######## block 1 ########
block_1/congestion.png
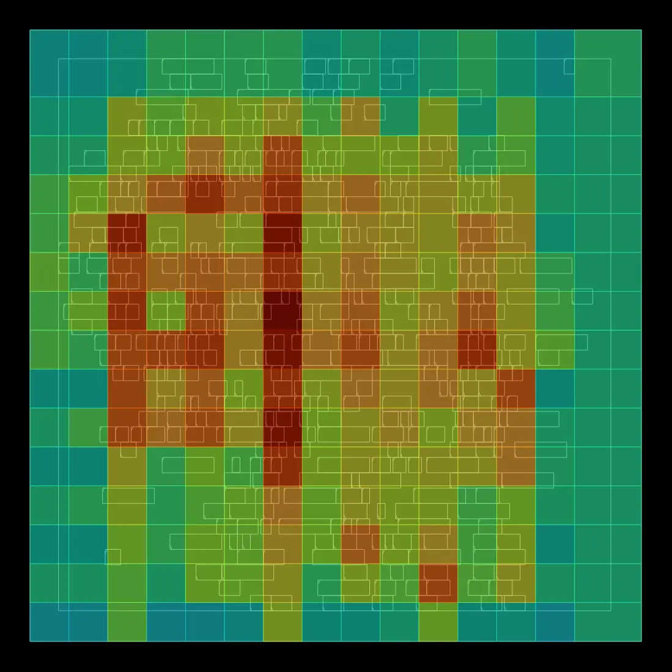
===== config.mk =====
export PLATFORM = sky130hd
export DESIGN_NAME = aligned_ram_reader
export DESIGN_NICKNAME = d
export VERILOG_FILES = /design/src/rtl/aligned_ram_reader.sv
export SDC_FILE = /design/constraint.sdc
export NUM_CORES = 1
export LEC_CHECK = 0
export ABC_AREA = 0
export CAP_MARGIN = 20
export CORE_MARGIN = 5
export CORE_UTILIZATION = 35
export DETAILED_ROUTE_END_ITERATION = 10
export SYNTH_ARGS = -nofsm -noshare
export SYNTH_HDL_FRONTEND = slang
export SYNTH_SLANG_ARGS = --single-unit

===== constraint.sdc =====
create_clock -name clk -period 3.8 [get_ports clk]
set_input_delay 0.76 -clock clk [delete_from_list [all_inputs] [get_ports clk]]
set_output_delay 0.76 -clock clk [all_outputs]
set_load 0.01 [all_outputs]

===== src/rtl/aligned_ram_reader.sv =====
`default_nettype none
// ============================================================================
// Module   : aligned_ram_reader
// Purpose  : Walks the aligned-sequence RAM from entry len-1 down to entry 0
//            and presents the symbols as a ready/valid stream. Traceback
//            writes symbols end-of-alignment first, so this readout order is
//            forward alignment order.
// Ports    : clk, rst_n          - clock, asynchronous active-low reset
//            start_i, len_i      - begin readout of len_i symbols
//            rd_addr_o           - RAM address (RAM registers it every edge)
//            ram_data_i          - RAM read data, valid the cycle after addr
//            out_valid_o/out_ready_i/out_data_o/out_last_o - symbol stream
//            busy_o              - high while a readout owns the RAM port
//            done_o              - one-cycle pulse when the readout completes
// Revision : 1.0 - initial release
// ============================================================================
module aligned_ram_reader #(
    parameter int N       = 128,
    parameter int BitAddr = $clog2(N*N+1)
) (
    input  logic             clk,
    input  logic             rst_n,
    input  logic             start_i,
    input  logic [BitAddr:0] len_i,
    output logic [BitAddr:0] rd_addr_o,
    input  logic [2:0]       ram_data_i,
    output logic             out_valid_o,
    input  logic             out_ready_i,
    output logic [2:0]       out_data_o,
    output logic             out_last_o,
    output logic             busy_o,
    output logic             done_o
);

    localparam int             C_DEPTH_I = N * N;
    localparam logic [BitAddr:0] C_DEPTH = C_DEPTH_I[BitAddr:0];

    typedef enum logic [1:0] {
        S_IDLE   = 2'd0,
        S_STREAM = 2'd1,
        S_DRAIN  = 2'd2,
        S_FINISH = 2'd3
    } state_e;

    state_e           state_q, state_d;
    logic [BitAddr:0] rd_addr_q, rd_addr_d;
    logic [BitAddr:0] remaining_q, remaining_d;
    logic             inflight_q, inflight_d;
    logic             tag_q, tag_d;

    // Two-entry output FIFO; each entry is {symbol, last}.
    logic [3:0]       fifo_mem_q [2];
    logic             wr_ptr_q, rd_ptr_q;
    logic [1:0]       count_q, count_d;

    logic             w_pop;
    logic             w_push;
    logic             w_issue;
    logic [2:0]       w_occ;
    logic [BitAddr:0] w_len_sat;

    always_comb begin
        w_pop     = (count_q != 2'd0) & out_ready_i;
        w_push    = inflight_q;
        // Occupancy the FIFO will have once the beat in flight lands and the
        // current head is (possibly) popped; issue only if a slot stays free.
        w_occ     = {1'b0, count_q} + {2'b00, inflight_q} - {2'b00, w_pop};
        w_issue   = (state_q == S_STREAM) && (remaining_q != '0) && (w_occ < 3'd2);
        w_len_sat = (len_i > C_DEPTH) ? C_DEPTH : len_i;
        count_d   = count_q + {1'b0, w_push} - {1'b0, w_pop};
    end

    always_comb begin
        state_d     = state_q;
        rd_addr_d   = rd_addr_q;
        remaining_d = remaining_q;
        inflight_d  = w_issue;
        tag_d       = tag_q;

        if (w_issue) begin
            tag_d = (rd_addr_q == '0);
        end

        case (state_q)
            S_IDLE: begin
                if (start_i) begin
                    if (w_len_sat == '0) begin
                        state_d = S_FINISH;
                    end else begin
                        rd_addr_d   = w_len_sat - 1'b1;
                        remaining_d = w_len_sat;
                        state_d     = S_STREAM;
                    end
                end
            end
            S_STREAM: begin
                if (w_issue) begin
                    // Address saturates at 0 after the final entry is read.
                    if (rd_addr_q != '0) begin
                        rd_addr_d = rd_addr_q - 1'b1;
                    end
                    remaining_d = remaining_q - 1'b1;
                    if (remaining_q == {{BitAddr{1'b0}}, 1'b1}) begin
                        state_d = S_DRAIN;
                    end
                end else if (remaining_q == '0) begin
                    state_d = S_DRAIN;
                end
            end
            S_DRAIN: begin
                if (!inflight_q && (count_q == 2'd0)) begin
                    state_d = S_FINISH;
                end
            end
            S_FINISH: begin
                state_d = S_IDLE;
            end
            default: begin
                state_d = S_IDLE;
            end
        endcase
    end

    always_ff @(posedge clk or negedge rst_n) begin
        if (!rst_n) begin
            state_q     <= S_IDLE;
            rd_addr_q   <= '0;
            remaining_q <= '0;
            inflight_q  <= 1'b0;
            tag_q       <= 1'b0;
            fifo_mem_q[0] <= 4'd0;
            fifo_mem_q[1] <= 4'd0;
            wr_ptr_q    <= 1'b0;
            rd_ptr_q    <= 1'b0;
            count_q     <= 2'd0;
        end else begin
            state_q     <= state_d;
            rd_addr_q   <= rd_addr_d;
            remaining_q <= remaining_d;
            inflight_q  <= inflight_d;
            tag_q       <= tag_d;
            count_q     <= count_d;
            if (w_push) begin
                fifo_mem_q[wr_ptr_q] <= {ram_data_i, tag_q};
                wr_ptr_q             <= ~wr_ptr_q;
            end
            if (w_pop) begin
                rd_ptr_q <= ~rd_ptr_q;
            end
        end
    end

    assign rd_addr_o   = rd_addr_q;
    assign out_valid_o = (count_q != 2'd0);
    assign out_data_o  = fifo_mem_q[rd_ptr_q][3:1];
    assign out_last_o  = fifo_mem_q[rd_ptr_q][0];
    assign busy_o      = (state_q != S_IDLE);
    assign done_o      = (state_q == S_FINISH);

endmodule
`default_nettype wire


==> changes_impl.md <==
## Implementation

* 1st-pass router iterations at 6
* Critical Path Source Type: input port
* Hold Crit Start: wr_ptr_q
* HP Class: reg -> reg
* Comb power frac at 0.604
* Cells after synthesis at 385
* Placed Instance Area at 4105 um^2
* CTS tree: built
* Port Buffers at 45
* Area Overhead vs Synth at 24.78%
* Reg2Reg Depth at 12
* Most numerous logic cell after layout: dfrtp_1
* Slew HR at 0.3659
* OpenROAD warnings at 31
* Total GRT Usage at 0.1904
* Number of multi-input logic gates at 300
* Number of enable flip-flop cells at 0
* Inverter count at 16
* Post-CTS Setup Bufs at 0
* Vias in the first global route at 3344
* RR Startpoint: count_q[1]
* Gpl congestion at 0.9207
* Critical-path cell list: clkdlybuf4s50_1, and2_1, ha_1, inv_1, ha_1, inv_1, fa_1, xnor2_1, o2111ai_2, o21ai_1, nand2_1, o311ai_0
* Chip area at 11760 um^2
* Pre-Place Util at 0.3537
* Cycle use final at 0.8688
* Final setup viols at 0
* Synth Warn # at 0
* Status: complete, no violations
* Core area at 9594 um^2
* Cell type with the largest total area: dfrtp_1
* Sequential Power Share at 0.279
* Largest net degree at the start of global routing at 46
* Clk pwr share at 0.116
Notes on block_1/congestion.png above:
met1 Use GR: 0.2516
busiest grt layer: met2
met2 Usage GRT: 0.3199

## metrics by stage
step / hold slack, ns / std cells / utilization
6_report: 0.4944 / 571 / 0.4413
3_3_place_gp: 0.4787 / 564 / 0.4279
2_1_floorplan: 0.4610 / 385 / -
4_1_cts: 0.4966 / 571 / 0.4413
5_1_grt: 0.5262 / 571 / 0.4413
3_5_place_dp: 0.4798 / 564 / 0.4279

######## block 2 ########
`src/rtl/syn_toggle_tx.sv`:
```
// syn_toggle_tx: source side of a toggle-handshake clock-domain crossing.
// A word accepted on in_valid/in_ready is held on tx_data and announced by
// flipping req_tgl. The far side answers by flipping ack_tgl. That toggle is
// synchronized into slow_clk, and the transfer completes once it matches req_tgl.
// Optional feature: define SYN_TX_TIMEOUT_EN to add an ack timeout with
// err / err_flag outputs.
module syn_toggle_tx #(
  parameter int unsigned DATA_W      = 4,
  parameter int unsigned SYNC_STAGES = 2,
  parameter int unsigned CNT_W       = 8,
  parameter int unsigned TIMEOUT_CYC = 255
) (
  input  logic              slow_clk,
  input  logic              rst,
  input  logic              in_valid,
  input  logic [DATA_W-1:0] in_data,
  output logic              in_ready,
  output logic              req_tgl,
  output logic [DATA_W-1:0] tx_data,
  input  logic              ack_tgl,
  output logic              busy,
  output logic              done,
  output logic [CNT_W-1:0]  xfer_cnt
`ifdef SYN_TX_TIMEOUT_EN
  ,
  output logic              err,
  output logic              err_flag
`endif
);

  typedef enum logic {
    IDLE     = 1'b0,
    WAIT_ACK = 1'b1
  } state_t;

  state_t                 state;
  state_t                 state_nxt;
  logic [SYNC_STAGES-1:0] ack_sync;
  logic                   ack_s;
  logic                   ack_match;

  logic                   req_nxt;
  logic [DATA_W-1:0]      data_nxt;
  logic                   busy_nxt;
  logic                   done_nxt;
  logic [CNT_W-1:0]       cnt_nxt;

`ifdef SYN_TX_TIMEOUT_EN
  localparam int unsigned TMO_W = $clog2(TIMEOUT_CYC + 1);

  logic [TMO_W-1:0]       tmo_cnt;
  logic [TMO_W-1:0]       tmo_nxt;
  logic                   err_nxt;
`endif

  assign ack_s     = ack_sync[SYNC_STAGES-1];
  assign ack_match = (ack_s == req_tgl);
  assign in_ready  = (state == IDLE) && ack_match;

  // Multi-flop synchronizer; ack_s is the only consumer of ack_tgl.
  always_ff @(posedge slow_clk) begin
    if (rst) begin
      ack_sync <= '0;
    end else begin
      ack_sync <= {ack_sync[SYNC_STAGES-2:0], ack_tgl};
    end
  end

  // State and output registers.
  always_ff @(posedge slow_clk) begin
    if (rst) begin
      state    <= IDLE;
      req_tgl  <= 1'b0;
      tx_data  <= '0;
      busy     <= 1'b0;
      done     <= 1'b0;
      xfer_cnt <= '0;
    end else begin
      state    <= state_nxt;
      req_tgl  <= req_nxt;
      tx_data  <= data_nxt;
      busy     <= busy_nxt;
      done     <= done_nxt;
      xfer_cnt <= cnt_nxt;
    end
  end

`ifdef SYN_TX_TIMEOUT_EN
  // Timeout counter and error flags; err_flag is sticky until reset.
  always_ff @(posedge slow_clk) begin
    if (rst) begin
      tmo_cnt  <= '0;
      err      <= 1'b0;
      err_flag <= 1'b0;
    end else begin
      tmo_cnt  <= tmo_nxt;
      err      <= err_nxt;
      err_flag <= err_flag | err_nxt;
    end
  end
`endif

  // Next-state and next-output logic; data and toggle change only on accept.
  always_comb begin
    state_nxt = state;
    req_nxt   = req_tgl;
    data_nxt  = tx_data;
    busy_nxt  = busy;
    done_nxt  = 1'b0;
    cnt_nxt   = xfer_cnt;
`ifdef SYN_TX_TIMEOUT_EN
    tmo_nxt   = tmo_cnt;
    err_nxt   = 1'b0;
`endif
    case (state)
      IDLE: begin
        if (in_valid && in_ready) begin
          data_nxt  = in_data;
          req_nxt   = ~req_tgl;
          busy_nxt  = 1'b1;
          state_nxt = WAIT_ACK;
`ifdef SYN_TX_TIMEOUT_EN
          tmo_nxt   = TMO_W'(TIMEOUT_CYC);
`endif
        end
      end
      WAIT_ACK: begin
        if (ack_match) begin
          done_nxt  = 1'b1;
          busy_nxt  = 1'b0;
          cnt_nxt   = xfer_cnt + CNT_W'(1);
          state_nxt = IDLE;
        end
`ifdef SYN_TX_TIMEOUT_EN
        // Give up on the ack; req_tgl/tx_data stay put so a late ack is absorbed in IDLE.
        else if (tmo_cnt <= TMO_W'(1)) begin
          err_nxt   = 1'b1;
          busy_nxt  = 1'b0;
          state_nxt = IDLE;
        end else begin
          tmo_nxt   = tmo_cnt - TMO_W'(1);
        end
`endif
      end
      default: begin
        state_nxt = IDLE;
      end
    endcase
  end

endmodule

```
`config.mk`:
```
export PLATFORM = sky130hd
export DESIGN_NAME = syn_toggle_tx
export DESIGN_NICKNAME = d
export VERILOG_FILES = /design/src/rtl/syn_toggle_tx.sv
export SDC_FILE = /design/constraint.sdc
export NUM_CORES = 1
export LEC_CHECK = 0
export ABC_AREA = 1
export CAP_MARGIN = 0
export CORE_ASPECT_RATIO = 1.25
export CORE_MARGIN = 5
export CORE_UTILIZATION = 40
export CTS_CLUSTER_SIZE = 12
export DETAILED_ROUTE_END_ITERATION = 10
export PLACE_DENSITY = 0.7
export SKIP_LAST_GASP = 1
export SLEW_MARGIN = 20
export SYNTH_ARGS = -nofsm -noshare
export SYNTH_HDL_FRONTEND = slang
export SYNTH_SLANG_ARGS = --single-unit
```
`constraint.sdc`:
```
create_clock -name slow_clk -period 1.2 [get_ports slow_clk]
set_clock_uncertainty 0.05 [all_clocks]
set_input_delay 0.12 -clock slow_clk [delete_from_list [all_inputs] [get_ports slow_clk]]
set_output_delay 0.12 -clock slow_clk [all_outputs]
set_load 0.01 [all_outputs]
```
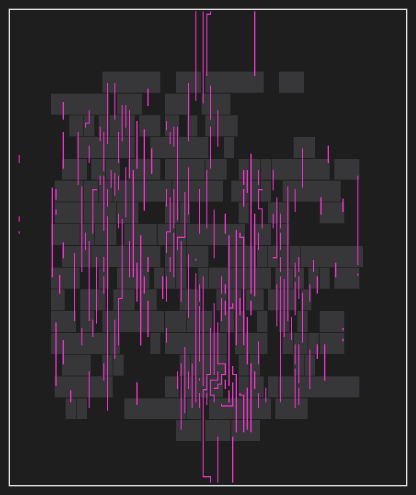
block_2/layer_met2.png
(8 px per um)
wire length on this layer = 849 um
share of all routed wire = 50%
longest straight run = 24.1 um

==> changes_impl.md <==
## Implementation

* Setup crit end: in_ready
* Final Max Tran Viols at 0
* Slew HR at 0.8541
* Maximum clock rate at 818.7 MHz
* Top cells by count: nand2_1 (28), dfxtp_1 (18), inv_1 (15), nor2_1 (13), a21oi_1 (9)
* Hold Crit Start: ack_tgl
* Max reg flops at 8
* Post-DP HPWL at 1263 um
* Final worst slack at -0.02138 ns
* Late-Pin Clk Latency at 0.30 ns
* Power Density at 1194 nW/um^2
* Crit end category: primary output
* Violated checks: setup timing
* Critical Path RT at 1.03 ns
* Top power group: sequential cells
* Busiest grt layer: met2
* Status: finished, violations left
* Final setup viols at 1
* Reg2reg setup slack at 0.02 ns
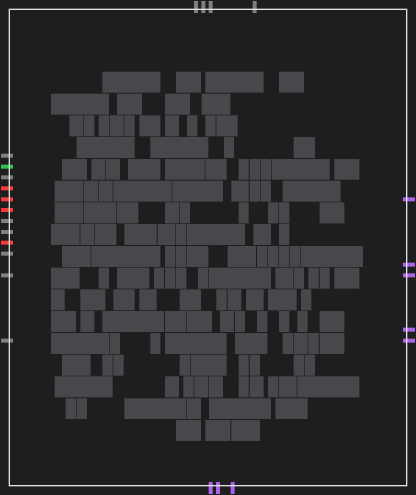
block_2/io_placement.png
(8 px per um) Pins as bars across the die edge, other pins in gray.
slow_clk -> green  # pins 1, direction input, edge left
in_data -> red  # pins 4, direction input, edge left
xfer_cnt -> purple  # pins 8, direction output, edge 5 right, 3 bottom

==> worst max-delay path, delay by kind of cell, from the launching register on <==
family,cells,cell delay [ns]
and+or+nand+nor,3,0.22
DFF,1,0.37
buffers and inverters,2,0.17
==> metrics by stage <==
stage,setup slack (ns),hold slack [ns],cells
after floorplan,0.01987,0.1391,107
after global placement,-0.1354,0.3515,156
after detailed placement,-0.1594,0.3484,156
after CTS,-0.1877,0.2733,161
after global routing,-0.09335,0.2755,161
final,-0.02138,0.2787,161

######## block 3 ########
block_3/layer_met2.png
(8 px per um)
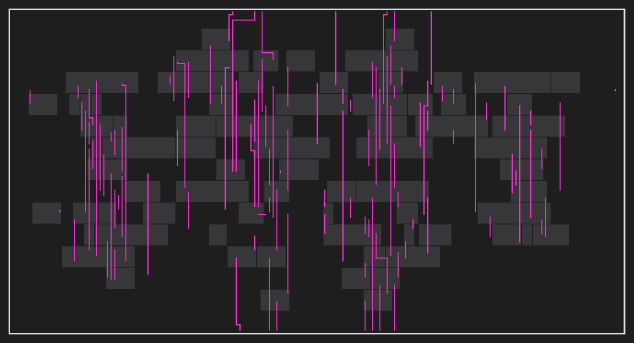
block_3/flops_by_reg.png
(6 px per um) Other sequential cells in the stronger gray, the rest of the logic in the fainter gray.
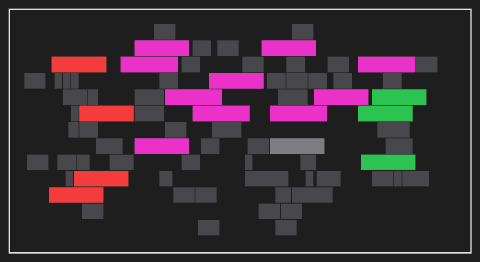
===== config.mk =====
export PLATFORM = sky130hd
export DESIGN_NAME = comma_tx_serializer_flat
export DESIGN_NICKNAME = d
export VERILOG_FILES = /design/src/rtl/comma_pkg.sv /design/src/rtl/comma_tx_serializer_if.sv /design/src/rtl/comma_tx_shifter.sv /design/src/rtl/comma_tx_serializer.sv /design/src/flat_wrapper.sv
export SDC_FILE = /design/constraint.sdc
export NUM_CORES = 1
export LEC_CHECK = 0
export CORE_ASPECT_RATIO = 0.5
export CORE_MARGIN = 2
export CORE_UTILIZATION = 30
export CTS_CLUSTER_DIAMETER = 120
export CTS_CLUSTER_SIZE = 20
export DETAILED_ROUTE_END_ITERATION = 10
export PLACE_DENSITY_LB_ADDON = 0.05
export SLEW_MARGIN = 40
export SYNTH_ARGS = -nofsm -noshare
export SYNTH_HDL_FRONTEND = slang
export SYNTH_SLANG_ARGS = --single-unit

===== constraint.sdc =====
create_clock -name clk -period 3.49 [get_ports clk]
set_input_delay 0.698 -clock clk [delete_from_list [all_inputs] [get_ports clk]]
set_output_delay 0.698 -clock clk [all_outputs]
set_load 0.01 [all_outputs]

===== src/rtl/comma_pkg.sv =====
// Shared symbol width, comma pattern and FSM encoding for the comma-framed serial link.
package comma_pkg;
  localparam int SYM_W = 10;
  typedef logic [SYM_W-1:0] sym_t;
  localparam sym_t COMMA_SYM = 10'b1010001110;
  localparam logic [0:0] ST_ALIGN = 1'b0;
  localparam logic [0:0] ST_RUN   = 1'b1;
endpackage


===== src/rtl/comma_tx_serializer_if.sv =====
// Symbol handshake into the serializer; source holds sym_in/sym_valid until sym_ready.
interface comma_tx_serializer_if;
  import comma_pkg::*;
  sym_t sym_in;
  logic sym_valid;
  logic sym_ready;

  modport master (output sym_in, output sym_valid, input sym_ready);
  modport slave  (input sym_in, input sym_valid, output sym_ready);
endinterface


===== src/rtl/comma_tx_shifter.sv =====
// Shift register + bit counter: MSB out each clock, reload on bit_cnt==9 (boundary).
// Latency: a loaded word's bit 9 appears on ser_o the cycle after the boundary; no backpressure.
module comma_tx_shifter
  import comma_pkg::*;
#(
  parameter sym_t COMMA = COMMA_SYM
) (
  input  logic clk,
  input  logic rst,
  input  sym_t load_dat_i,
  output logic ser_o,
  output logic start_o,
  output logic boundary_o
);
  localparam logic [3:0] LAST_BIT = 4'(SYM_W - 1);

  sym_t       shreg_q, shreg_d;
  logic [3:0] bit_cnt_q, bit_cnt_d;

  assign boundary_o = (bit_cnt_q == LAST_BIT);
  assign start_o    = (bit_cnt_q == 4'd0);
  assign ser_o      = shreg_q[SYM_W-1];

  always_comb begin
    shreg_d   = {shreg_q[SYM_W-2:0], 1'b0};
    bit_cnt_d = bit_cnt_q + 4'd1;
    if (boundary_o) begin
      shreg_d   = load_dat_i;
      bit_cnt_d = 4'd0;
    end
  end

  always_ff @(posedge clk or posedge rst) begin
    if (rst) begin
      shreg_q   <= COMMA;
      bit_cnt_q <= 4'd0;
    end else begin
      shreg_q   <= shreg_d;
      bit_cnt_q <= bit_cnt_d;
    end
  end
endmodule


===== src/rtl/comma_tx_serializer.sv =====
// Comma-framed 10b serializer: ALIGN_COUNT-comma burst after reset, commas fill idle slots; accept -> bit 9 out next cycle.
// sym_ready only on boundaries once aligned; COMMA_TX_PERIODIC_EN forces a comma after PERIOD back-to-back data symbols.
module comma_tx_serializer
  import comma_pkg::*;
#(
  parameter sym_t COMMA       = COMMA_SYM,
  parameter int   ALIGN_COUNT = 4,
  parameter int   PERIOD      = 16
) (
  input  logic                        clk,
  input  logic                        rst,
  comma_tx_serializer_if.slave        sym_if,
  output logic                        ser_out,
  output logic                        sym_start,
  output logic                        comma_load,
  output logic                        aligned
);
  localparam int AW = $clog2(ALIGN_COUNT + 1);
  localparam logic [AW-1:0] ALIGN_LAST = AW'(ALIGN_COUNT - 1);

  if (ALIGN_COUNT < 1 || PERIOD < 2) begin : g_bad_cfg
    $error("comma_tx_serializer: ALIGN_COUNT must be >= 1 and PERIOD >= 2");
  end

  logic [0:0]    state_q, state_d;
  logic [AW-1:0] align_cnt_q, align_cnt_d;
  logic          boundary;
  logic          slot_open;
  logic          accept;
  sym_t          load_dat;

  // The final alignment boundary already offers a data slot, so exactly ALIGN_COUNT commas lead.
  assign slot_open = boundary & ((state_q == ST_RUN) | (align_cnt_q == ALIGN_LAST));

`ifdef COMMA_TX_PERIODIC_EN
  localparam int PW = $clog2(PERIOD + 1);
  localparam logic [PW-1:0] PER_MAX = PW'(PERIOD);

  logic [PW-1:0] per_cnt_q, per_cnt_d;
  logic          force_comma;

  assign force_comma      = (per_cnt_q == PER_MAX);
  assign sym_if.sym_ready = slot_open & ~force_comma;

  always_comb begin
    per_cnt_d = per_cnt_q;
    if (boundary) begin
      per_cnt_d = accept ? per_cnt_q + PW'(1) : '0;
    end
  end

  always_ff @(posedge clk or posedge rst) begin
    if (rst) begin
      per_cnt_q <= '0;
    end else begin
      per_cnt_q <= per_cnt_d;
    end
  end
`else
  assign sym_if.sym_ready = slot_open;
`endif

  assign accept     = sym_if.sym_valid & sym_if.sym_ready;
  assign load_dat   = accept ? sym_if.sym_in : COMMA;
  assign comma_load = boundary & (state_q == ST_RUN) & ~accept;
  assign aligned    = (state_q == ST_RUN);

  always_comb begin
    state_d     = state_q;
    align_cnt_d = align_cnt_q;
    if (boundary && state_q == ST_ALIGN) begin
      align_cnt_d = align_cnt_q + AW'(1);
      if (align_cnt_q == ALIGN_LAST) begin
        state_d = ST_RUN;
      end
    end
  end

  always_ff @(posedge clk or posedge rst) begin
    if (rst) begin
      state_q     <= ST_ALIGN;
      align_cnt_q <= '0;
    end else begin
      state_q     <= state_d;
      align_cnt_q <= align_cnt_d;
    end
  end

  comma_tx_shifter #(
    .COMMA (COMMA)
  ) u_shifter (
    .clk        (clk),
    .rst        (rst),
    .load_dat_i (load_dat),
    .ser_o      (ser_out),
    .start_o    (sym_start),
    .boundary_o (boundary)
  );
endmodule


===== src/flat_wrapper.sv =====
// flat-port wrapper written by rule: the top's interface ports become plain ports
module comma_tx_serializer_flat import comma_pkg::*;
#(
  parameter sym_t COMMA       = COMMA_SYM,
  parameter int   ALIGN_COUNT = 4,
  parameter int   PERIOD      = 16
)
  (clk, rst, ser_out, sym_start, comma_load, aligned, sym_if_sym_in, sym_if_sym_valid, sym_if_sym_ready);
  comma_tx_serializer_if sym_if_i ();
  input  logic clk;
  input  logic rst;
  output logic ser_out;
  output logic sym_start;
  output logic comma_load;
  output logic aligned;
  input wire logic [$bits(sym_if_i.sym_in)-1:0] sym_if_sym_in;
  input wire logic [$bits(sym_if_i.sym_valid)-1:0] sym_if_sym_valid;
  output wire logic [$bits(sym_if_i.sym_ready)-1:0] sym_if_sym_ready;
  assign sym_if_i.sym_in = sym_if_sym_in;
  assign sym_if_i.sym_valid = sym_if_sym_valid;
  assign sym_if_sym_ready = sym_if_i.sym_ready;
  comma_tx_serializer #(.COMMA(COMMA), .ALIGN_COUNT(ALIGN_COUNT), .PERIOD(PERIOD)) u_core (.clk(clk), .rst(rst), .sym_if(sym_if_i), .ser_out(ser_out), .sym_start(sym_start), .comma_load(comma_load), .aligned(aligned));
endmodule

==> changes_impl.md <==
## Implementation

* RSZ-0062 raised after global routing: false
* Status: complete, no violations
* Post-synth ARST share at 1.000
* Critical Path Source Type: flop
* Critical path class: reg -> out
* Pre-Place Util at 0.3106
* RR Startpoint: u_core.u_shifter.bit_cnt_q[2]
* Largest class: sequential cells
* Leak at 0.4697 nW
* Synth Warn # at 0
* Synthesized flop and latch total at 18
* Design area at 1046 um^2
* Num rows at 13
* HP Class: reg -> reg
* Crit end category: primary output
* Largest net degree at the start of global routing at 19
Notes on block_3/layer_met2.png above:
longest straight run = 21.9 um
main direction = vertical
share of all routed wire = 49%
wire length on this layer = 707 um

Notes on block_3/flops_by_reg.png above:
u_core.u_shifter.shreg_q -> magenta  # flops 10
u_core.u_shifter.bit_cnt_q -> red  # flops 4
u_core.align_cnt_q -> green  # flops 3
not colored = 1

==> per-layer routing <==
layer | vias up | share of wire | track usage
li1 | 242 | - | -
met2 | 4 | 0.49 | 0.1886
met4 | 0 | 0.0055 | 0.04091
met3 | 2 | 0.029 | 0.04730
met5 | - | 0 | 0
met1 | 245 | 0.48 | 0.1166
==> per-stage QoR <==
step	total power [mW]	setup slack, ns
4_1_cts	0.4124	0.5876
2_1_floorplan	0.2265	1.697
3_5_place_dp	0.2457	0.8115
3_3_place_gp	0.2450	0.8357
6_report	0.4048	0.6238
5_1_grt	0.4209	0.4832

######## block 4 ########
block_4/congestion.png
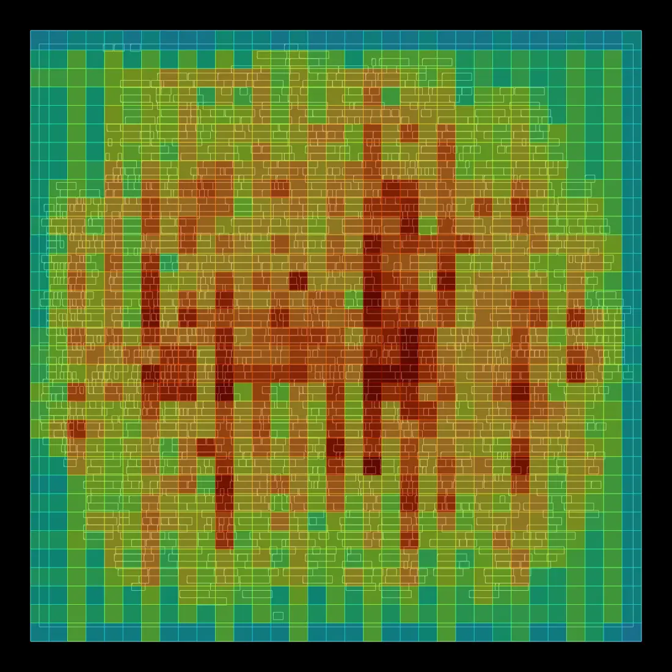
block_4/metal_density.png
(1.5 px per um) The die is cut into 23 by 23 equal tiles; dark blue is low, red is high, scaled to the fullest tile. Values are wire area over tile area, all layers added.
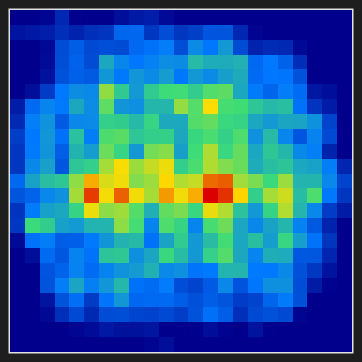
block_4/layer_met2.png
(2 px per um)
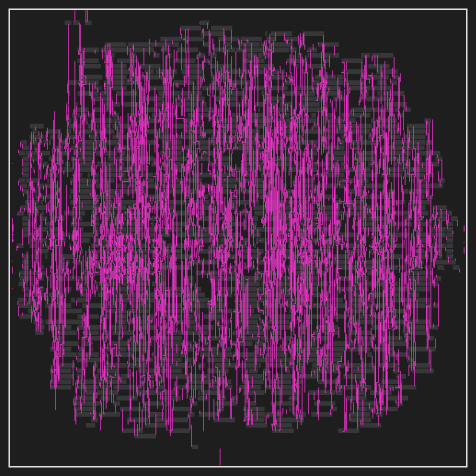
===== src/rtl/backing_mem_ctrl.sv =====
// backing_mem_ctrl: word-addressed backing RAM for the cache, with fixed access latency and a post-reset clear.
// Optional posted-write buffer: BACKING_MEM_POSTED_WRITE_EN. Rev 1.0
`default_nettype none

module backing_mem_ctrl #(
   parameter int DATA_W  = 16,
   parameter int ADDR_W  = 5,
   parameter int LATENCY = 3
) (
   input  logic              clock,
   input  logic              resetn,
   input  logic              req,
   input  logic              we,
   input  logic [ADDR_W-1:0] addr,
   input  logic [DATA_W-1:0] wdata,
   output logic              ready,
   output logic              ack,
   output logic [DATA_W-1:0] rdata,
   output logic              clearing
);

   localparam int         C_DEPTH    = 2**ADDR_W;
   localparam logic [3:0] C_LAT_LOAD = 4'(LATENCY - 1);

   typedef enum logic [1:0] {
      S_CLEAR  = 2'd0,
      S_IDLE   = 2'd1,
      S_ACCESS = 2'd2
   } state_t;

   state_t              r_state;
   state_t              w_state_nxt;
   logic [ADDR_W-1:0]   r_clr_addr;
   logic [ADDR_W-1:0]   r_addr;
   logic                r_we;
   logic [DATA_W-1:0]   r_wdata;
   logic [DATA_W-1:0]   r_rdata;
   logic [3:0]          r_cnt;
   logic                r_ack;
   logic [DATA_W-1:0]   r_mem [0:C_DEPTH-1];

   logic                w_accept;
   logic                w_accept_access;
   logic                w_done;
   logic                w_clr_last;
   logic                w_mem_we;
   logic [ADDR_W-1:0]   w_mem_addr;
   logic [DATA_W-1:0]   w_mem_wdata;

`ifdef BACKING_MEM_POSTED_WRITE_EN
   logic                r_pw_valid;
   logic [ADDR_W-1:0]   r_pw_addr;
   logic [DATA_W-1:0]   r_pw_data;
   logic [3:0]          r_pw_cnt;
   logic                w_pw_accept;
   logic                w_pw_commit;

   // Writes only wait for the buffer; reads may overtake a draining write.
   assign ready           = (r_state == S_IDLE) && (!we || !r_pw_valid);
   assign w_pw_accept     = w_accept && we;
   assign w_accept_access = w_accept && !we;
   assign w_pw_commit     = r_pw_valid && (r_pw_cnt == 4'd0);
`else
   assign ready           = (r_state == S_IDLE);
   assign w_accept_access = w_accept;
`endif

   assign w_accept   = req && ready;
   assign w_done     = (r_state == S_ACCESS) && (r_cnt == 4'd0);
   assign w_clr_last = (r_clr_addr == {ADDR_W{1'b1}});
   assign ack        = r_ack;
   assign rdata      = r_rdata;
   assign clearing   = (r_state == S_CLEAR);

   always_ff @(posedge clock) begin
      if (!resetn) begin
         r_state <= S_CLEAR;
      end else begin
         r_state <= w_state_nxt;
      end
   end

   always_comb begin
      w_state_nxt = r_state;
      case (r_state)
         S_CLEAR:  if (w_clr_last)      w_state_nxt = S_IDLE;
         S_IDLE:   if (w_accept_access) w_state_nxt = S_ACCESS;
         S_ACCESS: if (w_done)          w_state_nxt = S_IDLE;
         default:                       w_state_nxt = S_CLEAR;
      endcase
   end

   // Single array write port; gated by resetn so an aborted access never commits.
   always_comb begin
      w_mem_we    = 1'b0;
      w_mem_addr  = r_clr_addr;
      w_mem_wdata = '0;
      if (r_state == S_CLEAR) begin
         w_mem_we = resetn;
      end else if (w_done && r_we) begin
         w_mem_we    = resetn;
         w_mem_addr  = r_addr;
         w_mem_wdata = r_wdata;
      end
`ifdef BACKING_MEM_POSTED_WRITE_EN
      else if (w_pw_commit) begin
         w_mem_we    = resetn;
         w_mem_addr  = r_pw_addr;
         w_mem_wdata = r_pw_data;
      end
`endif
   end

   always_ff @(posedge clock) begin
      if (w_mem_we) begin
         r_mem[w_mem_addr] <= w_mem_wdata;
      end
   end

   always_ff @(posedge clock) begin
      if (!resetn) begin
         r_clr_addr <= '0;
         r_addr     <= '0;
         r_we       <= 1'b0;
         r_wdata    <= '0;
         r_rdata    <= '0;
         r_cnt      <= 4'd0;
         r_ack      <= 1'b0;
      end else begin
         r_ack <= 1'b0;
         if (r_state == S_CLEAR) begin
            r_clr_addr <= r_clr_addr + 1'b1;
         end
         if (w_accept_access) begin
            r_addr  <= addr;
            r_we    <= we;
            r_wdata <= wdata;
            r_cnt   <= C_LAT_LOAD;
         end
         if (r_state == S_ACCESS) begin
            if (r_cnt == 4'd0) begin
               r_ack <= 1'b1;
               if (!r_we) begin
                  r_rdata <= r_mem[r_addr];
               end
            end else begin
               r_cnt <= r_cnt - 4'd1;
            end
         end
`ifdef BACKING_MEM_POSTED_WRITE_EN
         if (w_pw_accept) begin
            r_ack <= 1'b1;
         end
`endif
      end
   end

`ifdef BACKING_MEM_POSTED_WRITE_EN
   always_ff @(posedge clock) begin
      if (!resetn) begin
         r_pw_valid <= 1'b0;
         r_pw_addr  <= '0;
         r_pw_data  <= '0;
         r_pw_cnt   <= 4'd0;
      end else if (w_pw_accept) begin
         r_pw_valid <= 1'b1;
         r_pw_addr  <= addr;
         r_pw_data  <= wdata;
         r_pw_cnt   <= C_LAT_LOAD;
      end else if (r_pw_valid) begin
         if (r_pw_cnt == 4'd0) begin
            r_pw_valid <= 1'b0;
         end else begin
            r_pw_cnt <= r_pw_cnt - 4'd1;
         end
      end
   end
`endif

endmodule

`default_nettype wire

===== config.mk =====
export PLATFORM = sky130hd
export DESIGN_NAME = backing_mem_ctrl
export DESIGN_NICKNAME = d
export VERILOG_FILES = /design/src/rtl/backing_mem_ctrl.sv
export SDC_FILE = /design/constraint.sdc
export NUM_CORES = 1
export LEC_CHECK = 0
export ABC_CLOCK_PERIOD_IN_PS = 2800
export CAP_MARGIN = 20
export CORE_MARGIN = 3
export CORE_UTILIZATION = 45
export CTS_BUF_LIST = sky130_fd_sc_hd__clkbuf_8
export CTS_CLUSTER_SIZE = 12
export DETAILED_ROUTE_END_ITERATION = 10
export GPL_TIMING_DRIVEN = 0
export PLACE_DENSITY_LB_ADDON = 0.25
export SYNTH_ARGS = -nofsm -noshare
export SYNTH_HDL_FRONTEND = slang
export SYNTH_SLANG_ARGS = --single-unit

===== constraint.sdc =====
create_clock -name clock -period 2.8 [get_ports clock]
set_input_delay 0.56 -clock clock [delete_from_list [all_inputs] [get_ports clock]]
set_output_delay 0.56 -clock clock [all_outputs]
set_load 0.01 [all_outputs]

==> changes_impl.md <==
## Implementation

* Tap cells at 656
* Place WS at -0.6660 ns
* Cells after synthesis at 1375
* Post-synth ARST share at 0
* Clock Power at 6.31 mW
* Power Density at 593.6 nW/um^2
* Most numerous logic cell after layout: edfxtp_1
* Critical Path RT at 3.20 ns
* Met1 WL at 23990 um
* Post-synth seq share at 0.7381
* Status: complete, no violations
* Largest Register: r_mem
* Design area at 26340 um^2
* CP Launch Point: r_addr[4]
* Skew final at 0.03872 ns
* Proportion of layout cells with a drive suffix above 1 at 0.1684
* Met2 Usage GRT at 0.3563
* Register area at 16380 um^2
* Area Overhead vs Synth at 18.72%
* Signal buffers share of area at 0.07073
* I/O pin total at 44
* Overall power at 15.63 mW
* Clock Tree Root: clkbuf_8
* RR Startpoint: r_addr[4]
* Comb power frac at 0.016
* MUX area fraction at 0.1159
* XOR Share, Synth at 0.001184
* Post-synthesis simple-gate area fraction at 0.03970
* Post-Syn Nets at 1404
* Critical Path Source Type: flop
* Pre-Place Util at 0.4599
* Met1 Use GR at 0.2967
* Fin crit period at 2.751 ns
* Maximum clock rate at 363.5 MHz
* Post-CTS Resized at 34
## Picture notes: block_4/congestion.png
wire per inst: 25.73 um
Final Util: 0.5459
met3 GRT Util: 0.05439

## Picture notes: block_4/metal_density.png
densest ninth of the die = middle
tiles over half the peak = 15%
mean over tiles = 0.19

## Picture notes: block_4/layer_met2.png
main direction = vertical
nets with wire on the layer = 1341
share of all routed wire = 47%
longest straight run = 83.3 um
wire length on this layer = 27.9 mm

-- final timing paths --
path	slack [ns]	to	cells after the start
worst min register to register	0.46	r_wdata[13]	2
worst max register to register	0.05	r_mem[27][1]	7
worst min-delay path	0.29	r_clr_addr[4]	2
worst max-delay path	0.05	r_mem[27][1]	7
-- critical path, cell delays in order, from the launching register on --
cell and delay (ns):
dfxtp_1 0.29, buf_2 0.21, nand2_1 0.31, clkbuf_1 0.63, nor3_1 0.13, a41oi_2 0.55, nor2_2 0.14, buf_8 0.21

######## block 5 ########
[src/rtl/icache_pkg.sv]
// Shared types and width helpers for the direct-mapped instruction cache.
// Optional statistics counters are enabled with the ICACHE_STATS_EN macro.
package icache_pkg;

    // Cache controller states.
    typedef enum logic [0:0] {
        IDLE   = 1'b0,
        REFILL = 1'b1
    } state_e;

    // Number of word-offset bits inside one line.
    function automatic int off_bits(input int words_per_line);
        return $clog2(words_per_line);
    endfunction

    // Number of line-index bits.
    function automatic int idx_bits(input int num_lines);
        return $clog2(num_lines);
    endfunction

    // Tag width: everything above index, word offset and the two byte bits.
    function automatic int tag_bits(input int addr_width, input int num_lines,
                                    input int words_per_line);
        return addr_width - idx_bits(num_lines) - off_bits(words_per_line) - 2;
    endfunction

    // Default geometry, used for the address-split view below.
    localparam int DEF_ADDR_WIDTH     = 32;
    localparam int DEF_NUM_LINES      = 16;
    localparam int DEF_WORDS_PER_LINE = 4;
    localparam int DEF_OFF_BITS       = off_bits(DEF_WORDS_PER_LINE);
    localparam int DEF_IDX_BITS       = idx_bits(DEF_NUM_LINES);
    localparam int DEF_TAG_BITS       = tag_bits(DEF_ADDR_WIDTH, DEF_NUM_LINES,
                                                 DEF_WORDS_PER_LINE);

    // Fetch address viewed as {tag, index, word offset, byte offset}.
    typedef struct packed {
        logic [DEF_TAG_BITS-1:0] tag;
        logic [DEF_IDX_BITS-1:0] idx;
        logic [DEF_OFF_BITS-1:0] off;
        logic [1:0]              byte_off;
    } addr_split_t;

endpackage

[src/rtl/icache_data_ram.sv]
// Instruction data store: NUM_LINES x WORDS_PER_LINE words, asynchronous
// read for same-cycle hits, synchronous single-word write for refill beats.
// Contents are not reset; line validity is tracked by the parent.
module icache_data_ram
    import icache_pkg::*;
#(
    parameter int DATA_WIDTH     = 32,
    parameter int NUM_LINES      = 16,
    parameter int WORDS_PER_LINE = 4
) (
    input  logic                                clk,
    input  logic                                i_we,
    input  logic [idx_bits(NUM_LINES)-1:0]      i_wr_line,
    input  logic [off_bits(WORDS_PER_LINE)-1:0] i_wr_word,
    input  logic [DATA_WIDTH-1:0]               i_wr_data,
    input  logic [idx_bits(NUM_LINES)-1:0]      i_rd_line,
    input  logic [off_bits(WORDS_PER_LINE)-1:0] i_rd_word,
    output logic [DATA_WIDTH-1:0]               o_rd_data
);

    localparam int IDX_BITS = idx_bits(NUM_LINES);
    localparam int OFF_BITS = off_bits(WORDS_PER_LINE);
    localparam int DEPTH    = NUM_LINES * WORDS_PER_LINE;

    logic [DATA_WIDTH-1:0]        r_mem [DEPTH];
    logic [IDX_BITS+OFF_BITS-1:0] w_wr_addr;
    logic [IDX_BITS+OFF_BITS-1:0] w_rd_addr;

    assign w_wr_addr = {i_wr_line, i_wr_word};
    assign w_rd_addr = {i_rd_line, i_rd_word};

    // Store one refill word per write strobe.
    always_ff @(posedge clk) begin
        if (i_we) begin
            r_mem[w_wr_addr] <= i_wr_data;
        end
    end

    assign o_rd_data = r_mem[w_rd_addr];

endmodule

[src/rtl/icache_direct.sv]
// Direct-mapped read-only instruction cache. Hits are answered in the same
// cycle; a miss raises stall and refills the whole line from a word-serial
// memory port. Optional hit/miss counters: define ICACHE_STATS_EN.
module icache_direct
    import icache_pkg::*;
#(
    parameter int DATA_WIDTH     = 32,
    parameter int ADDR_WIDTH     = 32,
    parameter int NUM_LINES      = 16,
    parameter int WORDS_PER_LINE = 4
) (
    input  logic                  clk,
    input  logic                  rst,
    input  logic                  cpu_req,
    input  logic [ADDR_WIDTH-1:0] cpu_addr,
    output logic [DATA_WIDTH-1:0] cpu_rdata,
    output logic                  stall,
    input  logic                  flush,
    output logic                  mem_req,
    output logic [ADDR_WIDTH-1:0] mem_addr,
    input  logic                  mem_rvalid,
    input  logic [DATA_WIDTH-1:0] mem_rdata,
    output logic [31:0]           hit_count,
    output logic [31:0]           miss_count
);

    localparam int OFF_BITS = off_bits(WORDS_PER_LINE);
    localparam int IDX_BITS = idx_bits(NUM_LINES);
    localparam int TAG_BITS = tag_bits(ADDR_WIDTH, NUM_LINES, WORDS_PER_LINE);
    localparam int LINE_LSB = OFF_BITS + 2;
    localparam int TAG_LSB  = LINE_LSB + IDX_BITS;
    localparam logic [OFF_BITS-1:0] LAST_BEAT = OFF_BITS'(WORDS_PER_LINE - 1);

    state_e                  r_state;
    logic [NUM_LINES-1:0]    r_valid;
    logic [TAG_BITS-1:0]     r_tags [NUM_LINES];
    logic                    r_mem_req;
    logic [ADDR_WIDTH-1:0]   r_mem_addr;
    logic [OFF_BITS-1:0]     r_beat;
    logic                    r_flushed;

    logic [OFF_BITS-1:0]     w_cpu_off;
    logic [IDX_BITS-1:0]     w_cpu_idx;
    logic [TAG_BITS-1:0]     w_cpu_tag;
    logic [IDX_BITS-1:0]     w_ref_idx;
    logic [TAG_BITS-1:0]     w_ref_tag;
    logic [DATA_WIDTH-1:0]   w_ram_rdata;
    logic                    w_hit;
    logic                    w_stall;
    logic                    w_miss_start;
    logic                    w_beat_we;
    logic                    w_last_beat;
    logic                    w_unused_byte_bits;

    // Split the fetch address; the latched refill address carries its own
    // index and tag so a wandering cpu_addr cannot corrupt a burst.
    assign w_cpu_off          = cpu_addr[LINE_LSB-1:2];
    assign w_cpu_idx          = cpu_addr[TAG_LSB-1:LINE_LSB];
    assign w_cpu_tag          = cpu_addr[ADDR_WIDTH-1:TAG_LSB];
    assign w_ref_idx          = r_mem_addr[TAG_LSB-1:LINE_LSB];
    assign w_ref_tag          = r_mem_addr[ADDR_WIDTH-1:TAG_LSB];
    assign w_unused_byte_bits = ^cpu_addr[1:0];

    // Lookup and refill strobes; a flush in the lookup cycle forces a miss.
    always_comb begin
        w_hit        = 1'b0;
        w_stall      = 1'b0;
        w_miss_start = 1'b0;
        w_beat_we    = 1'b0;
        w_last_beat  = 1'b0;
        case (r_state)
            IDLE: begin
                if (cpu_req && !flush && r_valid[w_cpu_idx] &&
                    (r_tags[w_cpu_idx] == w_cpu_tag)) begin
                    w_hit = 1'b1;
                end else begin
                    w_hit = 1'b0;
                end
                if (cpu_req && !w_hit) begin
                    w_stall      = 1'b1;
                    w_miss_start = 1'b1;
                end else begin
                    w_stall      = 1'b0;
                    w_miss_start = 1'b0;
                end
            end
            REFILL: begin
                w_stall     = 1'b1;
                w_beat_we   = mem_rvalid;
                w_last_beat = mem_rvalid && (r_beat == LAST_BEAT);
            end
            default: begin
                w_stall = 1'b0;
            end
        endcase
    end

    // Controller: miss capture, beat counting, valid bookkeeping, flush.
    always_ff @(posedge clk) begin
        if (rst) begin
            r_state    <= IDLE;
            r_valid    <= {NUM_LINES{1'b0}};
            r_mem_req  <= 1'b0;
            r_mem_addr <= {ADDR_WIDTH{1'b0}};
            r_beat     <= {OFF_BITS{1'b0}};
            r_flushed  <= 1'b0;
        end else begin
            case (r_state)
                IDLE: begin
                    if (flush) begin
                        r_valid <= {NUM_LINES{1'b0}};
                    end
                    if (w_miss_start) begin
                        r_state    <= REFILL;
                        r_mem_req  <= 1'b1;
                        r_mem_addr <= {cpu_addr[ADDR_WIDTH-1:LINE_LSB],
                                       {LINE_LSB{1'b0}}};
                        r_beat     <= {OFF_BITS{1'b0}};
                        r_flushed  <= 1'b0;
                    end
                end
                REFILL: begin
                    // A flush anywhere in the burst keeps the new line invalid.
                    if (flush) begin
                        r_valid <= {NUM_LINES{1'b0}};
                    end else if (w_last_beat && !r_flushed) begin
                        r_valid[w_ref_idx] <= 1'b1;
                    end
                    if (w_last_beat) begin
                        r_state   <= IDLE;
                        r_mem_req <= 1'b0;
                        r_beat    <= {OFF_BITS{1'b0}};
                        r_flushed <= 1'b0;
                    end else begin
                        if (w_beat_we) begin
                            r_beat <= r_beat + {{(OFF_BITS-1){1'b0}}, 1'b1};
                        end
                        if (flush) begin
                            r_flushed <= 1'b1;
                        end
                    end
                end
                default: begin
                    r_state   <= IDLE;
                    r_mem_req <= 1'b0;
                end
            endcase
        end
    end

    // Tag array has no reset; the tag is committed with the last beat.
    always_ff @(posedge clk) begin
        if (w_last_beat) begin
            r_tags[w_ref_idx] <= w_ref_tag;
        end
    end

    icache_data_ram #(
        .DATA_WIDTH     (DATA_WIDTH),
        .NUM_LINES      (NUM_LINES),
        .WORDS_PER_LINE (WORDS_PER_LINE)
    ) u_data_ram (
        .clk       (clk),
        .i_we      (w_beat_we),
        .i_wr_line (w_ref_idx),
        .i_wr_word (r_beat),
        .i_wr_data (mem_rdata),
        .i_rd_line (w_cpu_idx),
        .i_rd_word (w_cpu_off),
        .o_rd_data (w_ram_rdata)
    );

    assign cpu_rdata = w_hit ? w_ram_rdata : {DATA_WIDTH{1'b0}};
    assign stall     = w_stall;
    assign mem_req   = r_mem_req;
    assign mem_addr  = r_mem_addr;

`ifdef ICACHE_STATS_EN
    logic [31:0] r_hit_count;
    logic [31:0] r_miss_count;

    // Free-running hit/miss statistics, wrapping naturally at 2^32.
    always_ff @(posedge clk) begin
        if (rst) begin
            r_hit_count  <= 32'd0;
            r_miss_count <= 32'd0;
        end else begin
            if (w_hit) begin
                r_hit_count <= r_hit_count + 32'd1;
            end
            if (w_miss_start) begin
                r_miss_count <= r_miss_count + 32'd1;
            end
        end
    end

    assign hit_count  = r_hit_count;
    assign miss_count = r_miss_count;
`else
    assign hit_count  = 32'd0;
    assign miss_count = 32'd0;
`endif

endmodule

[config.mk]
export PLATFORM = sky130hd
export DESIGN_NAME = icache_direct
export DESIGN_NICKNAME = d
export VERILOG_FILES = /design/src/rtl/icache_pkg.sv /design/src/rtl/icache_data_ram.sv /design/src/rtl/icache_direct.sv
export SDC_FILE = /design/constraint.sdc
export NUM_CORES = 2
export LEC_CHECK = 0
export CORE_MARGIN = 4
export CORE_UTILIZATION = 45
export DETAILED_ROUTE_END_ITERATION = 8
export GPL_ROUTABILITY_DRIVEN = 0
export PLACE_DENSITY = 0.59
export SYNTH_ARGS = -nofsm -noshare
export SYNTH_HDL_FRONTEND = slang
export SYNTH_HIERARCHICAL = 1
export SYNTH_SLANG_ARGS = --single-unit
export TNS_END_PERCENT = 10
[constraint.sdc]
create_clock -name clk -period 6.1 [get_ports clk]
set_input_delay 1.525 -clock clk [delete_from_list [all_inputs] [get_ports clk]]
set_output_delay 1.525 -clock clk [all_outputs]
set_load 0.05 [all_outputs]
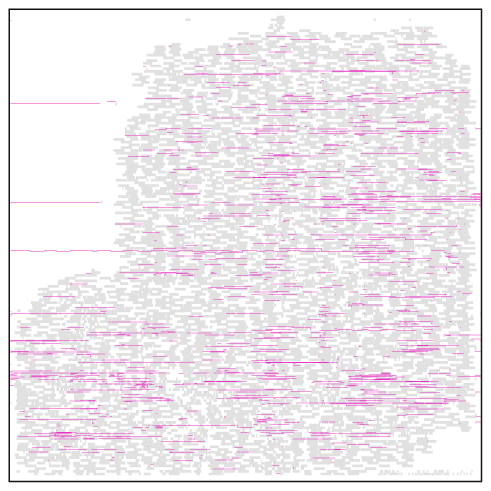
block_5/layer_met3.png
(1 px per um)
longest straight run = 156 um
main direction = horizontal
wire length on this layer = 15000 um
total number of vias: 47290
met3 GRT Util: 0.03438
final WL: 246900 um

==> changes_impl.md <==
## Implementation

* Busiest grt layer: met2
* Critical path's slowest cell: mux4_2
* Final setup viols at 33
* Wire length on met3 at 15000 um
* Sequential Power Share at 0.534
* Most frequent cell after synthesis: edfxtp_1
* Tap cells at 2821
* Clk pwr share at 0.407
* Top cells by count: edfxtp_1 (2432), mux4_2 (632), nor2_1 (177), mux2i_1 (149), clkbuf_1 (113)
* OpenROAD warnings at 30
* Combinational share of cell area at 0.1928
* 1st-pass router iterations at 5
* Crit end category: primary output
* Worst-Margin Slew at 1.274 ns
* Hold-fix buffers, CTS at 0
* Final worst slack at -0.1396 ns
* Violated checks: setup timing
* Status: finished, violations left
* Synthesized flop and latch total at 2481
* Distinct lib cells at 61
* CP delay by family, top: simple AND/OR/NAND/NOR gates
* Chip area at 221600 um^2
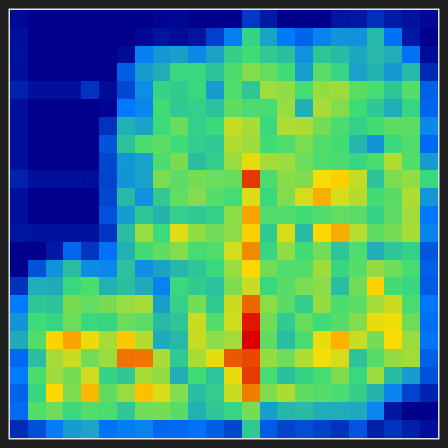
block_5/metal_density.png
The die is cut into 24 by 24 equal tiles; dark blue is low, red is high, scaled to the fullest tile. Values are wire area over tile area, all layers added.
fullest tile = 0.45
tiles over half the peak = 42%
nearly empty tiles = 11%
mean over tiles = 0.18
emptiest ninth of the die = top left

power by group through the flow:
stage | registers, mW | clock network (mW) | logic [mW]
2_1_floorplan | 19.3 | 0 | 1.11
3_3_place_gp | 19.3 | 0 | 2.06
3_5_place_dp | 19.3 | 0 | 2.07
4_1_cts | 18.9 | 14.7 | 2.10
5_1_grt | 18.9 | 15.5 | 2.21
6_report | 18.9 | 14.4 | 2.09
worst register-to-register path: cells and delay by family, from the launching register on:
| family | cells | cell delay (ns) |
|---|---|---|
| buf+inv | 2 | 0.83 |
| flops | 1 | 0.58 |
| simple gates | 4 | 1.76 |

######## block 6 ########
block_6/layer_met2.png
(6 px per um)
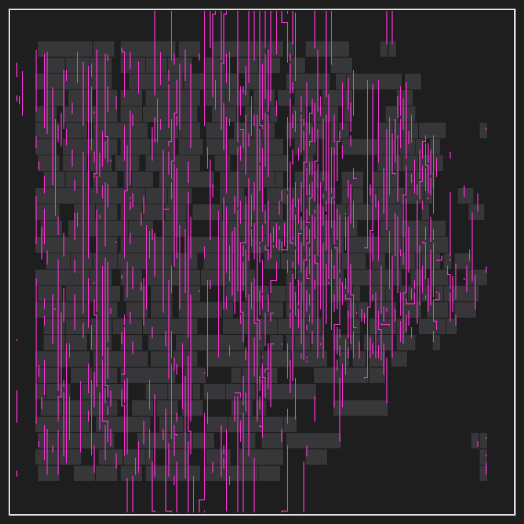
[src/rtl/seq_mult_pkg.sv]
// Shared types and constants for the digit-serial multiplier schedule controller.
package seq_mult_pkg;

    localparam int DIGIT_W = 2;
    localparam int OPER_W  = 16;

    typedef enum logic [2:0] {IDLE, LOAD, MAC, DRAIN, LAST} state_e;

    typedef logic [1:0] wcode_t;
    typedef logic [2:0] digit_idx_t;

    localparam logic [4*DIGIT_W-1:0] INIT_SIGNED = 8'h00;
    localparam logic [1:0]           CORR_SHIFT  = 2'b10;

    typedef struct packed {
        digit_idx_t sel_a;
        digit_idx_t sel_b;
        logic       count_down;
        logic       count_last2;
        logic       inv_first;
        logic       inv_second;
        logic       place_one;
        logic [1:0] shift_in;
    } sched_t;

    // N-1 for a width code, where N = 1 << wcode digits per operand.
    function automatic logic [3:0] n_minus1(input wcode_t wcode);
        return 4'((1 << wcode) - 1);
    endfunction

endpackage

[src/rtl/seq_mult_term_cnt.sv]
// Column/term walker: visits (i, j = k-i) column by column, i ascending inside a column.
module seq_mult_term_cnt
    import seq_mult_pkg::*;
(
    input  logic       clk_i,
    input  logic       rst_n,
    input  logic       clear,
    input  logic       advance,
    input  wcode_t     wcode,
    output digit_idx_t idx_i,
    output digit_idx_t idx_j,
    output logic [3:0] col_k,
    output logic       first_term,
    output logic       last_term,
    output logic       last_col
);

    logic [3:0] k_q;
    logic [3:0] k_nxt;
    logic [3:0] n_m1;
    digit_idx_t i_q;
    digit_idx_t i_lo;
    digit_idx_t i_hi;

    assign n_m1  = n_minus1(wcode);
    assign k_nxt = k_q + 4'd1;
    assign i_lo  = (k_q > n_m1) ? 3'(k_q - n_m1) : 3'd0;
    assign i_hi  = (k_q < n_m1) ? 3'(k_q) : 3'(n_m1);

    always_ff @(posedge clk_i or negedge rst_n) begin
        if (!rst_n) begin
            k_q <= '0;
            i_q <= '0;
        end else if (clear) begin
            k_q <= '0;
            i_q <= '0;
        end else if (advance) begin
            if (last_term) begin
                k_q <= k_nxt;
                i_q <= (k_nxt > n_m1) ? 3'(k_nxt - n_m1) : 3'd0;
            end else begin
                i_q <= i_q + 3'd1;
            end
        end
    end

    assign idx_i      = i_q;
    assign idx_j      = k_q[2:0] - i_q;
    assign col_k      = k_q;
    assign first_term = (i_q == i_lo);
    assign last_term  = (i_q == i_hi);
    assign last_col   = (k_q == {n_m1[2:0], 1'b0});

endmodule

[src/rtl/seq_mult_ctrl.sv]
// Request handshake and per-term schedule generator for the digit-serial multiplier datapath.
//   state | meaning
//   IDLE  | ready for a request
//   LOAD  | datapath load/clear, accumulator preset
//   MAC   | one partial-product term per cycle, N*N cycles
//   DRAIN | flushes the schedule pipeline stage (MANUAL_PIPELINE only)
//   LAST  | final upper-digit output cycle
module seq_mult_ctrl
    import seq_mult_pkg::*;
#(
    parameter int P               = 2,
    parameter int MAX_WIDTH       = 16,
    parameter int MANUAL_PIPELINE = 0
) (
    input  logic                 clk_i,
    input  logic                 rst_n,
    input  logic                 req_valid_i,
    output logic                 req_ready_o,
    input  logic [MAX_WIDTH-1:0] req_a_i,
    input  logic [MAX_WIDTH-1:0] req_b_i,
    input  logic [1:0]           req_wcode_i,
    input  logic                 req_signed_i,
    output logic [MAX_WIDTH-1:0] a_o,
    output logic [MAX_WIDTH-1:0] b_o,
    output logic                 start_o,
    output logic [2:0]           muxSelA_o,
    output logic [2:0]           muxSelB_o,
    output logic                 countDown_o,
    output logic                 countLast2_o,
    output logic                 lastOut_o,
    output logic                 invertFirstBit_o,
    output logic                 invertSecondRow_o,
    output logic                 placeOne_o,
    output logic [1:0]           countShiftInput_o,
    output logic [4*P-1:0]       initSum_o,
    output logic                 dig_valid_o,
    output logic                 dig_last_o,
    output logic                 busy_o
);

    state_e     state_q;
    state_e     state_d;
    wcode_t     wcode_q;
    logic       signed_q;
    logic [3:0] n_m1;
    digit_idx_t cnt_i;
    digit_idx_t cnt_j;
    logic [3:0] cnt_k;
    logic       cnt_first;
    logic       cnt_last;
    logic       cnt_last_col;
    logic       i_top;
    logic       j_top;
    logic       corner;
    sched_t     sched_c;
    sched_t     sched_o;
    logic       last_out;
    logic       dig_valid_q;
    logic       dig_last_q;

    assign n_m1 = n_minus1(wcode_q);

    seq_mult_term_cnt u_term_cnt (
        .clk_i      (clk_i),
        .rst_n      (rst_n),
        .clear      (state_q == LOAD),
        .advance    (state_q == MAC),
        .wcode      (wcode_q),
        .idx_i      (cnt_i),
        .idx_j      (cnt_j),
        .col_k      (cnt_k),
        .first_term (cnt_first),
        .last_term  (cnt_last),
        .last_col   (cnt_last_col)
    );

    always_ff @(posedge clk_i or negedge rst_n) begin
        if (!rst_n) begin
            state_q <= IDLE;
        end else begin
            state_q <= state_d;
        end
    end

    always_comb begin
        state_d = state_q;
        case (state_q)
            IDLE:    if (req_valid_i) state_d = LOAD;
            LOAD:    state_d = MAC;
            MAC:     if (cnt_last && cnt_last_col) state_d = (MANUAL_PIPELINE != 0) ? DRAIN : LAST;
            DRAIN:   state_d = LAST;
            LAST:    state_d = IDLE;
            default: state_d = IDLE;
        endcase
    end

    // Corner term (both top digits) keeps its sign weight positive, except when N=1.
    assign i_top  = ({1'b0, cnt_i} == n_m1);
    assign j_top  = ({1'b0, cnt_j} == n_m1);
    assign corner = i_top && j_top && (wcode_q != 2'd0);

    always_comb begin
        sched_c   = '0;
        start_o   = 1'b0;
        initSum_o = '0;
        last_out  = 1'b0;
        case (state_q)
            LOAD: begin
                start_o   = 1'b1;
                initSum_o = signed_q ? INIT_SIGNED : '0;
            end
            MAC: begin
                sched_c.sel_a       = cnt_i;
                sched_c.sel_b       = cnt_j;
                sched_c.count_down  = (cnt_k >= n_m1);
                sched_c.count_last2 = cnt_last;
                if (signed_q) begin
                    sched_c.inv_first  = i_top && !corner;
                    sched_c.inv_second = j_top && !corner;
                    sched_c.place_one  = cnt_first && (cnt_k == n_m1);
                    sched_c.shift_in   = (cnt_last && cnt_last_col) ? CORR_SHIFT : 2'b00;
                end
            end
            LAST:    last_out = 1'b1;
            default: ;
        endcase
    end

    generate
        if (MANUAL_PIPELINE != 0) begin : g_pipe
            sched_t sched_q;
            always_ff @(posedge clk_i or negedge rst_n) begin
                if (!rst_n) begin
                    sched_q <= '0;
                end else begin
                    sched_q <= sched_c;
                end
            end
            assign sched_o = sched_q;
        end else begin : g_comb
            assign sched_o = sched_c;
        end
    endgenerate

    always_ff @(posedge clk_i or negedge rst_n) begin
        if (!rst_n) begin
            a_o      <= '0;
            b_o      <= '0;
            wcode_q  <= '0;
            signed_q <= 1'b0;
        end else if (state_q == IDLE && req_valid_i) begin
            a_o      <= req_a_i;
            b_o      <= req_b_i;
            wcode_q  <= req_wcode_i;
            signed_q <= req_signed_i;
        end
    end

    // A product digit appears one cycle after each column shift and after the final output cycle.
    always_ff @(posedge clk_i or negedge rst_n) begin
        if (!rst_n) begin
            dig_valid_q <= 1'b0;
            dig_last_q  <= 1'b0;
        end else begin
            dig_valid_q <= sched_o.count_last2 | last_out;
            dig_last_q  <= last_out;
        end
    end

    assign req_ready_o       = (state_q == IDLE);
    assign busy_o            = (state_q != IDLE);
    assign lastOut_o         = last_out;
    assign muxSelA_o         = sched_o.sel_a;
    assign muxSelB_o         = sched_o.sel_b;
    assign countDown_o       = sched_o.count_down;
    assign countLast2_o      = sched_o.count_last2;
    assign invertFirstBit_o  = sched_o.inv_first;
    assign invertSecondRow_o = sched_o.inv_second;
    assign placeOne_o        = sched_o.place_one;
    assign countShiftInput_o = sched_o.shift_in;
    assign dig_valid_o       = dig_valid_q;
    assign dig_last_o        = dig_last_q;

endmodule

[config.mk]
export PLATFORM = sky130hd
export DESIGN_NAME = seq_mult_ctrl
export DESIGN_NICKNAME = d
export VERILOG_FILES = /design/src/rtl/seq_mult_pkg.sv /design/src/rtl/seq_mult_term_cnt.sv /design/src/rtl/seq_mult_ctrl.sv
export SDC_FILE = /design/constraint.sdc
export NUM_CORES = 1
export LEC_CHECK = 0
export ABC_CLOCK_PERIOD_IN_PS = 3700
export CAP_MARGIN = 20
export CORE_MARGIN = 4
export CORE_UTILIZATION = 45
export CTS_CLUSTER_SIZE = 20
export DETAILED_ROUTE_END_ITERATION = 7
export PLACE_DENSITY = 0.81
export SLEW_MARGIN = 10
export SYNTH_ARGS = -nofsm -noshare
export SYNTH_HDL_FRONTEND = slang
export SYNTH_SLANG_ARGS = --single-unit
[constraint.sdc]
create_clock -name clk_i -period 3.7 [get_ports clk_i]
set_input_delay 1.11 -clock clk_i [delete_from_list [all_inputs] [get_ports clk_i]]
set_output_delay 1.11 -clock clk_i [all_outputs]
set_load 0.05 [all_outputs]
==> changes_impl.md <==
## Implementation

* Status: finished, violations left
* Violated checks: setup timing
* Sequential Power Share at 0.213
* Hold-fix buffers, CTS at 0
* Worst-Margin Slew at 0.6343 ns
* Register clock-pin slew on the reported worst setup and hold paths at 0.09 ns
* Final Util at 0.7037
* Met1 WL at 2563 um
* Overall power at 4.202 mW
* Largest net degree at the start of global routing at 48
* Num rows at 27
* Net Sw Frac at 0.5006
* Pre-Place Util at 0.4693
* Maximum clock rate at 261.2 MHz
* Met2 wire length at 3557 um
* Seq pwr at 0.893 mW
* Hold Crit Start: a_o[11]
* Busiest grt layer: met2
* Final setup viols at 2
* Logic area at 1360 um^2
* Max-Cap Viols at 0
* Late-Pin Clk Latency at 0.30 ns
* Power Density at 1078 nW/um^2
* Final worst slack at -0.1281 ns
* Initial DRC Count at 241
* Area Overhead vs Synth at 49.95%
* Met3 GRT Util at 0.09576
* Mean area per synthesized cell at 10.74 um^2
* Synth Warn # at 0
* Post-DP HPWL at 5024 um
* Antenna diode instance count at 0
* Cell type with the largest total area: dfrtp_1
* Cell count in the Yosys report at 242
* Top cells by count: dfrtp_1 (47), mux2_2 (33), nor2_1 (17), inv_1 (12)
* Register area at 1176 um^2
* First-pass GRT wire length at 11240 um
* # H-tree levels at 2
* Placed Instance Area at 3647 um^2
* Synth top area cells: dfrtp_1 (45%), mux2_2 (14%), ha_1 (3.8%), buf_4 (2.9%), nor2_1 (2.5%)
* RR Startpoint: u_term_cnt.col_k[0]
* Critical path's slowest cell: dfrtp_1
* Crit path arrival time at 2.72 ns
## Picture notes: block_6/layer_met2.png
main direction = vertical
longest straight run = 34.2 um
share of all routed wire = 50%
nets with wire on the layer = 362
met2 Usage GRT: 0.3319
final WL: 7117 um
total number of vias: 2281

-- cell type report --
cell class	count	area share
multi-input combinational	169	0.3488
sequential	47	0.3017
timing repair buffer	115	0.2930
tap	72	0.02311
clock buffer	6	0.01861
inverter	12	0.01155
clock inverter	2	0.003209
-- sequential cells by signal, summed over array words and instances, names as in the netlist --
name              count
signed_q              1
state_q               3
dig_valid_o           1
wcode_q               2
u_term_cnt.idx_i      3
b_o                  16
u_term_cnt.col_k      4
a_o                  16
dig_last_o            1

######## block 7 ########
===== src/rtl/uart_tx_sched_pkg.sv =====
// Shared definitions for the UART transmit scheduler.
//   state_t    : scheduler FSM state encoding (3 bits)
//   DATA_W_DEF : default byte width for FIFO and transmitter data
package uart_tx_sched_pkg;

  localparam int unsigned DATA_W_DEF = 8;

  typedef enum logic [2:0] {
    IDLE      = 3'd0,
    READ      = 3'd1,
    LATCH     = 3'd2,
    WRITE     = 3'd3,
    WAIT_BUSY = 3'd4,
    WAIT_DONE = 3'd5
  } state_t;

endpackage


===== src/rtl/uart_tx_sched_rr_arb2.sv =====
// Two-request round-robin arbiter, purely combinational.
//   req       : request vector, bit N = source N has data
//   last      : source served most recently
//   gnt_valid : at least one request present
//   gnt       : granted source index (only meaningful when gnt_valid)
module rr_arb2 (
  input  logic [1:0] req,
  input  logic       last,
  output logic       gnt_valid,
  output logic       gnt
);

  always_comb begin
    gnt_valid = |req;
    gnt       = 1'b0;
    case (req)
      2'b10:   gnt = 1'b1;
      2'b11:   gnt = ~last;  // tie goes to the source not served last
      default: gnt = 1'b0;
    endcase
  end

endmodule


===== src/rtl/uart_tx_sched.sv =====
// Schedules bytes from two non-showahead FIFOs onto a single UART transmitter.
//   clk_50m, reset_n          : clock, asynchronous active-low reset
//   enable                    : permits new byte grants
//   err_clr                   : clears the sticky timeout flag
//   fifoN_empty / fifoN_q     : source FIFO status and read data
//   fifoN_rdreq               : single-cycle FIFO read strobes
//   tx_busy                   : transmitter busy
//   tx_wr_en / tx_data        : transmitter load strobe and byte
//   tx_src                    : source of the current/last byte
//   byte_cnt                  : completed-byte counter (wraps)
//   err_timeout               : transmitter never acknowledged a load
module uart_tx_sched
  import uart_tx_sched_pkg::*;
#(
  parameter int unsigned BUSY_WAIT = 8,
  parameter int unsigned DATA_W    = DATA_W_DEF
) (
  input  logic              clk_50m,
  input  logic              reset_n,
  input  logic              enable,
  input  logic              err_clr,
  input  logic              fifo0_empty,
  input  logic              fifo1_empty,
  input  logic [DATA_W-1:0] fifo0_q,
  input  logic [DATA_W-1:0] fifo1_q,
  output logic              fifo0_rdreq,
  output logic              fifo1_rdreq,
  input  logic              tx_busy,
  output logic              tx_wr_en,
  output logic [DATA_W-1:0] tx_data,
  output logic              tx_src,
  output logic [15:0]       byte_cnt,
  output logic              err_timeout
);

  localparam int unsigned CNT_W = (BUSY_WAIT > 1) ? $clog2(BUSY_WAIT) : 1;
  localparam logic [CNT_W-1:0] WAIT_LAST = CNT_W'(BUSY_WAIT - 1);

  state_t           state, state_nxt;
  logic             gnt_valid, gnt;
  logic             last_src;
  logic [CNT_W-1:0] wait_cnt;
  logic [15:0]      byte_cnt_q;
  logic             grant_take, timeout_hit, byte_done;

  rr_arb2 u_arb (
    .req       ({~fifo1_empty, ~fifo0_empty}),
    .last      (last_src),
    .gnt_valid (gnt_valid),
    .gnt       (gnt)
  );

  always_ff @(posedge clk_50m or negedge reset_n) begin
    if (!reset_n) state <= IDLE;
    else          state <= state_nxt;
  end

  // Strobes are decoded from the registered state, so reset removes them
  // immediately and they cannot glitch on release.
  always_comb begin
    state_nxt   = state;
    fifo0_rdreq = 1'b0;
    fifo1_rdreq = 1'b0;
    tx_wr_en    = 1'b0;
    grant_take  = 1'b0;
    timeout_hit = 1'b0;
    byte_done   = 1'b0;
    case (state)
      IDLE: begin
        if (enable && !tx_busy && gnt_valid) begin
          grant_take = 1'b1;
          state_nxt  = READ;
        end
      end
      READ: begin
        fifo0_rdreq = ~tx_src;
        fifo1_rdreq = tx_src;
        state_nxt   = LATCH;
      end
      LATCH: state_nxt = WRITE;
      WRITE: begin
        tx_wr_en  = 1'b1;
        state_nxt = WAIT_BUSY;
      end
      WAIT_BUSY: begin
        if (tx_busy) begin
          state_nxt = WAIT_DONE;
        end else if (wait_cnt == WAIT_LAST) begin
          timeout_hit = 1'b1;
          state_nxt   = IDLE;
        end
      end
      WAIT_DONE: begin
        if (!tx_busy) begin
          byte_done = 1'b1;
          state_nxt = IDLE;
        end
      end
      default: state_nxt = IDLE;
    endcase
  end

  always_ff @(posedge clk_50m or negedge reset_n) begin
    if (!reset_n) begin
      tx_src      <= 1'b0;
      last_src    <= 1'b1;
      tx_data     <= '0;
      wait_cnt    <= '0;
      byte_cnt_q  <= '0;
      err_timeout <= 1'b0;
    end else begin
      if (grant_take) begin
        tx_src   <= gnt;
        last_src <= gnt;
      end
      if (state == LATCH) tx_data <= tx_src ? fifo1_q : fifo0_q;
      if (state == WAIT_BUSY && !tx_busy && !timeout_hit) wait_cnt <= wait_cnt + 1'b1;
      else                                                wait_cnt <= '0;
      if (byte_done) byte_cnt_q <= byte_cnt_q + 16'd1;
      if (timeout_hit)  err_timeout <= 1'b1;
      else if (err_clr) err_timeout <= 1'b0;
    end
  end

  assign byte_cnt = byte_cnt_q;

endmodule


===== config.mk =====
export PLATFORM = sky130hd
export DESIGN_NAME = uart_tx_sched
export DESIGN_NICKNAME = d
export VERILOG_FILES = /design/src/rtl/uart_tx_sched_pkg.sv /design/src/rtl/uart_tx_sched_rr_arb2.sv /design/src/rtl/uart_tx_sched.sv
export SDC_FILE = /design/constraint.sdc
export NUM_CORES = 1
export LEC_CHECK = 0
export CORE_ASPECT_RATIO = 0.9
export CORE_MARGIN = 5
export CORE_UTILIZATION = 46
export DETAILED_ROUTE_END_ITERATION = 8
export PLACE_DENSITY = 0.91
export SKIP_LAST_GASP = 1
export SLEW_MARGIN = 5
export SYNTH_ARGS = -nofsm -noshare
export SYNTH_HDL_FRONTEND = slang
export SYNTH_SLANG_ARGS = --single-unit
export TNS_END_PERCENT = 20

===== constraint.sdc =====
create_clock -name clk_50m -period 3.7 [get_ports clk_50m]
set_clock_uncertainty 0.2 [all_clocks]
set_input_delay 1.11 -clock clk_50m [delete_from_list [all_inputs] [get_ports clk_50m]]
set_output_delay 1.11 -clock clk_50m [all_outputs]
set_load 0.03 [all_outputs]

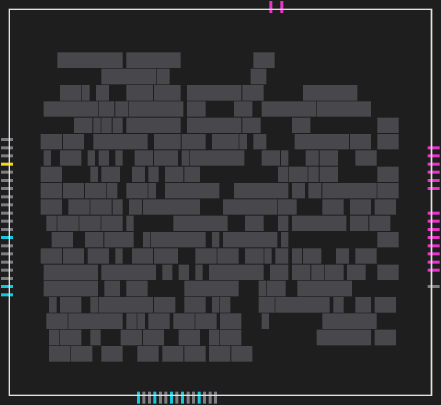
block_7/io_placement.png
(6 px per um) Pins as bars across the die edge, other pins in gray.
byte_cnt -> magenta  # pins 16, direction output, edge 14 right, 2 top
fifo0_q -> cyan  # pins 8, direction input, edge 5 bottom, 3 left
tx_wr_en -> yellow  # pins 1, direction output, edge left
Port Buffers: 51
Die X-Extent: 70.12 um
die height: 64.11 um

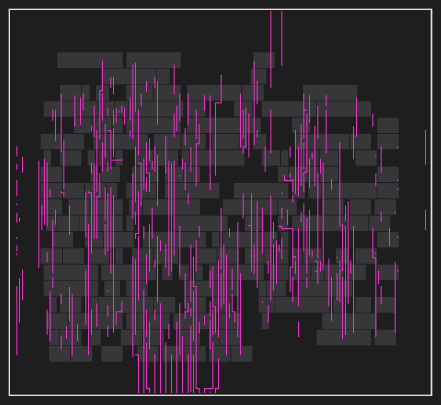
block_7/layer_met2.png
(6 px per um)
share of all routed wire = 50%
wire length on this layer = 1640 um
longest straight run = 22.8 um
final WL: 3303 um
met2 Usage GRT: 0.2700

==> changes_impl.md <==
## Implementation

* Status: complete, no violations
* Post-synth ARST share at 1.000
* Post-Syn Nets at 159
* YS chip area at 1496 um^2
* XOR Share, Synth at 0.09365
* Worst Path Max Fanout at 12
* Synth top area cells: dfrtp_1 (54%), xnor2_1 (8.2%), mux2i_1 (5.4%), a21oi_1 (3.0%), ha_1 (2.5%)
* Distinct lib cells at 28
* Synth Warn # at 0
* Main logic family after synthesis: simple AND/OR/NAND/NOR gates
* Largest net degree at the start of global routing at 34
* Post-route ant nets at 0
* Cell count in the Yosys report at 133
* Cells after synthesis at 133
* Area Overhead vs Synth at 41.72%
* TritonCTS buffer count at 5
* Met3 GRT Util at 0.07367
* Most numerous logic cell after layout: clkdlybuf4s50_1
* Fin Setup TNS at 0 ns
* Number of enable flip-flop cells at 0
* Met2 wire length at 1635 um
* Busiest grt layer: met2
* 1st-pass router iterations at 4
* RSZ-0062 raised after global routing: false
* Remaining global-route overflow at 0
* Fin crit period at 3.463 ns
* Place WS at 0.6705 ns
* Mean area per synthesized cell at 11.25 um^2
* Max Used Layer: met4
* Crit end category: primary output
* Met1 Use GR at 0.1850
* Leak at 0.9191 nW
* Placed insts at 220
* Cell type with the largest total area: dfrtp_1
* Design area at 2121 um^2
* Register clock-pin slew on the reported worst setup and hold paths at 0.10 ns
* Nets at 211
* FF-to-FF End: tx_data[5]
* Met1 WL at 1409 um
* Pre-Place Util at 0.4842
* Clock Tree Buf Depth at 2
* Hold-fix buffers, CTS at 0
* Clock Power at 0.281 mW
==> state kept, by name (all words and copies together) (netlist names) <==
register	count
byte_cnt	16
tx_data	8
state	3
wait_cnt	3
err_timeout	1
last_src	1
tx_src	1
==> worst max-delay path, cell delays in order (launching register included) <==
cell	delay (ns)
dfrtp_1	0.69
nor4bb_1	0.39
clkdlybuf4s50_1	0.73
==> final cells by class <==
cell class,instances,area [um^2]
clock inverters,1,30.03
fillers,236,969.7
inverters,5,18.77
repair buffers,52,518.0
well taps,42,52.55
multi-input cells,88,619.3
flip-flops and latches,33,827.0
clock buffers,7,55.05

######## block 8 ########
===== src/rtl/seven_seg_scan_decoder.sv =====
// Rebuilds BCD digits from a multiplexed active-low 7-segment bus, filters for
// stability, flags illegal patterns and hands out one frame per scan (valid/ready).
module seven_seg_scan_decoder #(
    parameter int NUM_DIGITS    = 4,
    parameter int STABLE_CYCLES = 8
) (
    input  logic                    clk,
    input  logic                    rst_n,
    input  logic [7:0]              segments,
    input  logic [NUM_DIGITS-1:0]   anodes,
    input  logic                    out_ready,
    output logic                    out_valid,
    output logic [4*NUM_DIGITS-1:0] bcd_out,
    output logic [NUM_DIGITS-1:0]   digit_err,
    output logic                    overrun,
    output logic                    bus_fault
);

    localparam int          SW        = NUM_DIGITS + 8;
    localparam logic [7:0]  STABLE    = 8'(STABLE_CYCLES);
    localparam logic [NUM_DIGITS-1:0] FULL_MASK = '1;

    typedef enum logic {EMPTY, FULL} state_t;

    // Returns {err, nibble}; dp is not part of the pattern.
    function automatic logic [4:0] decode_seg(input logic [6:0] s);
        case (s)
            7'h40:   decode_seg = 5'h00;
            7'h79:   decode_seg = 5'h01;
            7'h24:   decode_seg = 5'h02;
            7'h30:   decode_seg = 5'h03;
            7'h19:   decode_seg = 5'h04;
            7'h12:   decode_seg = 5'h05;
            7'h02:   decode_seg = 5'h06;
            7'h78:   decode_seg = 5'h07;
            7'h00:   decode_seg = 5'h08;
            7'h10:   decode_seg = 5'h09;
            default: decode_seg = 5'h1F;
        endcase
    endfunction

    state_t                  state_q, state_d;
    logic [SW-1:0]           sample_q, sample_d, prev_q, prev_d;
    logic [7:0]              cnt_q, cnt_d;
    logic [NUM_DIGITS-1:0]   mask_q, mask_d;
    logic [4*NUM_DIGITS-1:0] shadow_bcd_q, shadow_bcd_d, bcd_out_q, bcd_out_d;
    logic [NUM_DIGITS-1:0]   shadow_err_q, shadow_err_d, digit_err_q, digit_err_d;
    logic                    overrun_q, overrun_d, bus_fault_q, bus_fault_d;

    logic [3:0]              low_cnt;
    logic [NUM_DIGITS-1:0]   cap_bits;
    logic                    legal, multi, capture, frame_done, load, drop;
    logic [4:0]              dec;

    // Anode analysis and stability counter on the registered sample
    always_comb begin
        sample_d = {anodes, segments};
        prev_d   = sample_q;
        low_cnt  = '0;
        cap_bits = '0;
        for (int i = 0; i < NUM_DIGITS; i++) begin
            if (!sample_q[8+i]) begin
                low_cnt     = low_cnt + 4'd1;
                cap_bits[i] = 1'b1;
            end
        end
        legal = (low_cnt == 4'd1);
        multi = (low_cnt > 4'd1);

        if (sample_q != prev_q)
            cnt_d = legal ? 8'd1 : 8'd0;
        else if (!legal)
            cnt_d = 8'd0;
        else if (cnt_q < STABLE)
            cnt_d = cnt_q + 8'd1;
        else
            cnt_d = cnt_q;

        capture = legal && (cnt_d == STABLE) && (cnt_q != STABLE);
        dec     = decode_seg(sample_q[6:0]);
    end

    // Shadow digits and frame assembly
    always_comb begin
        shadow_bcd_d = shadow_bcd_q;
        shadow_err_d = shadow_err_q;
        mask_d       = mask_q;
        frame_done   = 1'b0;
        if (capture) begin
            for (int i = 0; i < NUM_DIGITS; i++) begin
                if (cap_bits[i]) begin
                    shadow_bcd_d[i*4 +: 4] = dec[3:0];
                    shadow_err_d[i]        = dec[4];
                end
            end
            mask_d = mask_q | cap_bits;
            if (mask_d == FULL_MASK) begin
                frame_done = 1'b1;
                mask_d     = '0;
            end
        end

        load        = frame_done && ((state_q == EMPTY) || out_ready);
        drop        = frame_done && (state_q == FULL) && !out_ready;
        bcd_out_d   = load ? shadow_bcd_d : bcd_out_q;
        digit_err_d = load ? shadow_err_d : digit_err_q;
        overrun_d   = overrun_q | drop;
        bus_fault_d = bus_fault_q | multi;
    end

    always_comb begin
        state_d = state_q;
        case (state_q)
            EMPTY:   if (frame_done) state_d = FULL;
            FULL:    if (!frame_done && out_ready) state_d = EMPTY;
            default: state_d = EMPTY;
        endcase
    end

    always_comb begin
        out_valid = (state_q == FULL);
    end

    // Sample resets to a blank bus so the first post-reset cycle is not seen as multi-low
    always_ff @(posedge clk or negedge rst_n) begin
        if (!rst_n) begin
            state_q      <= EMPTY;
            sample_q     <= '1;
            prev_q       <= '0;
            cnt_q        <= '0;
            mask_q       <= '0;
            shadow_bcd_q <= '0;
            shadow_err_q <= '0;
            bcd_out_q    <= '0;
            digit_err_q  <= '0;
            overrun_q    <= 1'b0;
            bus_fault_q  <= 1'b0;
        end else begin
            state_q      <= state_d;
            sample_q     <= sample_d;
            prev_q       <= prev_d;
            cnt_q        <= cnt_d;
            mask_q       <= mask_d;
            shadow_bcd_q <= shadow_bcd_d;
            shadow_err_q <= shadow_err_d;
            bcd_out_q    <= bcd_out_d;
            digit_err_q  <= digit_err_d;
            overrun_q    <= overrun_d;
            bus_fault_q  <= bus_fault_d;
        end
    end

    assign bcd_out   = bcd_out_q;
    assign digit_err = digit_err_q;
    assign overrun   = overrun_q;
    assign bus_fault = bus_fault_q;

endmodule


===== config.mk =====
export PLATFORM = sky130hd
export DESIGN_NAME = seven_seg_scan_decoder
export DESIGN_NICKNAME = d
export VERILOG_FILES = /design/src/rtl/seven_seg_scan_decoder.sv
export SDC_FILE = /design/constraint.sdc
export NUM_CORES = 1
export LEC_CHECK = 0
export ABC_AREA = 1
export CAP_MARGIN = 20
export CORE_UTILIZATION = 57
export DETAILED_ROUTE_END_ITERATION = 10
export GPL_TIMING_DRIVEN = 1
export PLACE_DENSITY = 0.82
export SYNTH_ARGS = -nofsm -noshare
export SYNTH_HDL_FRONTEND = slang
export SYNTH_SLANG_ARGS = --single-unit

===== constraint.sdc =====
create_clock -name clk -period 3.7 [get_ports clk]
set_input_delay 0.37 -clock clk [delete_from_list [all_inputs] [get_ports clk]]
set_output_delay 0.37 -clock clk [all_outputs]
set_load 0.05 [all_outputs]

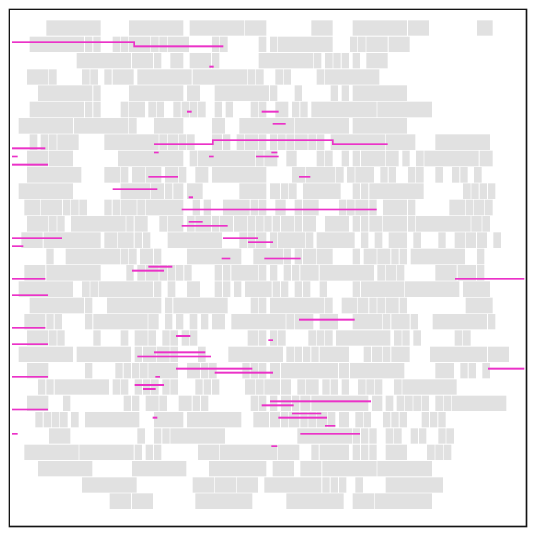
block_8/layer_met3.png
(6 px per um)
nets with wire on the layer = 40
wire length on this layer = 344 um
total number of vias: 3309
met3 GRT Util: 0.04524

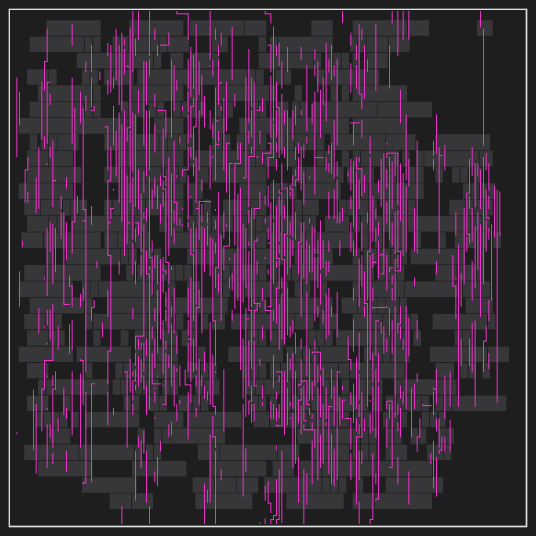
block_8/layer_met2.png
(6 px per um)
wire length on this layer = 4210 um
share of all routed wire = 49%
longest straight run = 35.4 um

## per-layer routing
metal	GRT usage	vias to the layer above	part of all wire
met1	0.3304	1559	0.45
met5	0	-	0
met3	0.04524	23	0.040
met4	0.1273	0	0.023
met2	0.4214	77	0.49
li1	-	1650	-
## per-stage QoR
stage               instance area [um^2]  std cells  setup slack [ns]
floorplan                           4018        507            0.8230
global placement                    4402        628            0.2707
detailed placement                  4402        628           0.05443
CTS                                 4627        644            0.2313
global route                        4639        644           0.03645
finish                              4639        644            0.3102
## timing repair
action | CTS | global route
endpoints found under the hold margin | 0 | 0
endpoints found under the setup margin | 8 | 40
resized | 1 | 2
==> changes_impl.md <==
## Implementation

* Status: complete, no violations
* Clock Tree Root: clkbuf_8
* Critical-path cell list: inv_4, ha_1, inv_1, nand2_1, nand2_1, inv_1, ha_1, or2_2, o21ai_2, nand3_4, nor2_4, nand3b_2, nor2_4, nand3_4, nor2_4, nand2_1, nand2_1
* Port Buffers at 37
* NetSw at 0.4274 mW
* Post-synthesis simple-gate area fraction at 0.3550
* YS chip area at 4018 um^2
* VDD IR max at 0.2211 mV
* MUX area fraction at 0
* Hold-fix buffers, CTS at 0
* Crit end category: flop
* Final Util at 0.6829
* Critical Path RT at 3.99 ns
* FF-to-FF End: bcd_out[2]
* XOR Share, Synth at 0.01308
* # H-tree levels at 3
* Die height at 85.96 um
* Setup crit end: bcd_out[2]
* Post-route ant nets at 0
* 1st-pass router iterations at 5
* Register clock-pin slew on the reported worst setup and hold paths at 0.09 ns
* Tap cells at 96

######## block 9 ########
==> src/rtl/proc_alu_lane_pkg.sv <==
// Shared constants, message field offsets and FSM encoding for the ALU lane serializer.
package proc_alu_lane_pkg;

  localparam int unsigned P_NLANES     = 4;
  localparam int unsigned P_LANE_NBITS = 32;
  localparam int unsigned P_FN_NBITS   = 6;
  localparam int unsigned P_CNT_NBITS  = 2;
  localparam int unsigned P_VEC_NBITS  = P_NLANES * P_LANE_NBITS;

  // Vector request: {fn, cnt, in0, in1}
  localparam int unsigned IMSG_NBITS   = P_FN_NBITS + P_CNT_NBITS + 2 * P_VEC_NBITS;
  localparam int unsigned IMSG_FN_LSB  = 258;
  localparam int unsigned IMSG_CNT_LSB = 256;
  localparam int unsigned IMSG_IN0_LSB = 128;
  localparam int unsigned IMSG_IN1_LSB = 0;

  // Lane message: {fn, in0_lane, in1_lane}
  localparam int unsigned OMSG_NBITS   = P_FN_NBITS + 2 * P_LANE_NBITS;
  localparam int unsigned OMSG_FN_LSB  = 64;
  localparam int unsigned OMSG_IN0_LSB = 32;
  localparam int unsigned OMSG_IN1_LSB = 0;

  typedef enum logic {
    ST_IDLE  = 1'b0,
    ST_ISSUE = 1'b1
  } state_e;

endpackage

==> src/rtl/proc_alu_lane_mux.sv <==
// Combinational 4:1 selector picking one lane out of a packed operand vector.
module proc_alu_lane_mux
  import proc_alu_lane_pkg::*;
#(
  parameter int unsigned p_lane_nbits = P_LANE_NBITS
) (
  input  logic [4*p_lane_nbits-1:0] vec_i,
  input  logic [1:0]                sel_i,
  output logic [p_lane_nbits-1:0]   lane_o
);

  always_comb begin
    lane_o = '0;
    case (sel_i)
      2'd0:    lane_o = vec_i[0*p_lane_nbits +: p_lane_nbits];
      2'd1:    lane_o = vec_i[1*p_lane_nbits +: p_lane_nbits];
      2'd2:    lane_o = vec_i[2*p_lane_nbits +: p_lane_nbits];
      2'd3:    lane_o = vec_i[3*p_lane_nbits +: p_lane_nbits];
      default: lane_o = '0;
    endcase
  end

endmodule

==> src/rtl/proc_alu_lane_serializer.sv <==
// Splits one packed subword-vector ALU request into per-lane messages issued
// in ascending lane order, one lane per handshake, with no bubble between requests.
module proc_alu_lane_serializer
  import proc_alu_lane_pkg::*;
#(
  parameter int unsigned p_nlanes     = P_NLANES,
  parameter int unsigned p_lane_nbits = P_LANE_NBITS,
  parameter int unsigned p_fn_nbits   = P_FN_NBITS
) (
  input  logic                                                clk,
  input  logic                                                reset,
  input  logic                                                istream_val,
  output logic                                                istream_rdy,
  input  logic [p_fn_nbits+2+2*p_nlanes*p_lane_nbits-1:0]     istream_msg,
  output logic                                                ostream_val,
  input  logic                                                ostream_rdy,
  output logic [p_fn_nbits+2*p_lane_nbits-1:0]                ostream_msg,
  output logic                                                ostream_last
);

  localparam int unsigned LC_VEC  = p_nlanes * p_lane_nbits;
  localparam int unsigned LC_IMSG = p_fn_nbits + 2 + 2 * LC_VEC;
  localparam int unsigned LC_OMSG = p_fn_nbits + 2 * p_lane_nbits;

  state_e                  state_q, state_d;
  logic [1:0]              ctr_q, ctr_d;
  logic [p_fn_nbits-1:0]   fn_q;
  logic [1:0]              cnt_q;
  logic [LC_VEC-1:0]       in0_q, in1_q;
  logic [p_lane_nbits-1:0] in0_lane_s, in1_lane_s;
  logic                    last_s, load_s, ofire_s;

  proc_alu_lane_mux #(.p_lane_nbits(p_lane_nbits)) u_mux_in0 (
    .vec_i  (in0_q),
    .sel_i  (ctr_q),
    .lane_o (in0_lane_s)
  );

  proc_alu_lane_mux #(.p_lane_nbits(p_lane_nbits)) u_mux_in1 (
    .vec_i  (in1_q),
    .sel_i  (ctr_q),
    .lane_o (in1_lane_s)
  );

  // Handshake outputs are forced low while reset is held, even before the state settles.
  always_comb begin
    ostream_val  = 1'b0;
    last_s       = 1'b0;
    istream_rdy  = 1'b0;
    if (!reset) begin
      ostream_val = (state_q == ST_ISSUE);
      last_s      = (state_q == ST_ISSUE) && (ctr_q == cnt_q);
      istream_rdy = (state_q == ST_IDLE) || (last_s && ostream_rdy);
    end else begin
      ostream_val = 1'b0;
    end
    ostream_last = last_s & ostream_val;
    ostream_msg  = {fn_q, in0_lane_s, in1_lane_s} & {LC_OMSG{ostream_val}};
    load_s       = istream_val && istream_rdy;
    ofire_s      = ostream_val && ostream_rdy;
  end

  always_comb begin
    state_d = state_q;
    ctr_d   = ctr_q;
    case (state_q)
      ST_IDLE: begin
        if (load_s) begin
          state_d = ST_ISSUE;
          ctr_d   = 2'd0;
        end else begin
          state_d = ST_IDLE;
        end
      end
      ST_ISSUE: begin
        if (ofire_s && !last_s) begin
          ctr_d = ctr_q + 2'd1;
        end else if (ofire_s && load_s) begin
          ctr_d = 2'd0;
        end else if (ofire_s) begin
          state_d = ST_IDLE;
        end else begin
          state_d = ST_ISSUE;
        end
      end
      default: begin
        state_d = ST_IDLE;
        ctr_d   = 2'd0;
      end
    endcase
  end

  always_ff @(posedge clk) begin
    if (reset) begin
      state_q <= ST_IDLE;
      ctr_q   <= 2'd0;
    end else begin
      state_q <= state_d;
      ctr_q   <= ctr_d;
    end
  end

  // Request payload is captured only on an accepted istream transfer.
  always_ff @(posedge clk) begin
    if (reset) begin
      fn_q  <= '0;
      cnt_q <= 2'd0;
      in0_q <= '0;
      in1_q <= '0;
    end else if (load_s) begin
      fn_q  <= istream_msg[LC_IMSG-1 -: p_fn_nbits];
      cnt_q <= istream_msg[2*LC_VEC +: 2];
      in0_q <= istream_msg[LC_VEC +: LC_VEC];
      in1_q <= istream_msg[0 +: LC_VEC];
    end
  end

endmodule
==> config.mk <==
export PLATFORM = sky130hd
export DESIGN_NAME = proc_alu_lane_serializer
export DESIGN_NICKNAME = d
export VERILOG_FILES = /design/src/rtl/proc_alu_lane_pkg.sv /design/src/rtl/proc_alu_lane_mux.sv /design/src/rtl/proc_alu_lane_serializer.sv
export SDC_FILE = /design/constraint.sdc
export NUM_CORES = 1
export LEC_CHECK = 0
export ABC_CLOCK_PERIOD_IN_PS = 4300
export CAP_MARGIN = 10
export CORE_MARGIN = 3
export CORE_UTILIZATION = 51
export DETAILED_ROUTE_END_ITERATION = 12
export GPL_ROUTABILITY_DRIVEN = 0
export PLACE_DENSITY_LB_ADDON = 0.15
export REMOVE_ABC_BUFFERS = 1
export SYNTH_ARGS = -nofsm -noshare
export SYNTH_HDL_FRONTEND = slang
export SYNTH_HIERARCHICAL = 1
export SYNTH_SLANG_ARGS = --single-unit
==> constraint.sdc <==
create_clock -name clk -period 4.3 [get_ports clk]
set_clock_uncertainty 0.2 [all_clocks]
set_input_delay 0.645 -clock clk [delete_from_list [all_inputs] [get_ports clk]]
set_output_delay 0.645 -clock clk [all_outputs]
set_load 0.02 [all_outputs]
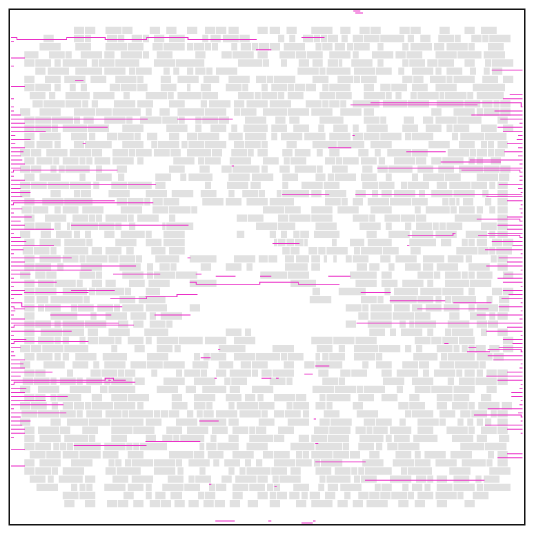
block_9/layer_met3.png
(3 px per um)
wire length on this layer = 2270 um
main direction = horizontal
final WL: 31130 um
total number of vias: 8549
met3 GRT Util: 0.05033

==> changes_impl.md <==
## Implementation

* Reg2Reg Depth at 4
* Sequential Power Share at 0.420
* Crit path arrival time at 2.71 ns
* Clock Power at 2.67 mW
* Placed Instance Area at 17040 um^2
* Top Registers: in0_q: 128 flops, in1_q: 128 flops, fn_q: 6 flops
* Logic area at 7697 um^2
* Worst Path Max Fanout at 26
* Hold Path Stages at 2
* Most frequent logic cells in the routed design: clkdlybuf4s50_1 (339), nor2b_1 (265), dfxtp_1 (265)
* Initial DRC Count at 541
* Most frequent cell after synthesis: dfxtp_1
* Max Used Layer: met5
* Critical-path cell list: buf_4, mux4_1, and2_1, clkdlybuf4s50_1
* Worst Hold Margin at 0.3970 ns
* Comb power frac at 0.188
* Clk pwr share at 0.392
* Initial antenna violation count at 5
* Buf/Inv on CP at 2
* Cells after synthesis at 1036
* Final setup viols at 0
* Final worst slack at 0.7486 ns
* YS chip area at 13940 um^2
* Post-CTS Setup Bufs at 0
* Drt drc at 0
* Wire length on met3 at 2269 um
* Setup crit end: ostream_msg[60]
* CP delay by family, top: buffers and inverters
* Post-synth ARST share at 0
* Status: complete, no violations
* Register area at 5353 um^2
* CTS tree: built
* First-pass GRT wire length at 48230 um
* Die height at 171.4 um
* Seq pwr at 2.86 mW
* Distinct lib cells at 29
* Critical Path RT at 3.45 ns
* Max-Cap Viols at 0
* Top-area cell share at 0.3833
* Post-CTS Resized at 0
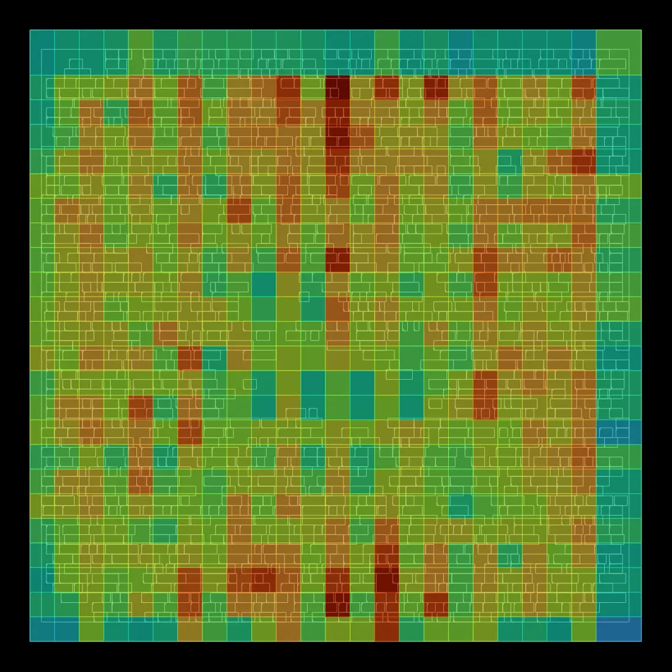
block_9/congestion.png
Final Util: 0.6852
wire per inst: 18.31 um
busiest grt layer: met2
met2 Usage GRT: 0.3393

-- worst min-delay path by stage --
stage,startpoint,to
floorplan,state_q,state_q
global placement,state_q,state_q
detailed placement,state_q,state_q
CTS,reset,state_q
global route,reset,state_q
finish,reset,state_q
-- area by class of cell --
class                           instances  area share
Clock inverter                          9    0.006771
Multi-Input combinational cell        684      0.4251
Sequential cell                       267      0.2956
Clock buffer                           46     0.05148
Inverter                                4   0.0008291
Timing Repair Buffer                  350      0.1964
Tap cell                              335     0.02315
Antenna cell                            5   0.0006909

######## block 10 ########
`config.mk`:
```
export PLATFORM = sky130hd
export DESIGN_NAME = mem_arbiter
export DESIGN_NICKNAME = d
export VERILOG_FILES = /design/src/rtl/mem_arb_pkg.sv /design/src/rtl/mem_arb_align_chk.sv /design/src/rtl/mem_arbiter.sv
export SDC_FILE = /design/constraint.sdc
export NUM_CORES = 1
export LEC_CHECK = 0
export ABC_AREA = 1
export CAP_MARGIN = 15
export CELL_PAD_IN_SITES_DETAIL_PLACEMENT = 1
export CELL_PAD_IN_SITES_GLOBAL_PLACEMENT = 1
export CORE_ASPECT_RATIO = 0.75
export CORE_MARGIN = 2
export CORE_UTILIZATION = 17
export DETAILED_ROUTE_END_ITERATION = 6
export PLACE_DENSITY_LB_ADDON = 0.05
export SYNTH_ARGS = -nofsm -noshare
export SYNTH_HDL_FRONTEND = slang
export SYNTH_SLANG_ARGS = --single-unit
```
`constraint.sdc`:
```
create_clock -name clk -period 1.4 [get_ports clk]
set_input_delay 0.14 -clock clk [delete_from_list [all_inputs] [get_ports clk]]
set_output_delay 0.14 -clock clk [all_outputs]
set_load 0.01 [all_outputs]
```
`src/rtl/mem_arb_pkg.sv`:
```
// mem_arb_pkg: shared FSM/owner encodings and access-size codes for mem_arbiter
package mem_arb_pkg;
    typedef enum logic {IDLE, WAIT_RD} state_t;
    typedef enum logic {OWN_CORE, OWN_DBG} owner_t;
    localparam logic [2:0] F3_B  = 3'b000;
    localparam logic [2:0] F3_H  = 3'b001;
    localparam logic [2:0] F3_W  = 3'b010;
    localparam logic [2:0] F3_BU = 3'b100;
    localparam logic [2:0] F3_HU = 3'b101;
endpackage

```
`src/rtl/mem_arb_align_chk.sv`:
```
// mem_arb_align_chk: flags halfword/word accesses that straddle their natural boundary
module mem_arb_align_chk
    import mem_arb_pkg::*;
(
    input  logic [2:0] funct3,
    input  logic [1:0] adr_lsb,
    output logic       misalign
);
    assign misalign = ((funct3 == F3_H || funct3 == F3_HU) && adr_lsb[0]) ||
                      (funct3 == F3_W && adr_lsb != 2'b00);
endmodule

```
`src/rtl/mem_arbiter.sv`:
```
// mem_arbiter: core vs debug/loader arbiter onto one unified memory port.
// Define MEM_ARB_ALIGN_CHECK_EN to suppress and flag misaligned halfword/word accesses.
module mem_arbiter
    import mem_arb_pkg::*;
#(
    parameter int MEM_LATENCY   = 1,
    parameter int DBG_BURST_MAX = 4
) (
    input  logic        clk,
    input  logic        reset,
    input  logic        core_req,
    input  logic [31:0] core_adr,
    input  logic        core_we,
    input  logic [31:0] core_wdata,
    input  logic [2:0]  core_funct3,
    output logic        core_gnt,
    output logic [31:0] core_rdata,
    output logic        core_rvalid,
    input  logic        dbg_req,
    input  logic [31:0] dbg_adr,
    input  logic        dbg_we,
    input  logic [31:0] dbg_wdata,
    input  logic [2:0]  dbg_funct3,
    output logic        dbg_gnt,
    output logic [31:0] dbg_rdata,
    output logic        dbg_rvalid,
    output logic [31:0] mem_adr,
    output logic        mem_we,
    output logic [31:0] mem_wdata,
    output logic [2:0]  mem_funct3,
    input  logic [31:0] mem_rdata,
    output logic        misalign_err
);
    localparam logic [3:0] BMAX = 4'(DBG_BURST_MAX);
    localparam logic [2:0] LAT  = 3'(MEM_LATENCY);
    state_t      state;
    owner_t      owner;
    logic [3:0]  streak;
    logic [2:0]  lat;
    logic [31:0] rdata_q;
    logic        bad_q;
    logic        idle, any_gnt, sel_we, rd_gnt, misalign, rvalid;
    logic [31:0] rdata_now;
    // Gating with reset keeps every grant low while reset is held.
    assign idle     = reset && state == IDLE;
    assign dbg_gnt  = idle && dbg_req && !(core_req && streak == BMAX);
    assign core_gnt = idle && core_req && !dbg_gnt;
    assign any_gnt  = core_gnt || dbg_gnt;
    assign mem_adr    = dbg_gnt ? dbg_adr : core_adr;
    assign mem_wdata  = dbg_gnt ? dbg_wdata : core_wdata;
    assign mem_funct3 = dbg_gnt ? dbg_funct3 : core_funct3;
    assign sel_we     = dbg_gnt ? dbg_we : core_we;
    assign mem_we     = any_gnt && sel_we && !misalign;
    assign rd_gnt     = any_gnt && !sel_we;
`ifdef MEM_ARB_ALIGN_CHECK_EN
    logic misalign_raw;
    mem_arb_align_chk u_align (
        .funct3  (mem_funct3),
        .adr_lsb (mem_adr[1:0]),
        .misalign(misalign_raw)
    );
    assign misalign = any_gnt && misalign_raw;
`else
    assign misalign = 1'b0;
`endif
    assign misalign_err = misalign;
    assign rvalid      = state == WAIT_RD && lat == LAT;
    assign rdata_now   = bad_q ? '0 : mem_rdata;
    assign core_rvalid = rvalid && owner == OWN_CORE;
    assign dbg_rvalid  = rvalid && owner == OWN_DBG;
    assign core_rdata  = owner != OWN_CORE ? '0 : core_rvalid ? rdata_now : rdata_q;
    assign dbg_rdata   = owner != OWN_DBG ? '0 : dbg_rvalid ? rdata_now : rdata_q;
    always_ff @(posedge clk or negedge reset) begin
        if (!reset) begin
            state   <= IDLE;
            owner   <= OWN_CORE;
            streak  <= '0;
            lat     <= '0;
            rdata_q <= '0;
            bad_q   <= 1'b0;
        end else begin
            streak <= (!core_req || core_gnt) ? '0 :
                      (dbg_gnt && streak != BMAX) ? streak + 4'd1 : streak;
            if (rd_gnt) begin
                state <= WAIT_RD;
                owner <= dbg_gnt ? OWN_DBG : OWN_CORE;
                lat   <= 3'd1;
                bad_q <= misalign;
                // A new owner starts from 0 since it showed 0 as the non-owner.
                if (dbg_gnt != (owner == OWN_DBG))
                    rdata_q <= '0;
            end else if (rvalid) begin
                state   <= IDLE;
                rdata_q <= rdata_now;
            end else if (state == WAIT_RD) begin
                lat <= lat + 3'd1;
            end
        end
    end
endmodule

```
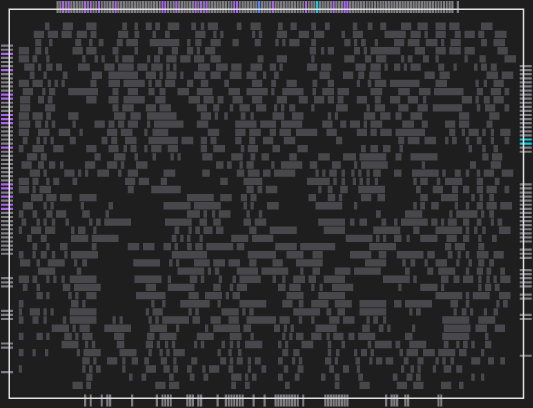
block_10/io_placement.png
(3 px per um) Pins as bars across the die edge, other pins in gray.
dbg_adr -> purple  # pins 32, direction input, edge 19 top, 13 left
core_gnt -> blue  # pins 1, direction output, edge top
mem_funct3 -> cyan  # pins 3, direction output, edge 2 right, 1 top
all pins by edge = 145 top, 61 left, 53 bottom, 50 right

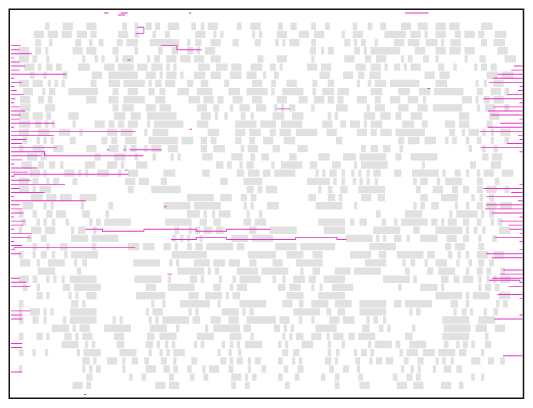
block_10/layer_met3.png
(3 px per um)
wire length on this layer = 945 um
longest straight run = 41.2 um
final WL: 20620 um
total number of vias: 5377
met3 GRT Util: 0.03238

==> changes_impl.md <==
## Implementation

* Num rows at 45
* Clk pwr share at 0.081
* Top power group: combinational cells
* Cells after synthesis at 632
* VDD IR max at 0.6383 mV
* Met2 wire length at 10790 um
* Max reg flops at 32
* Buf/Inv on CP at 5
* Signal buffers share of area at 0.4682
* Port Buffers at 307
* Status: finished, violations left
* Worst-Margin Slew at 0.5769 ns
* Initial antenna violation count at 0
* Inverter count at 109
* Late-Pin Clk Latency at 0.29 ns
* Vias in the first global route at 5757
* Met2 Usage GRT at 0.3275
* Complex Gates by Area at 0.05213
* Register area at 1027 um^2
* Post-route ant nets at 0
* Gpl congestion at 0.7800
* Violated checks: setup timing
* Die height at 129.2 um
* Overall power at 13.91 mW
* Critical path class: reg -> out
* Combinational power at 10.8 mW
* TritonCTS buffer count at 5
* Final worst slack at -0.5546 ns
* 1st-pass router iterations at 4
* Maximum clock rate at 511.6 MHz
* Distinct lib cells at 29
* Final setup viols at 177
* Clock Tree Buf Depth at 2
* Synthesized flop and latch total at 41
* Chip area at 22080 um^2
* Seq pwr at 2.03 mW
* Core area at 20380 um^2
* Final hold violation count at 0
* Final Util at 0.4458
* Count of non-CTS buffers in the layout at 427
[path summary, 6_finish.rpt]
kind,start,endpoint,cells after the start
min,reset,rdata_q[29],3
min reg2reg,rdata_q[13],rdata_q[13],2
max,streak[1],mem_wdata[6],10
max reg2reg,streak[1],rdata_q[12],13
max in group asynchronous,reset,owner,3
min in group clk,rdata_q[13],rdata_q[13],2
[through the flow]
stage,instances,hold WS [ns]
after floorplan,632,-0.1556
after global placement,1254,0.4015
after detailed placement,1254,0.4158
after CTS,1311,0.1420
after global routing,1315,0.1748
final,1315,0.1110

######## block 11 ########
[config.mk]
export PLATFORM = sky130hd
export DESIGN_NAME = unibus_intr
export DESIGN_NICKNAME = d
export VERILOG_FILES = /design/src/rtl/unibus_intr_pkg.sv /design/src/rtl/unibus_intr.sv
export SDC_FILE = /design/constraint.sdc
export NUM_CORES = 1
export LEC_CHECK = 0
export CAP_MARGIN = 20
export CORE_MARGIN = 5
export CORE_UTILIZATION = 35
export DETAILED_ROUTE_END_ITERATION = 10
export PLACE_DENSITY = 0.61
export SLEW_MARGIN = 30
export SYNTH_ARGS = -nofsm -noshare
export SYNTH_HDL_FRONTEND = slang
export SYNTH_SLANG_ARGS = --single-unit
export TNS_END_PERCENT = 10
[constraint.sdc]
create_clock -name CLOCK -period 2.4 [get_ports CLOCK]
set_clock_uncertainty 0.15 [all_clocks]
set_input_delay 0.48 -clock CLOCK [delete_from_list [all_inputs] [get_ports CLOCK]]
set_output_delay 0.48 -clock CLOCK [all_outputs]
set_load 0.02 [all_outputs]
[src/rtl/unibus_intr_pkg.sv]
// unibus_intr_pkg
//   Shared definitions for the Unibus BR/BG interrupt master:
//   transaction state encoding, timing defaults, and the
//   level-to-BR/BG bit mapping.
package unibus_intr_pkg;

   typedef enum logic [2:0] {
      ST_IDLE     = 3'd0,
      ST_REQ      = 3'd1,
      ST_WAITBUS  = 3'd2,
      ST_INTR     = 3'd3,
      ST_WAITSSYN = 3'd4,
      ST_RELEASE  = 3'd5
   } state_t;

   // Timing defaults, in 100MHz clock cycles.
   localparam int DEBNC_DEF   = 4;
   localparam int SETTLE_DEF  = 15;
   localparam int TIMEOUT_DEF = 1000;

   // Width of the shared delay counter; it must hold TIMEOUT.
   localparam int CNT_W = 10;

   // Levels 4..7 map onto BR/BG bits 0..3, so only lev[1:0] selects the bit.
   function automatic logic [3:0] lev_mask(input logic [2:0] lev);
      lev_mask = 4'b0001 << lev[1:0];
   endfunction

endpackage

[src/rtl/unibus_intr.sv]
// unibus_intr
//   Unibus interrupt master. Requests the bus at BR4..BR7 for the level
//   on irqlev, takes the matching BG grant out of the daisy chain, puts
//   the vector on D with INTR, waits for SSYN, then releases the bus.
//   One interrupt is issued per distinct non-idle {irqlev, irqvec} value.
// Ports
//   CLOCK, RESET      100MHz clock, synchronous active-high reset
//   init_in_h         Unibus INIT, same effect as RESET
//   irqlev, irqvec    requested level (4..7 active) and vector bits 7:2
//   bg_in_l/bg_out_l  BG7..BG4 daisy chain in/out (active low)
//   br_out_h          BR7..BR4 request
//   bbsy_in_h, syn_msyn_in_h, syn_ssyn_in_h, del_ssyn_in_h  bus status
//   bbsy_out_h, sack_out_h, intr_out_h, d_out_h             bus drive
//   intdone           one-cycle pulse when the vector was accepted
//   inttimo           sticky: the last INTR got no SSYN
module unibus_intr
   import unibus_intr_pkg::*;
#(
   parameter int DEBNC   = DEBNC_DEF,
   parameter int SETTLE  = SETTLE_DEF,
   parameter int TIMEOUT = TIMEOUT_DEF
)(
   input  logic        CLOCK,
   input  logic        RESET,
   input  logic        init_in_h,
   input  logic [2:0]  irqlev,
   input  logic [5:0]  irqvec,
   input  logic [3:0]  bg_in_l,
   output logic [3:0]  bg_out_l,
   output logic [3:0]  br_out_h,
   input  logic        bbsy_in_h,
   input  logic        syn_msyn_in_h,
   input  logic        syn_ssyn_in_h,
   input  logic        del_ssyn_in_h,
   output logic        bbsy_out_h,
   output logic        sack_out_h,
   output logic        intr_out_h,
   output logic [15:0] d_out_h,
   output logic        intdone,
   output logic        inttimo
);

   localparam logic [CNT_W-1:0] DEBNC_LAST   = CNT_W'(DEBNC - 1);
   localparam logic [CNT_W-1:0] SETTLE_LAST  = CNT_W'(SETTLE - 1);
   localparam logic [CNT_W-1:0] TIMEOUT_LAST = CNT_W'(TIMEOUT - 1);

   state_t           state_r;
   logic [2:0]       lev_r;
   logic [5:0]       vec_r;
   logic [2:0]       last_lev_r;
   logic [5:0]       last_vec_r;
   logic [CNT_W-1:0] cnt_r;
   logic             ssyn_seen_r;
   logic [3:0]       br_r;
   logic             bbsy_r;
   logic             sack_r;
   logic             intr_r;
   logic [15:0]      d_r;
   logic             intdone_r;
   logic             inttimo_r;

   logic             req_change_s;
   logic             new_req_s;
   logic             grant_s;
   logic             past_req_s;
   logic [3:0]       bg_out_s;

   assign req_change_s = ({irqlev, irqvec} != {lev_r, vec_r});
   assign new_req_s    = (irqlev[2] == 1'b1) && ({irqlev, irqvec} != {last_lev_r, last_vec_r});
   assign grant_s      = ~bg_in_l[lev_r[1:0]];
   assign past_req_s   = (state_r == ST_WAITBUS) || (state_r == ST_INTR) ||
                         (state_r == ST_WAITSSYN) || (state_r == ST_RELEASE);

   // Grant chain: block our own level once we request or own the bus, pass all others through.
   always_comb begin
      bg_out_s = bg_in_l;
      for (int n = 0; n < 4; n++) begin
         if (br_r[n] || (past_req_s && (lev_r[1:0] == 2'(n)))) begin
            bg_out_s[n] = 1'b1;
         end else begin
            bg_out_s[n] = bg_in_l[n];
         end
      end
   end

   // Interrupt transaction sequencer with registered bus drive.
   always_ff @(posedge CLOCK) begin
      if (RESET || init_in_h) begin
         state_r     <= ST_IDLE;
         lev_r       <= 3'd0;
         vec_r       <= 6'd0;
         last_lev_r  <= 3'd0;
         last_vec_r  <= 6'd0;
         cnt_r       <= '0;
         ssyn_seen_r <= 1'b0;
         br_r        <= 4'd0;
         bbsy_r      <= 1'b0;
         sack_r      <= 1'b0;
         intr_r      <= 1'b0;
         d_r         <= 16'd0;
         intdone_r   <= 1'b0;
         inttimo_r   <= 1'b0;
      end else begin
         intdone_r <= 1'b0;
         case (state_r)
            ST_IDLE: begin
               if (new_req_s) begin
                  lev_r     <= irqlev;
                  vec_r     <= irqvec;
                  inttimo_r <= 1'b0;
                  br_r      <= lev_mask(irqlev);
                  cnt_r     <= '0;
                  state_r   <= ST_REQ;
               end else if (irqlev[2] == 1'b0) begin
                  // Level 0 never matches a request, so this re-arms any value.
                  last_lev_r <= 3'd0;
                  last_vec_r <= 6'd0;
               end else begin
                  cnt_r <= '0;
               end
            end
            ST_REQ: begin
               // Debounce completion outranks a request change on the same edge.
               if (grant_s && (cnt_r == DEBNC_LAST)) begin
                  sack_r  <= 1'b1;
                  br_r    <= 4'd0;
                  cnt_r   <= '0;
                  state_r <= ST_WAITBUS;
               end else if (req_change_s) begin
                  br_r    <= 4'd0;
                  cnt_r   <= '0;
                  state_r <= ST_IDLE;
               end else if (grant_s) begin
                  cnt_r <= cnt_r + CNT_W'(1);
               end else begin
                  cnt_r <= '0;
               end
            end
            ST_WAITBUS: begin
               if (!bbsy_in_h && !syn_msyn_in_h && !syn_ssyn_in_h) begin
                  bbsy_r  <= 1'b1;
                  sack_r  <= 1'b0;
                  d_r     <= {8'h00, vec_r, 2'b00};
                  cnt_r   <= '0;
                  state_r <= ST_INTR;
               end else begin
                  sack_r <= 1'b1;
               end
            end
            ST_INTR: begin
               if (cnt_r == SETTLE_LAST) begin
                  intr_r      <= 1'b1;
                  cnt_r       <= '0;
                  ssyn_seen_r <= 1'b0;
                  state_r     <= ST_WAITSSYN;
               end else begin
                  cnt_r <= cnt_r + CNT_W'(1);
               end
            end
            ST_WAITSSYN: begin
               if (ssyn_seen_r) begin
                  // Hold the vector SETTLE cycles past SSYN before letting go.
                  if (cnt_r == SETTLE_LAST) begin
                     intr_r      <= 1'b0;
                     bbsy_r      <= 1'b0;
                     d_r         <= 16'd0;
                     intdone_r   <= 1'b1;
                     last_lev_r  <= lev_r;
                     last_vec_r  <= vec_r;
                     cnt_r       <= '0;
                     ssyn_seen_r <= 1'b0;
                     state_r     <= ST_RELEASE;
                  end else begin
                     cnt_r <= cnt_r + CNT_W'(1);
                  end
               end else if (del_ssyn_in_h) begin
                  ssyn_seen_r <= 1'b1;
                  cnt_r       <= '0;
               end else if (cnt_r == TIMEOUT_LAST) begin
                  intr_r     <= 1'b0;
                  bbsy_r     <= 1'b0;
                  d_r        <= 16'd0;
                  inttimo_r  <= 1'b1;
                  last_lev_r <= lev_r;
                  last_vec_r <= vec_r;
                  cnt_r      <= '0;
                  state_r    <= ST_IDLE;
               end else begin
                  cnt_r <= cnt_r + CNT_W'(1);
               end
            end
            ST_RELEASE: begin
               if (!del_ssyn_in_h) begin
                  state_r <= ST_IDLE;
               end else begin
                  cnt_r <= '0;
               end
            end
            default: begin
               state_r <= ST_IDLE;
               br_r    <= 4'd0;
               bbsy_r  <= 1'b0;
               sack_r  <= 1'b0;
               intr_r  <= 1'b0;
               d_r     <= 16'd0;
               cnt_r   <= '0;
            end
         endcase
      end
   end

   assign bg_out_l   = bg_out_s;
   assign br_out_h   = br_r;
   assign bbsy_out_h = bbsy_r;
   assign sack_out_h = sack_r;
   assign intr_out_h = intr_r;
   assign d_out_h    = d_r;
   assign intdone    = intdone_r;
   assign inttimo    = inttimo_r;

endmodule

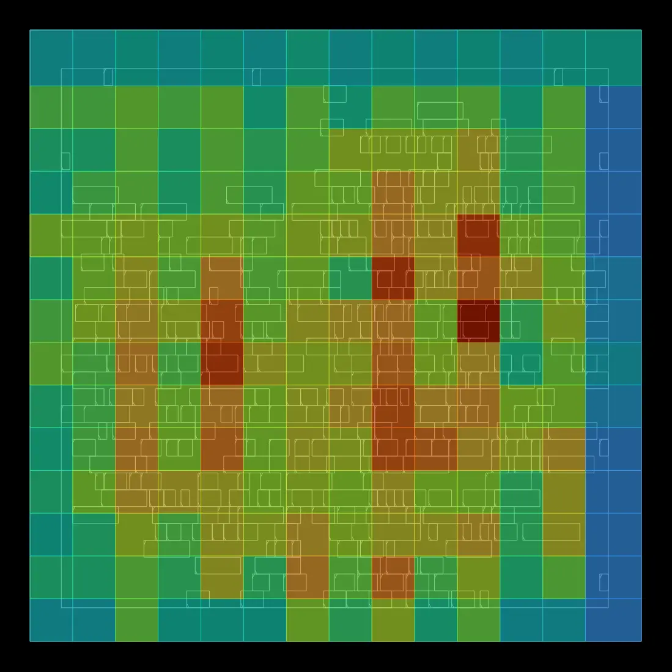
block_11/congestion.png
met2 Usage GRT: 0.2314
met3 GRT Util: 0.03539

==> changes_impl.md <==
## Implementation

* Comb power frac at 0.141
* Late-Pin Clk Latency at 0.30 ns
* Final worst slack at 0.09427 ns
* Clock buf count at 7
* # fillers at 778
* Max reg flops at 10
* Cycle use final at 0.9607
* Final Max Tran Viols at 0
* Seq pwr at 0.800 mW
* # H-tree levels at 2
* Inverter count at 9
* Final std cells w/o fill at 487
* Most frequent cell after synthesis: dfxtp_1
* Synth top area cells: dfxtp_1 (34%), xnor2_1 (6.0%), mux2i_1 (5.8%), a21oi_1 (5.1%), nand3_1 (4.2%)
* Final setup viols at 0
* Placed insts at 479
* Status: complete, no violations
* Fin crit period at 2.306 ns
* Clock Power at 0.516 mW
* Initial DRC Count at 84
* Sink Count at 47
* Mean area per synthesized cell at 8.374 um^2
* Combinational share of cell area at 0.4783
* YS chip area at 2755 um^2
* Area Overhead vs Synth at 26.57%
* CP Launch Point: state_r[1]
* Reg2Reg Depth at 6
* NetSw at 0.4035 mW
* Synth Warn # at 0
* Antenna diode instance count at 0
* TritonCTS buffer count at 5
* Fin Setup TNS at 0 ns
* Port Buffers at 38
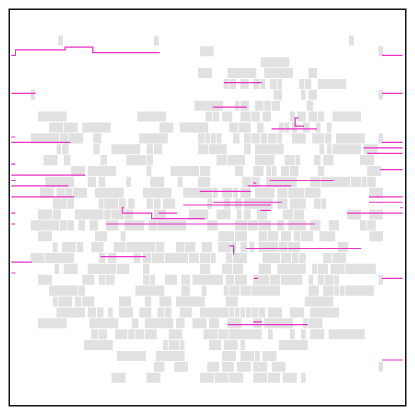
block_11/layer_met3.png
(4 px per um)
nets with wire on the layer = 40
share of all routed wire = 6.3%
wire length on this layer = 452 um
longest straight run = 52.0 um
main direction = horizontal
final WL: 7168 um
total number of vias: 2497

-- cells by family after synthesis --
group / share of synthesized area
mux: 0.06630
other cells: 0.001361
flops: 0.3415
buf+inv: 0.07266
xor+xnor: 0.06358
compound gates: 0.1526
fa+ha+maj: 0.01363
simple gates: 0.2884
-- routing by layer --
layer	GRT usage	vias up	routed length, um
li1	-	1264	-
met3	0.03539	4	452
met2	0.2314	67	3258
met1	0.2188	1162	3393
met4	0.04097	0	63
met5	0	-	0
-- repair_timing --
action,CTS,global route
gates resized,5,2
hold buffers,0,0
buffers inserted,0,0
setup endpoints to repair,4,7

######## block 12 ########
--- config.mk ---
export PLATFORM = sky130hd
export DESIGN_NAME = ctrl_pipe_mc
export DESIGN_NICKNAME = d
export VERILOG_FILES = /design/src/rtl/ctrl_pipe_mc.sv
export SDC_FILE = /design/constraint.sdc
export NUM_CORES = 1
export LEC_CHECK = 0
export CAP_MARGIN = 20
export CELL_PAD_IN_SITES_DETAIL_PLACEMENT = 0
export CELL_PAD_IN_SITES_GLOBAL_PLACEMENT = 1
export CORE_ASPECT_RATIO = 2
export CORE_MARGIN = 10
export CORE_UTILIZATION = 33
export DETAILED_ROUTE_END_ITERATION = 10
export GPL_TIMING_DRIVEN = 0
export PLACE_DENSITY = 0.84
export SYNTH_ARGS = -nofsm -noshare
export SYNTH_HDL_FRONTEND = slang
export SYNTH_SLANG_ARGS = --single-unit
--- constraint.sdc ---
create_clock -name clk -period 1.8 [get_ports clk]
set_input_delay 0.27 -clock clk [delete_from_list [all_inputs] [get_ports clk]]
set_output_delay 0.27 -clock clk [all_outputs]
set_load 0.1 [all_outputs]
--- src/rtl/ctrl_pipe_mc.sv ---
`default_nettype none
// ============================================================================
//  Module   : ctrl_pipe_mc
//  Purpose  : E/M/W control-bundle pipeline with per-stage valid bits.
//             Multi-cycle Execute ops hold E for MC_LAT cycles.
//  Revision : 1.0 - initial release
// ============================================================================
module ctrl_pipe_mc #(
    parameter int CTRL_W = 12,
    parameter int MC_LAT = 4,
    parameter int CNT_W  = $clog2(MC_LAT + 1)
) (
    input  logic              clk,
    input  logic              reset,
    input  logic [CTRL_W-1:0] ctrlD,
    input  logic              validD,
    input  logic              mcD,
    input  logic              flushE,
    output logic [CTRL_W-1:0] ctrlE,
    output logic [CTRL_W-1:0] ctrlM,
    output logic [CTRL_W-1:0] ctrlW,
    output logic              validE,
    output logic              validM,
    output logic              validW,
    output logic              mcE,
    output logic              mc_busy,
    output logic              mc_done
);

    // Counter preload: the first E cycle is counted, so MC_LAT-1 more remain.
    localparam logic [CNT_W-1:0] c_CNT_LOAD = CNT_W'(MC_LAT - 1);

    logic [CTRL_W-1:0] r_ctrlE;
    logic [CTRL_W-1:0] r_ctrlM;
    logic [CTRL_W-1:0] r_ctrlW;
    logic              r_validE;
    logic              r_validM;
    logic              r_validW;
    logic              r_mcE;
    logic [CNT_W-1:0]  r_cnt;

    logic              w_cnt_zero;
    logic              w_busy;
    logic              w_bubble_in;

    assign w_cnt_zero  = (r_cnt == '0);
    assign w_busy      = r_validE & r_mcE & ~w_cnt_zero;
    assign w_bubble_in = flushE | ~validD;

    // Execute stage: hold while busy, otherwise bubble or load from Decode.
    always_ff @(posedge clk or negedge reset) begin
        if (!reset) begin
            r_ctrlE  <= '0;
            r_validE <= 1'b0;
            r_mcE    <= 1'b0;
            r_cnt    <= '0;
        end else if (w_busy) begin
            r_cnt    <= r_cnt - CNT_W'(1);
        end else if (w_bubble_in) begin
            r_ctrlE  <= '0;
            r_validE <= 1'b0;
            r_mcE    <= 1'b0;
            r_cnt    <= '0;
        end else begin
            r_ctrlE  <= ctrlD;
            r_validE <= 1'b1;
            r_mcE    <= mcD;
            r_cnt    <= mcD ? c_CNT_LOAD : '0;
        end
    end

    // Memory stage takes bubbles while E is held.
    always_ff @(posedge clk or negedge reset) begin
        if (!reset) begin
            r_ctrlM  <= '0;
            r_validM <= 1'b0;
        end else if (w_busy) begin
            r_ctrlM  <= '0;
            r_validM <= 1'b0;
        end else begin
            r_ctrlM  <= r_ctrlE;
            r_validM <= r_validE;
        end
    end

    always_ff @(posedge clk or negedge reset) begin
        if (!reset) begin
            r_ctrlW  <= '0;
            r_validW <= 1'b0;
        end else begin
            r_ctrlW  <= r_ctrlM;
            r_validW <= r_validM;
        end
    end

    assign ctrlE   = r_ctrlE;
    assign ctrlM   = r_ctrlM;
    assign ctrlW   = r_ctrlW;
    assign validE  = r_validE;
    assign validM  = r_validM;
    assign validW  = r_validW;
    assign mcE     = r_mcE;
    assign mc_busy = w_busy;
    assign mc_done = r_validE & r_mcE & w_cnt_zero;

endmodule
`default_nettype wire

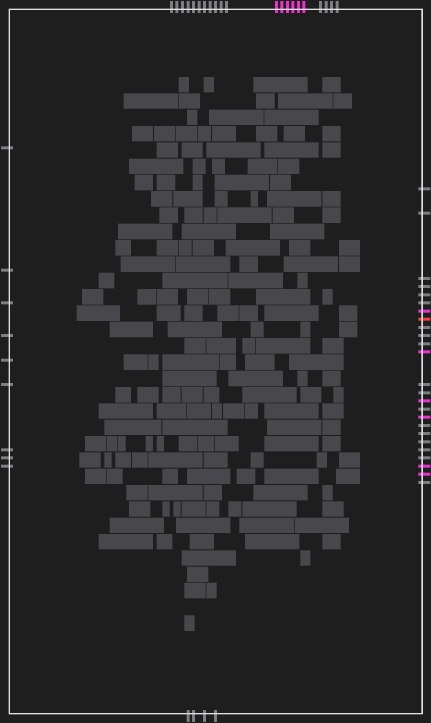
block_12/io_placement.png
(6 px per um) Pins as bars across the die edge, other pins in gray.
ctrlM -> magenta  # pins 12, direction output, edge 6 right, 6 top
validW -> red  # pins 1, direction output, edge right
Die X-Extent: 68.58 um
die height: 117.2 um
Port Buffers: 58

==> changes_impl.md <==
## Implementation

* Status: complete, no violations
* I/O pin total at 59
* Critical Path RT at 1.53 ns
* Remaining global-route overflow at 0
* Place WS at -0.8891 ns
* Most numerous logic cell after layout: dfrtp_1
* Critical-path cell list: inv_2, ha_4, ha_4, nand3b_4, clkinvlp_4, buf_12
* Combinational share of cell area at 0.1864
* Maximum clock rate at 566.1 MHz
* Register area at 1079 um^2
* Post-synth ARST share at 1.000
* Number of multi-input logic gates at 48
* Hold-fix buffers, CTS at 0
* Met1 WL at 1231 um
* Comb power frac at 0.199
* Vias in the first global route at 1210
* Crit end category: primary output
* CP dominant cell by count: ha_4
* MUX area fraction at 0.01285
* Net Sw Frac at 0.2892
* Post-synth seq share at 0.6908
* Proportion of layout cells with a drive suffix above 1 at 0.2931
* Post-synthesis simple-gate area fraction at 0.1639
* TritonCTS buffer count at 5
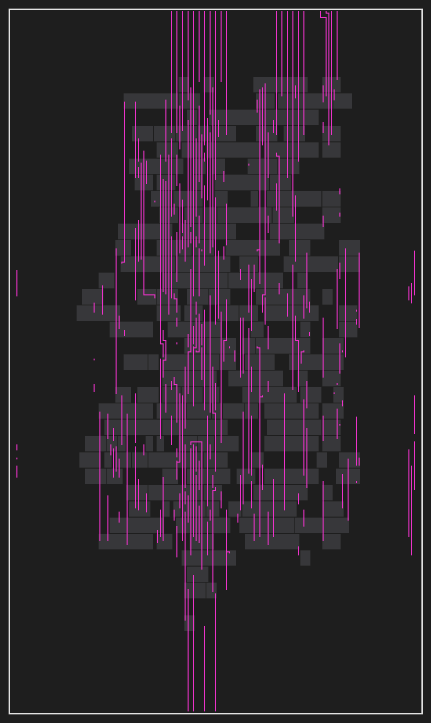
block_12/layer_met2.png
(6 px per um)
share of all routed wire = 57%
wire length on this layer = 2210 um
main direction = vertical
longest straight run = 47.4 um
nets with wire on the layer = 176
final WL: 3863 um
met2 Usage GRT: 0.1818
total number of vias: 1069

[timing repair]
action	CTS	global route
pin swaps	0	2
endpoints found under the setup margin	42	25
gates resized	81	28
buffers inserted	2	4
cloned	0	0
[flip-flops by register name, summed over array words and instances, names as in the netlist]
register  count
r_cnt         3
validW        1
validE        1
ctrlM        12
ctrlW        12
ctrlE        12
validM        1
mcE           1
[final timing paths]
kind	slack [ns]	end
setup / recovery	0.03	mc_busy
hold / removal	0.12	ctrlW[2]
setup reg to reg	0.24	ctrlE[0]
hold reg to reg	0.37	ctrlW[6]
max in group asynchronous	1.06	validE
min in group clk	0.37	ctrlW[6]


==> notes/layouts.md <==
Pictures saved along the way, in no particular order.

Pin placement.
picture 1
(2 px per um) Pins as bars across the die edge, other pins in gray.
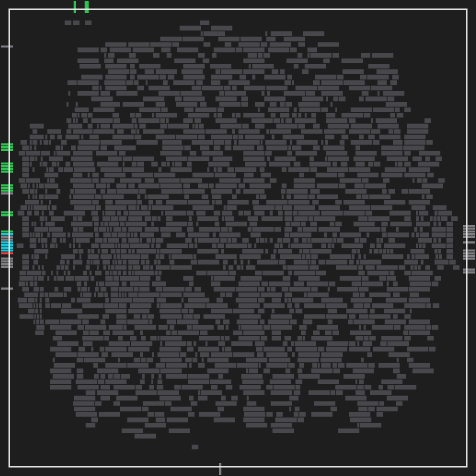
picture 2
(4 px per um) Pins as bars across the die edge, other pins in gray.
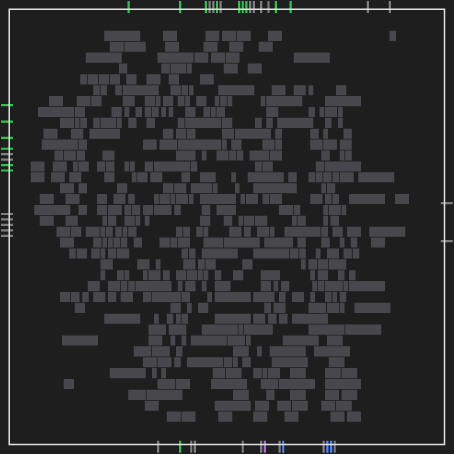
picture 3
(8 px per um) Pins as bars across the die edge, other pins in gray.
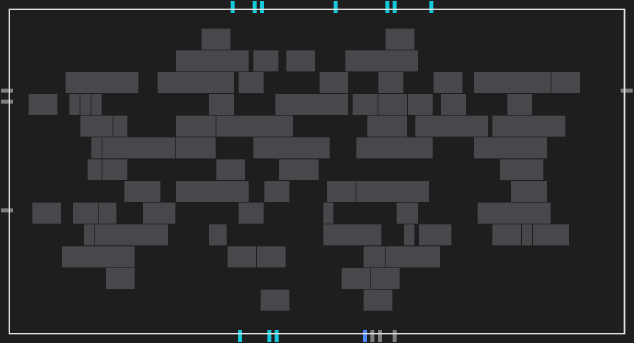
picture 4
(3 px per um) Pins as bars across the die edge, other pins in gray.
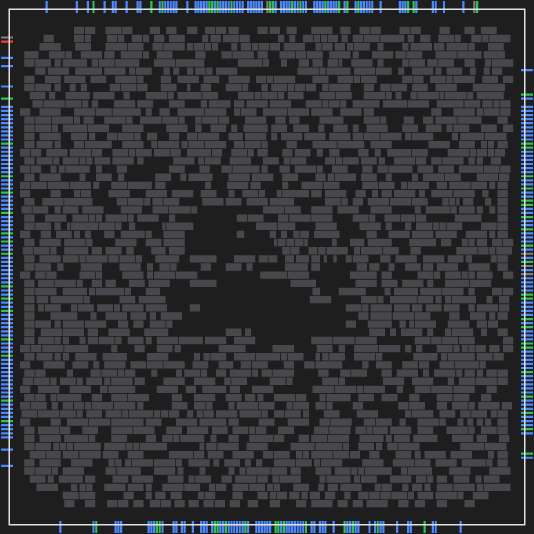
picture 5
(4 px per um) Pins as bars across the die edge, other pins in gray.
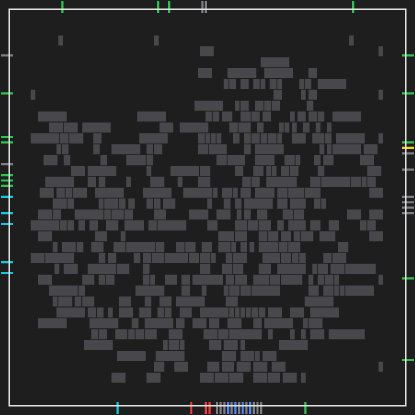
picture 6
(6 px per um) Pins as bars across the die edge, other pins in gray.
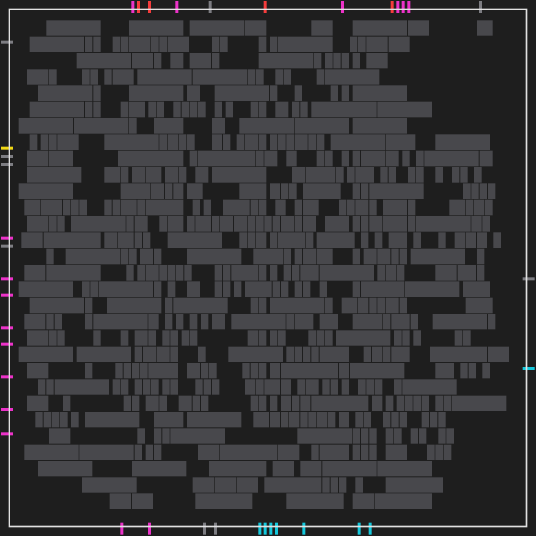
block 1: picture 2
block 11: picture 5
block 9: picture 4
block 3: picture 3
block 4: picture 1
block 8: picture 6

Key to picture 2:
out_valid_o -> purple  # pins 1, direction output, edge bottom
rd_addr_o -> green  # pins 16, direction output, edge 9 top, 6 left, 1 bottom
ram_data_i -> blue  # pins 3, direction input, edge bottom
all pins by edge = 18 top, 13 bottom, 13 left, 2 right


==> screenshots <==
Met2 routing.
image #1
(3 px per um)
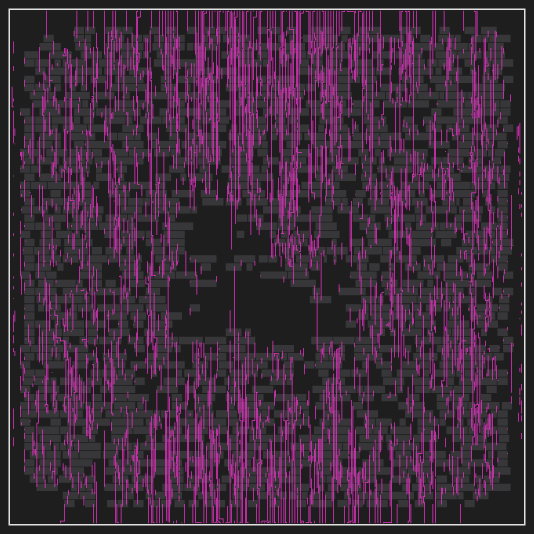
image #2
(4 px per um)
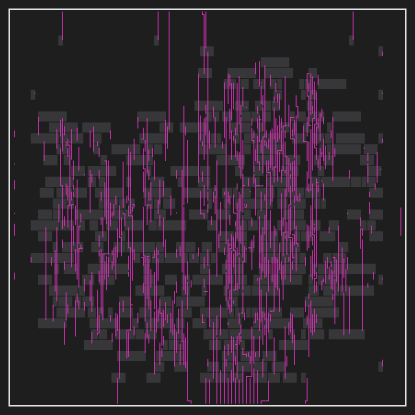
image #3
(1 px per um)
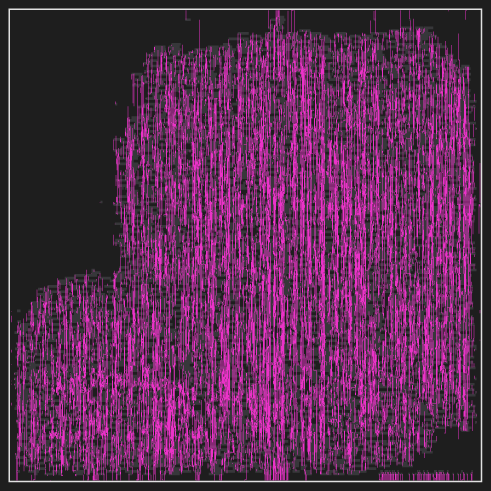
image #4
(4 px per um)
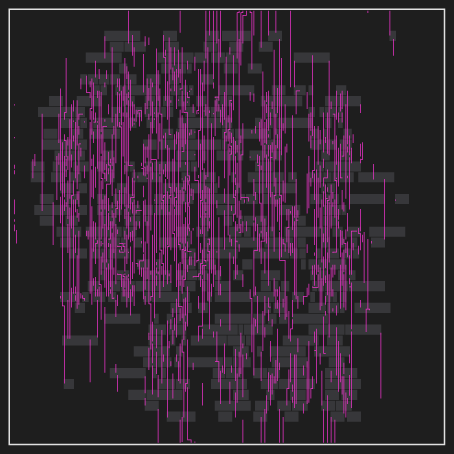
image #5
(3 px per um)
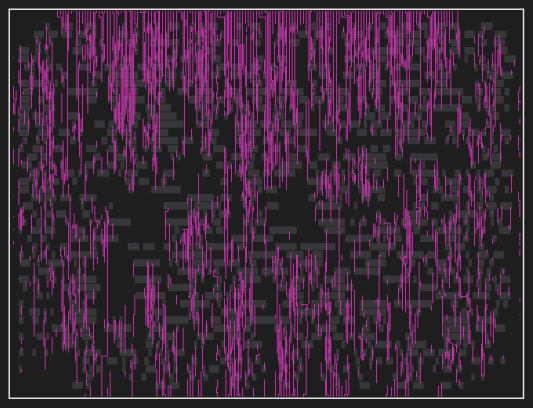
| picture | from |
|---|---|
| image #3 | block 5 |
| image #1 | block 9 |
| image #4 | block 1 |
| image #2 | block 11 |
| image #5 | block 10 |

Key to image #3:
wire length on this layer = 124 mm
share of all routed wire = 50%
nets with wire on the layer = 4487
main direction = vertical
longest straight run = 201 um

Power is estimated from default activity; no workload was simulated.
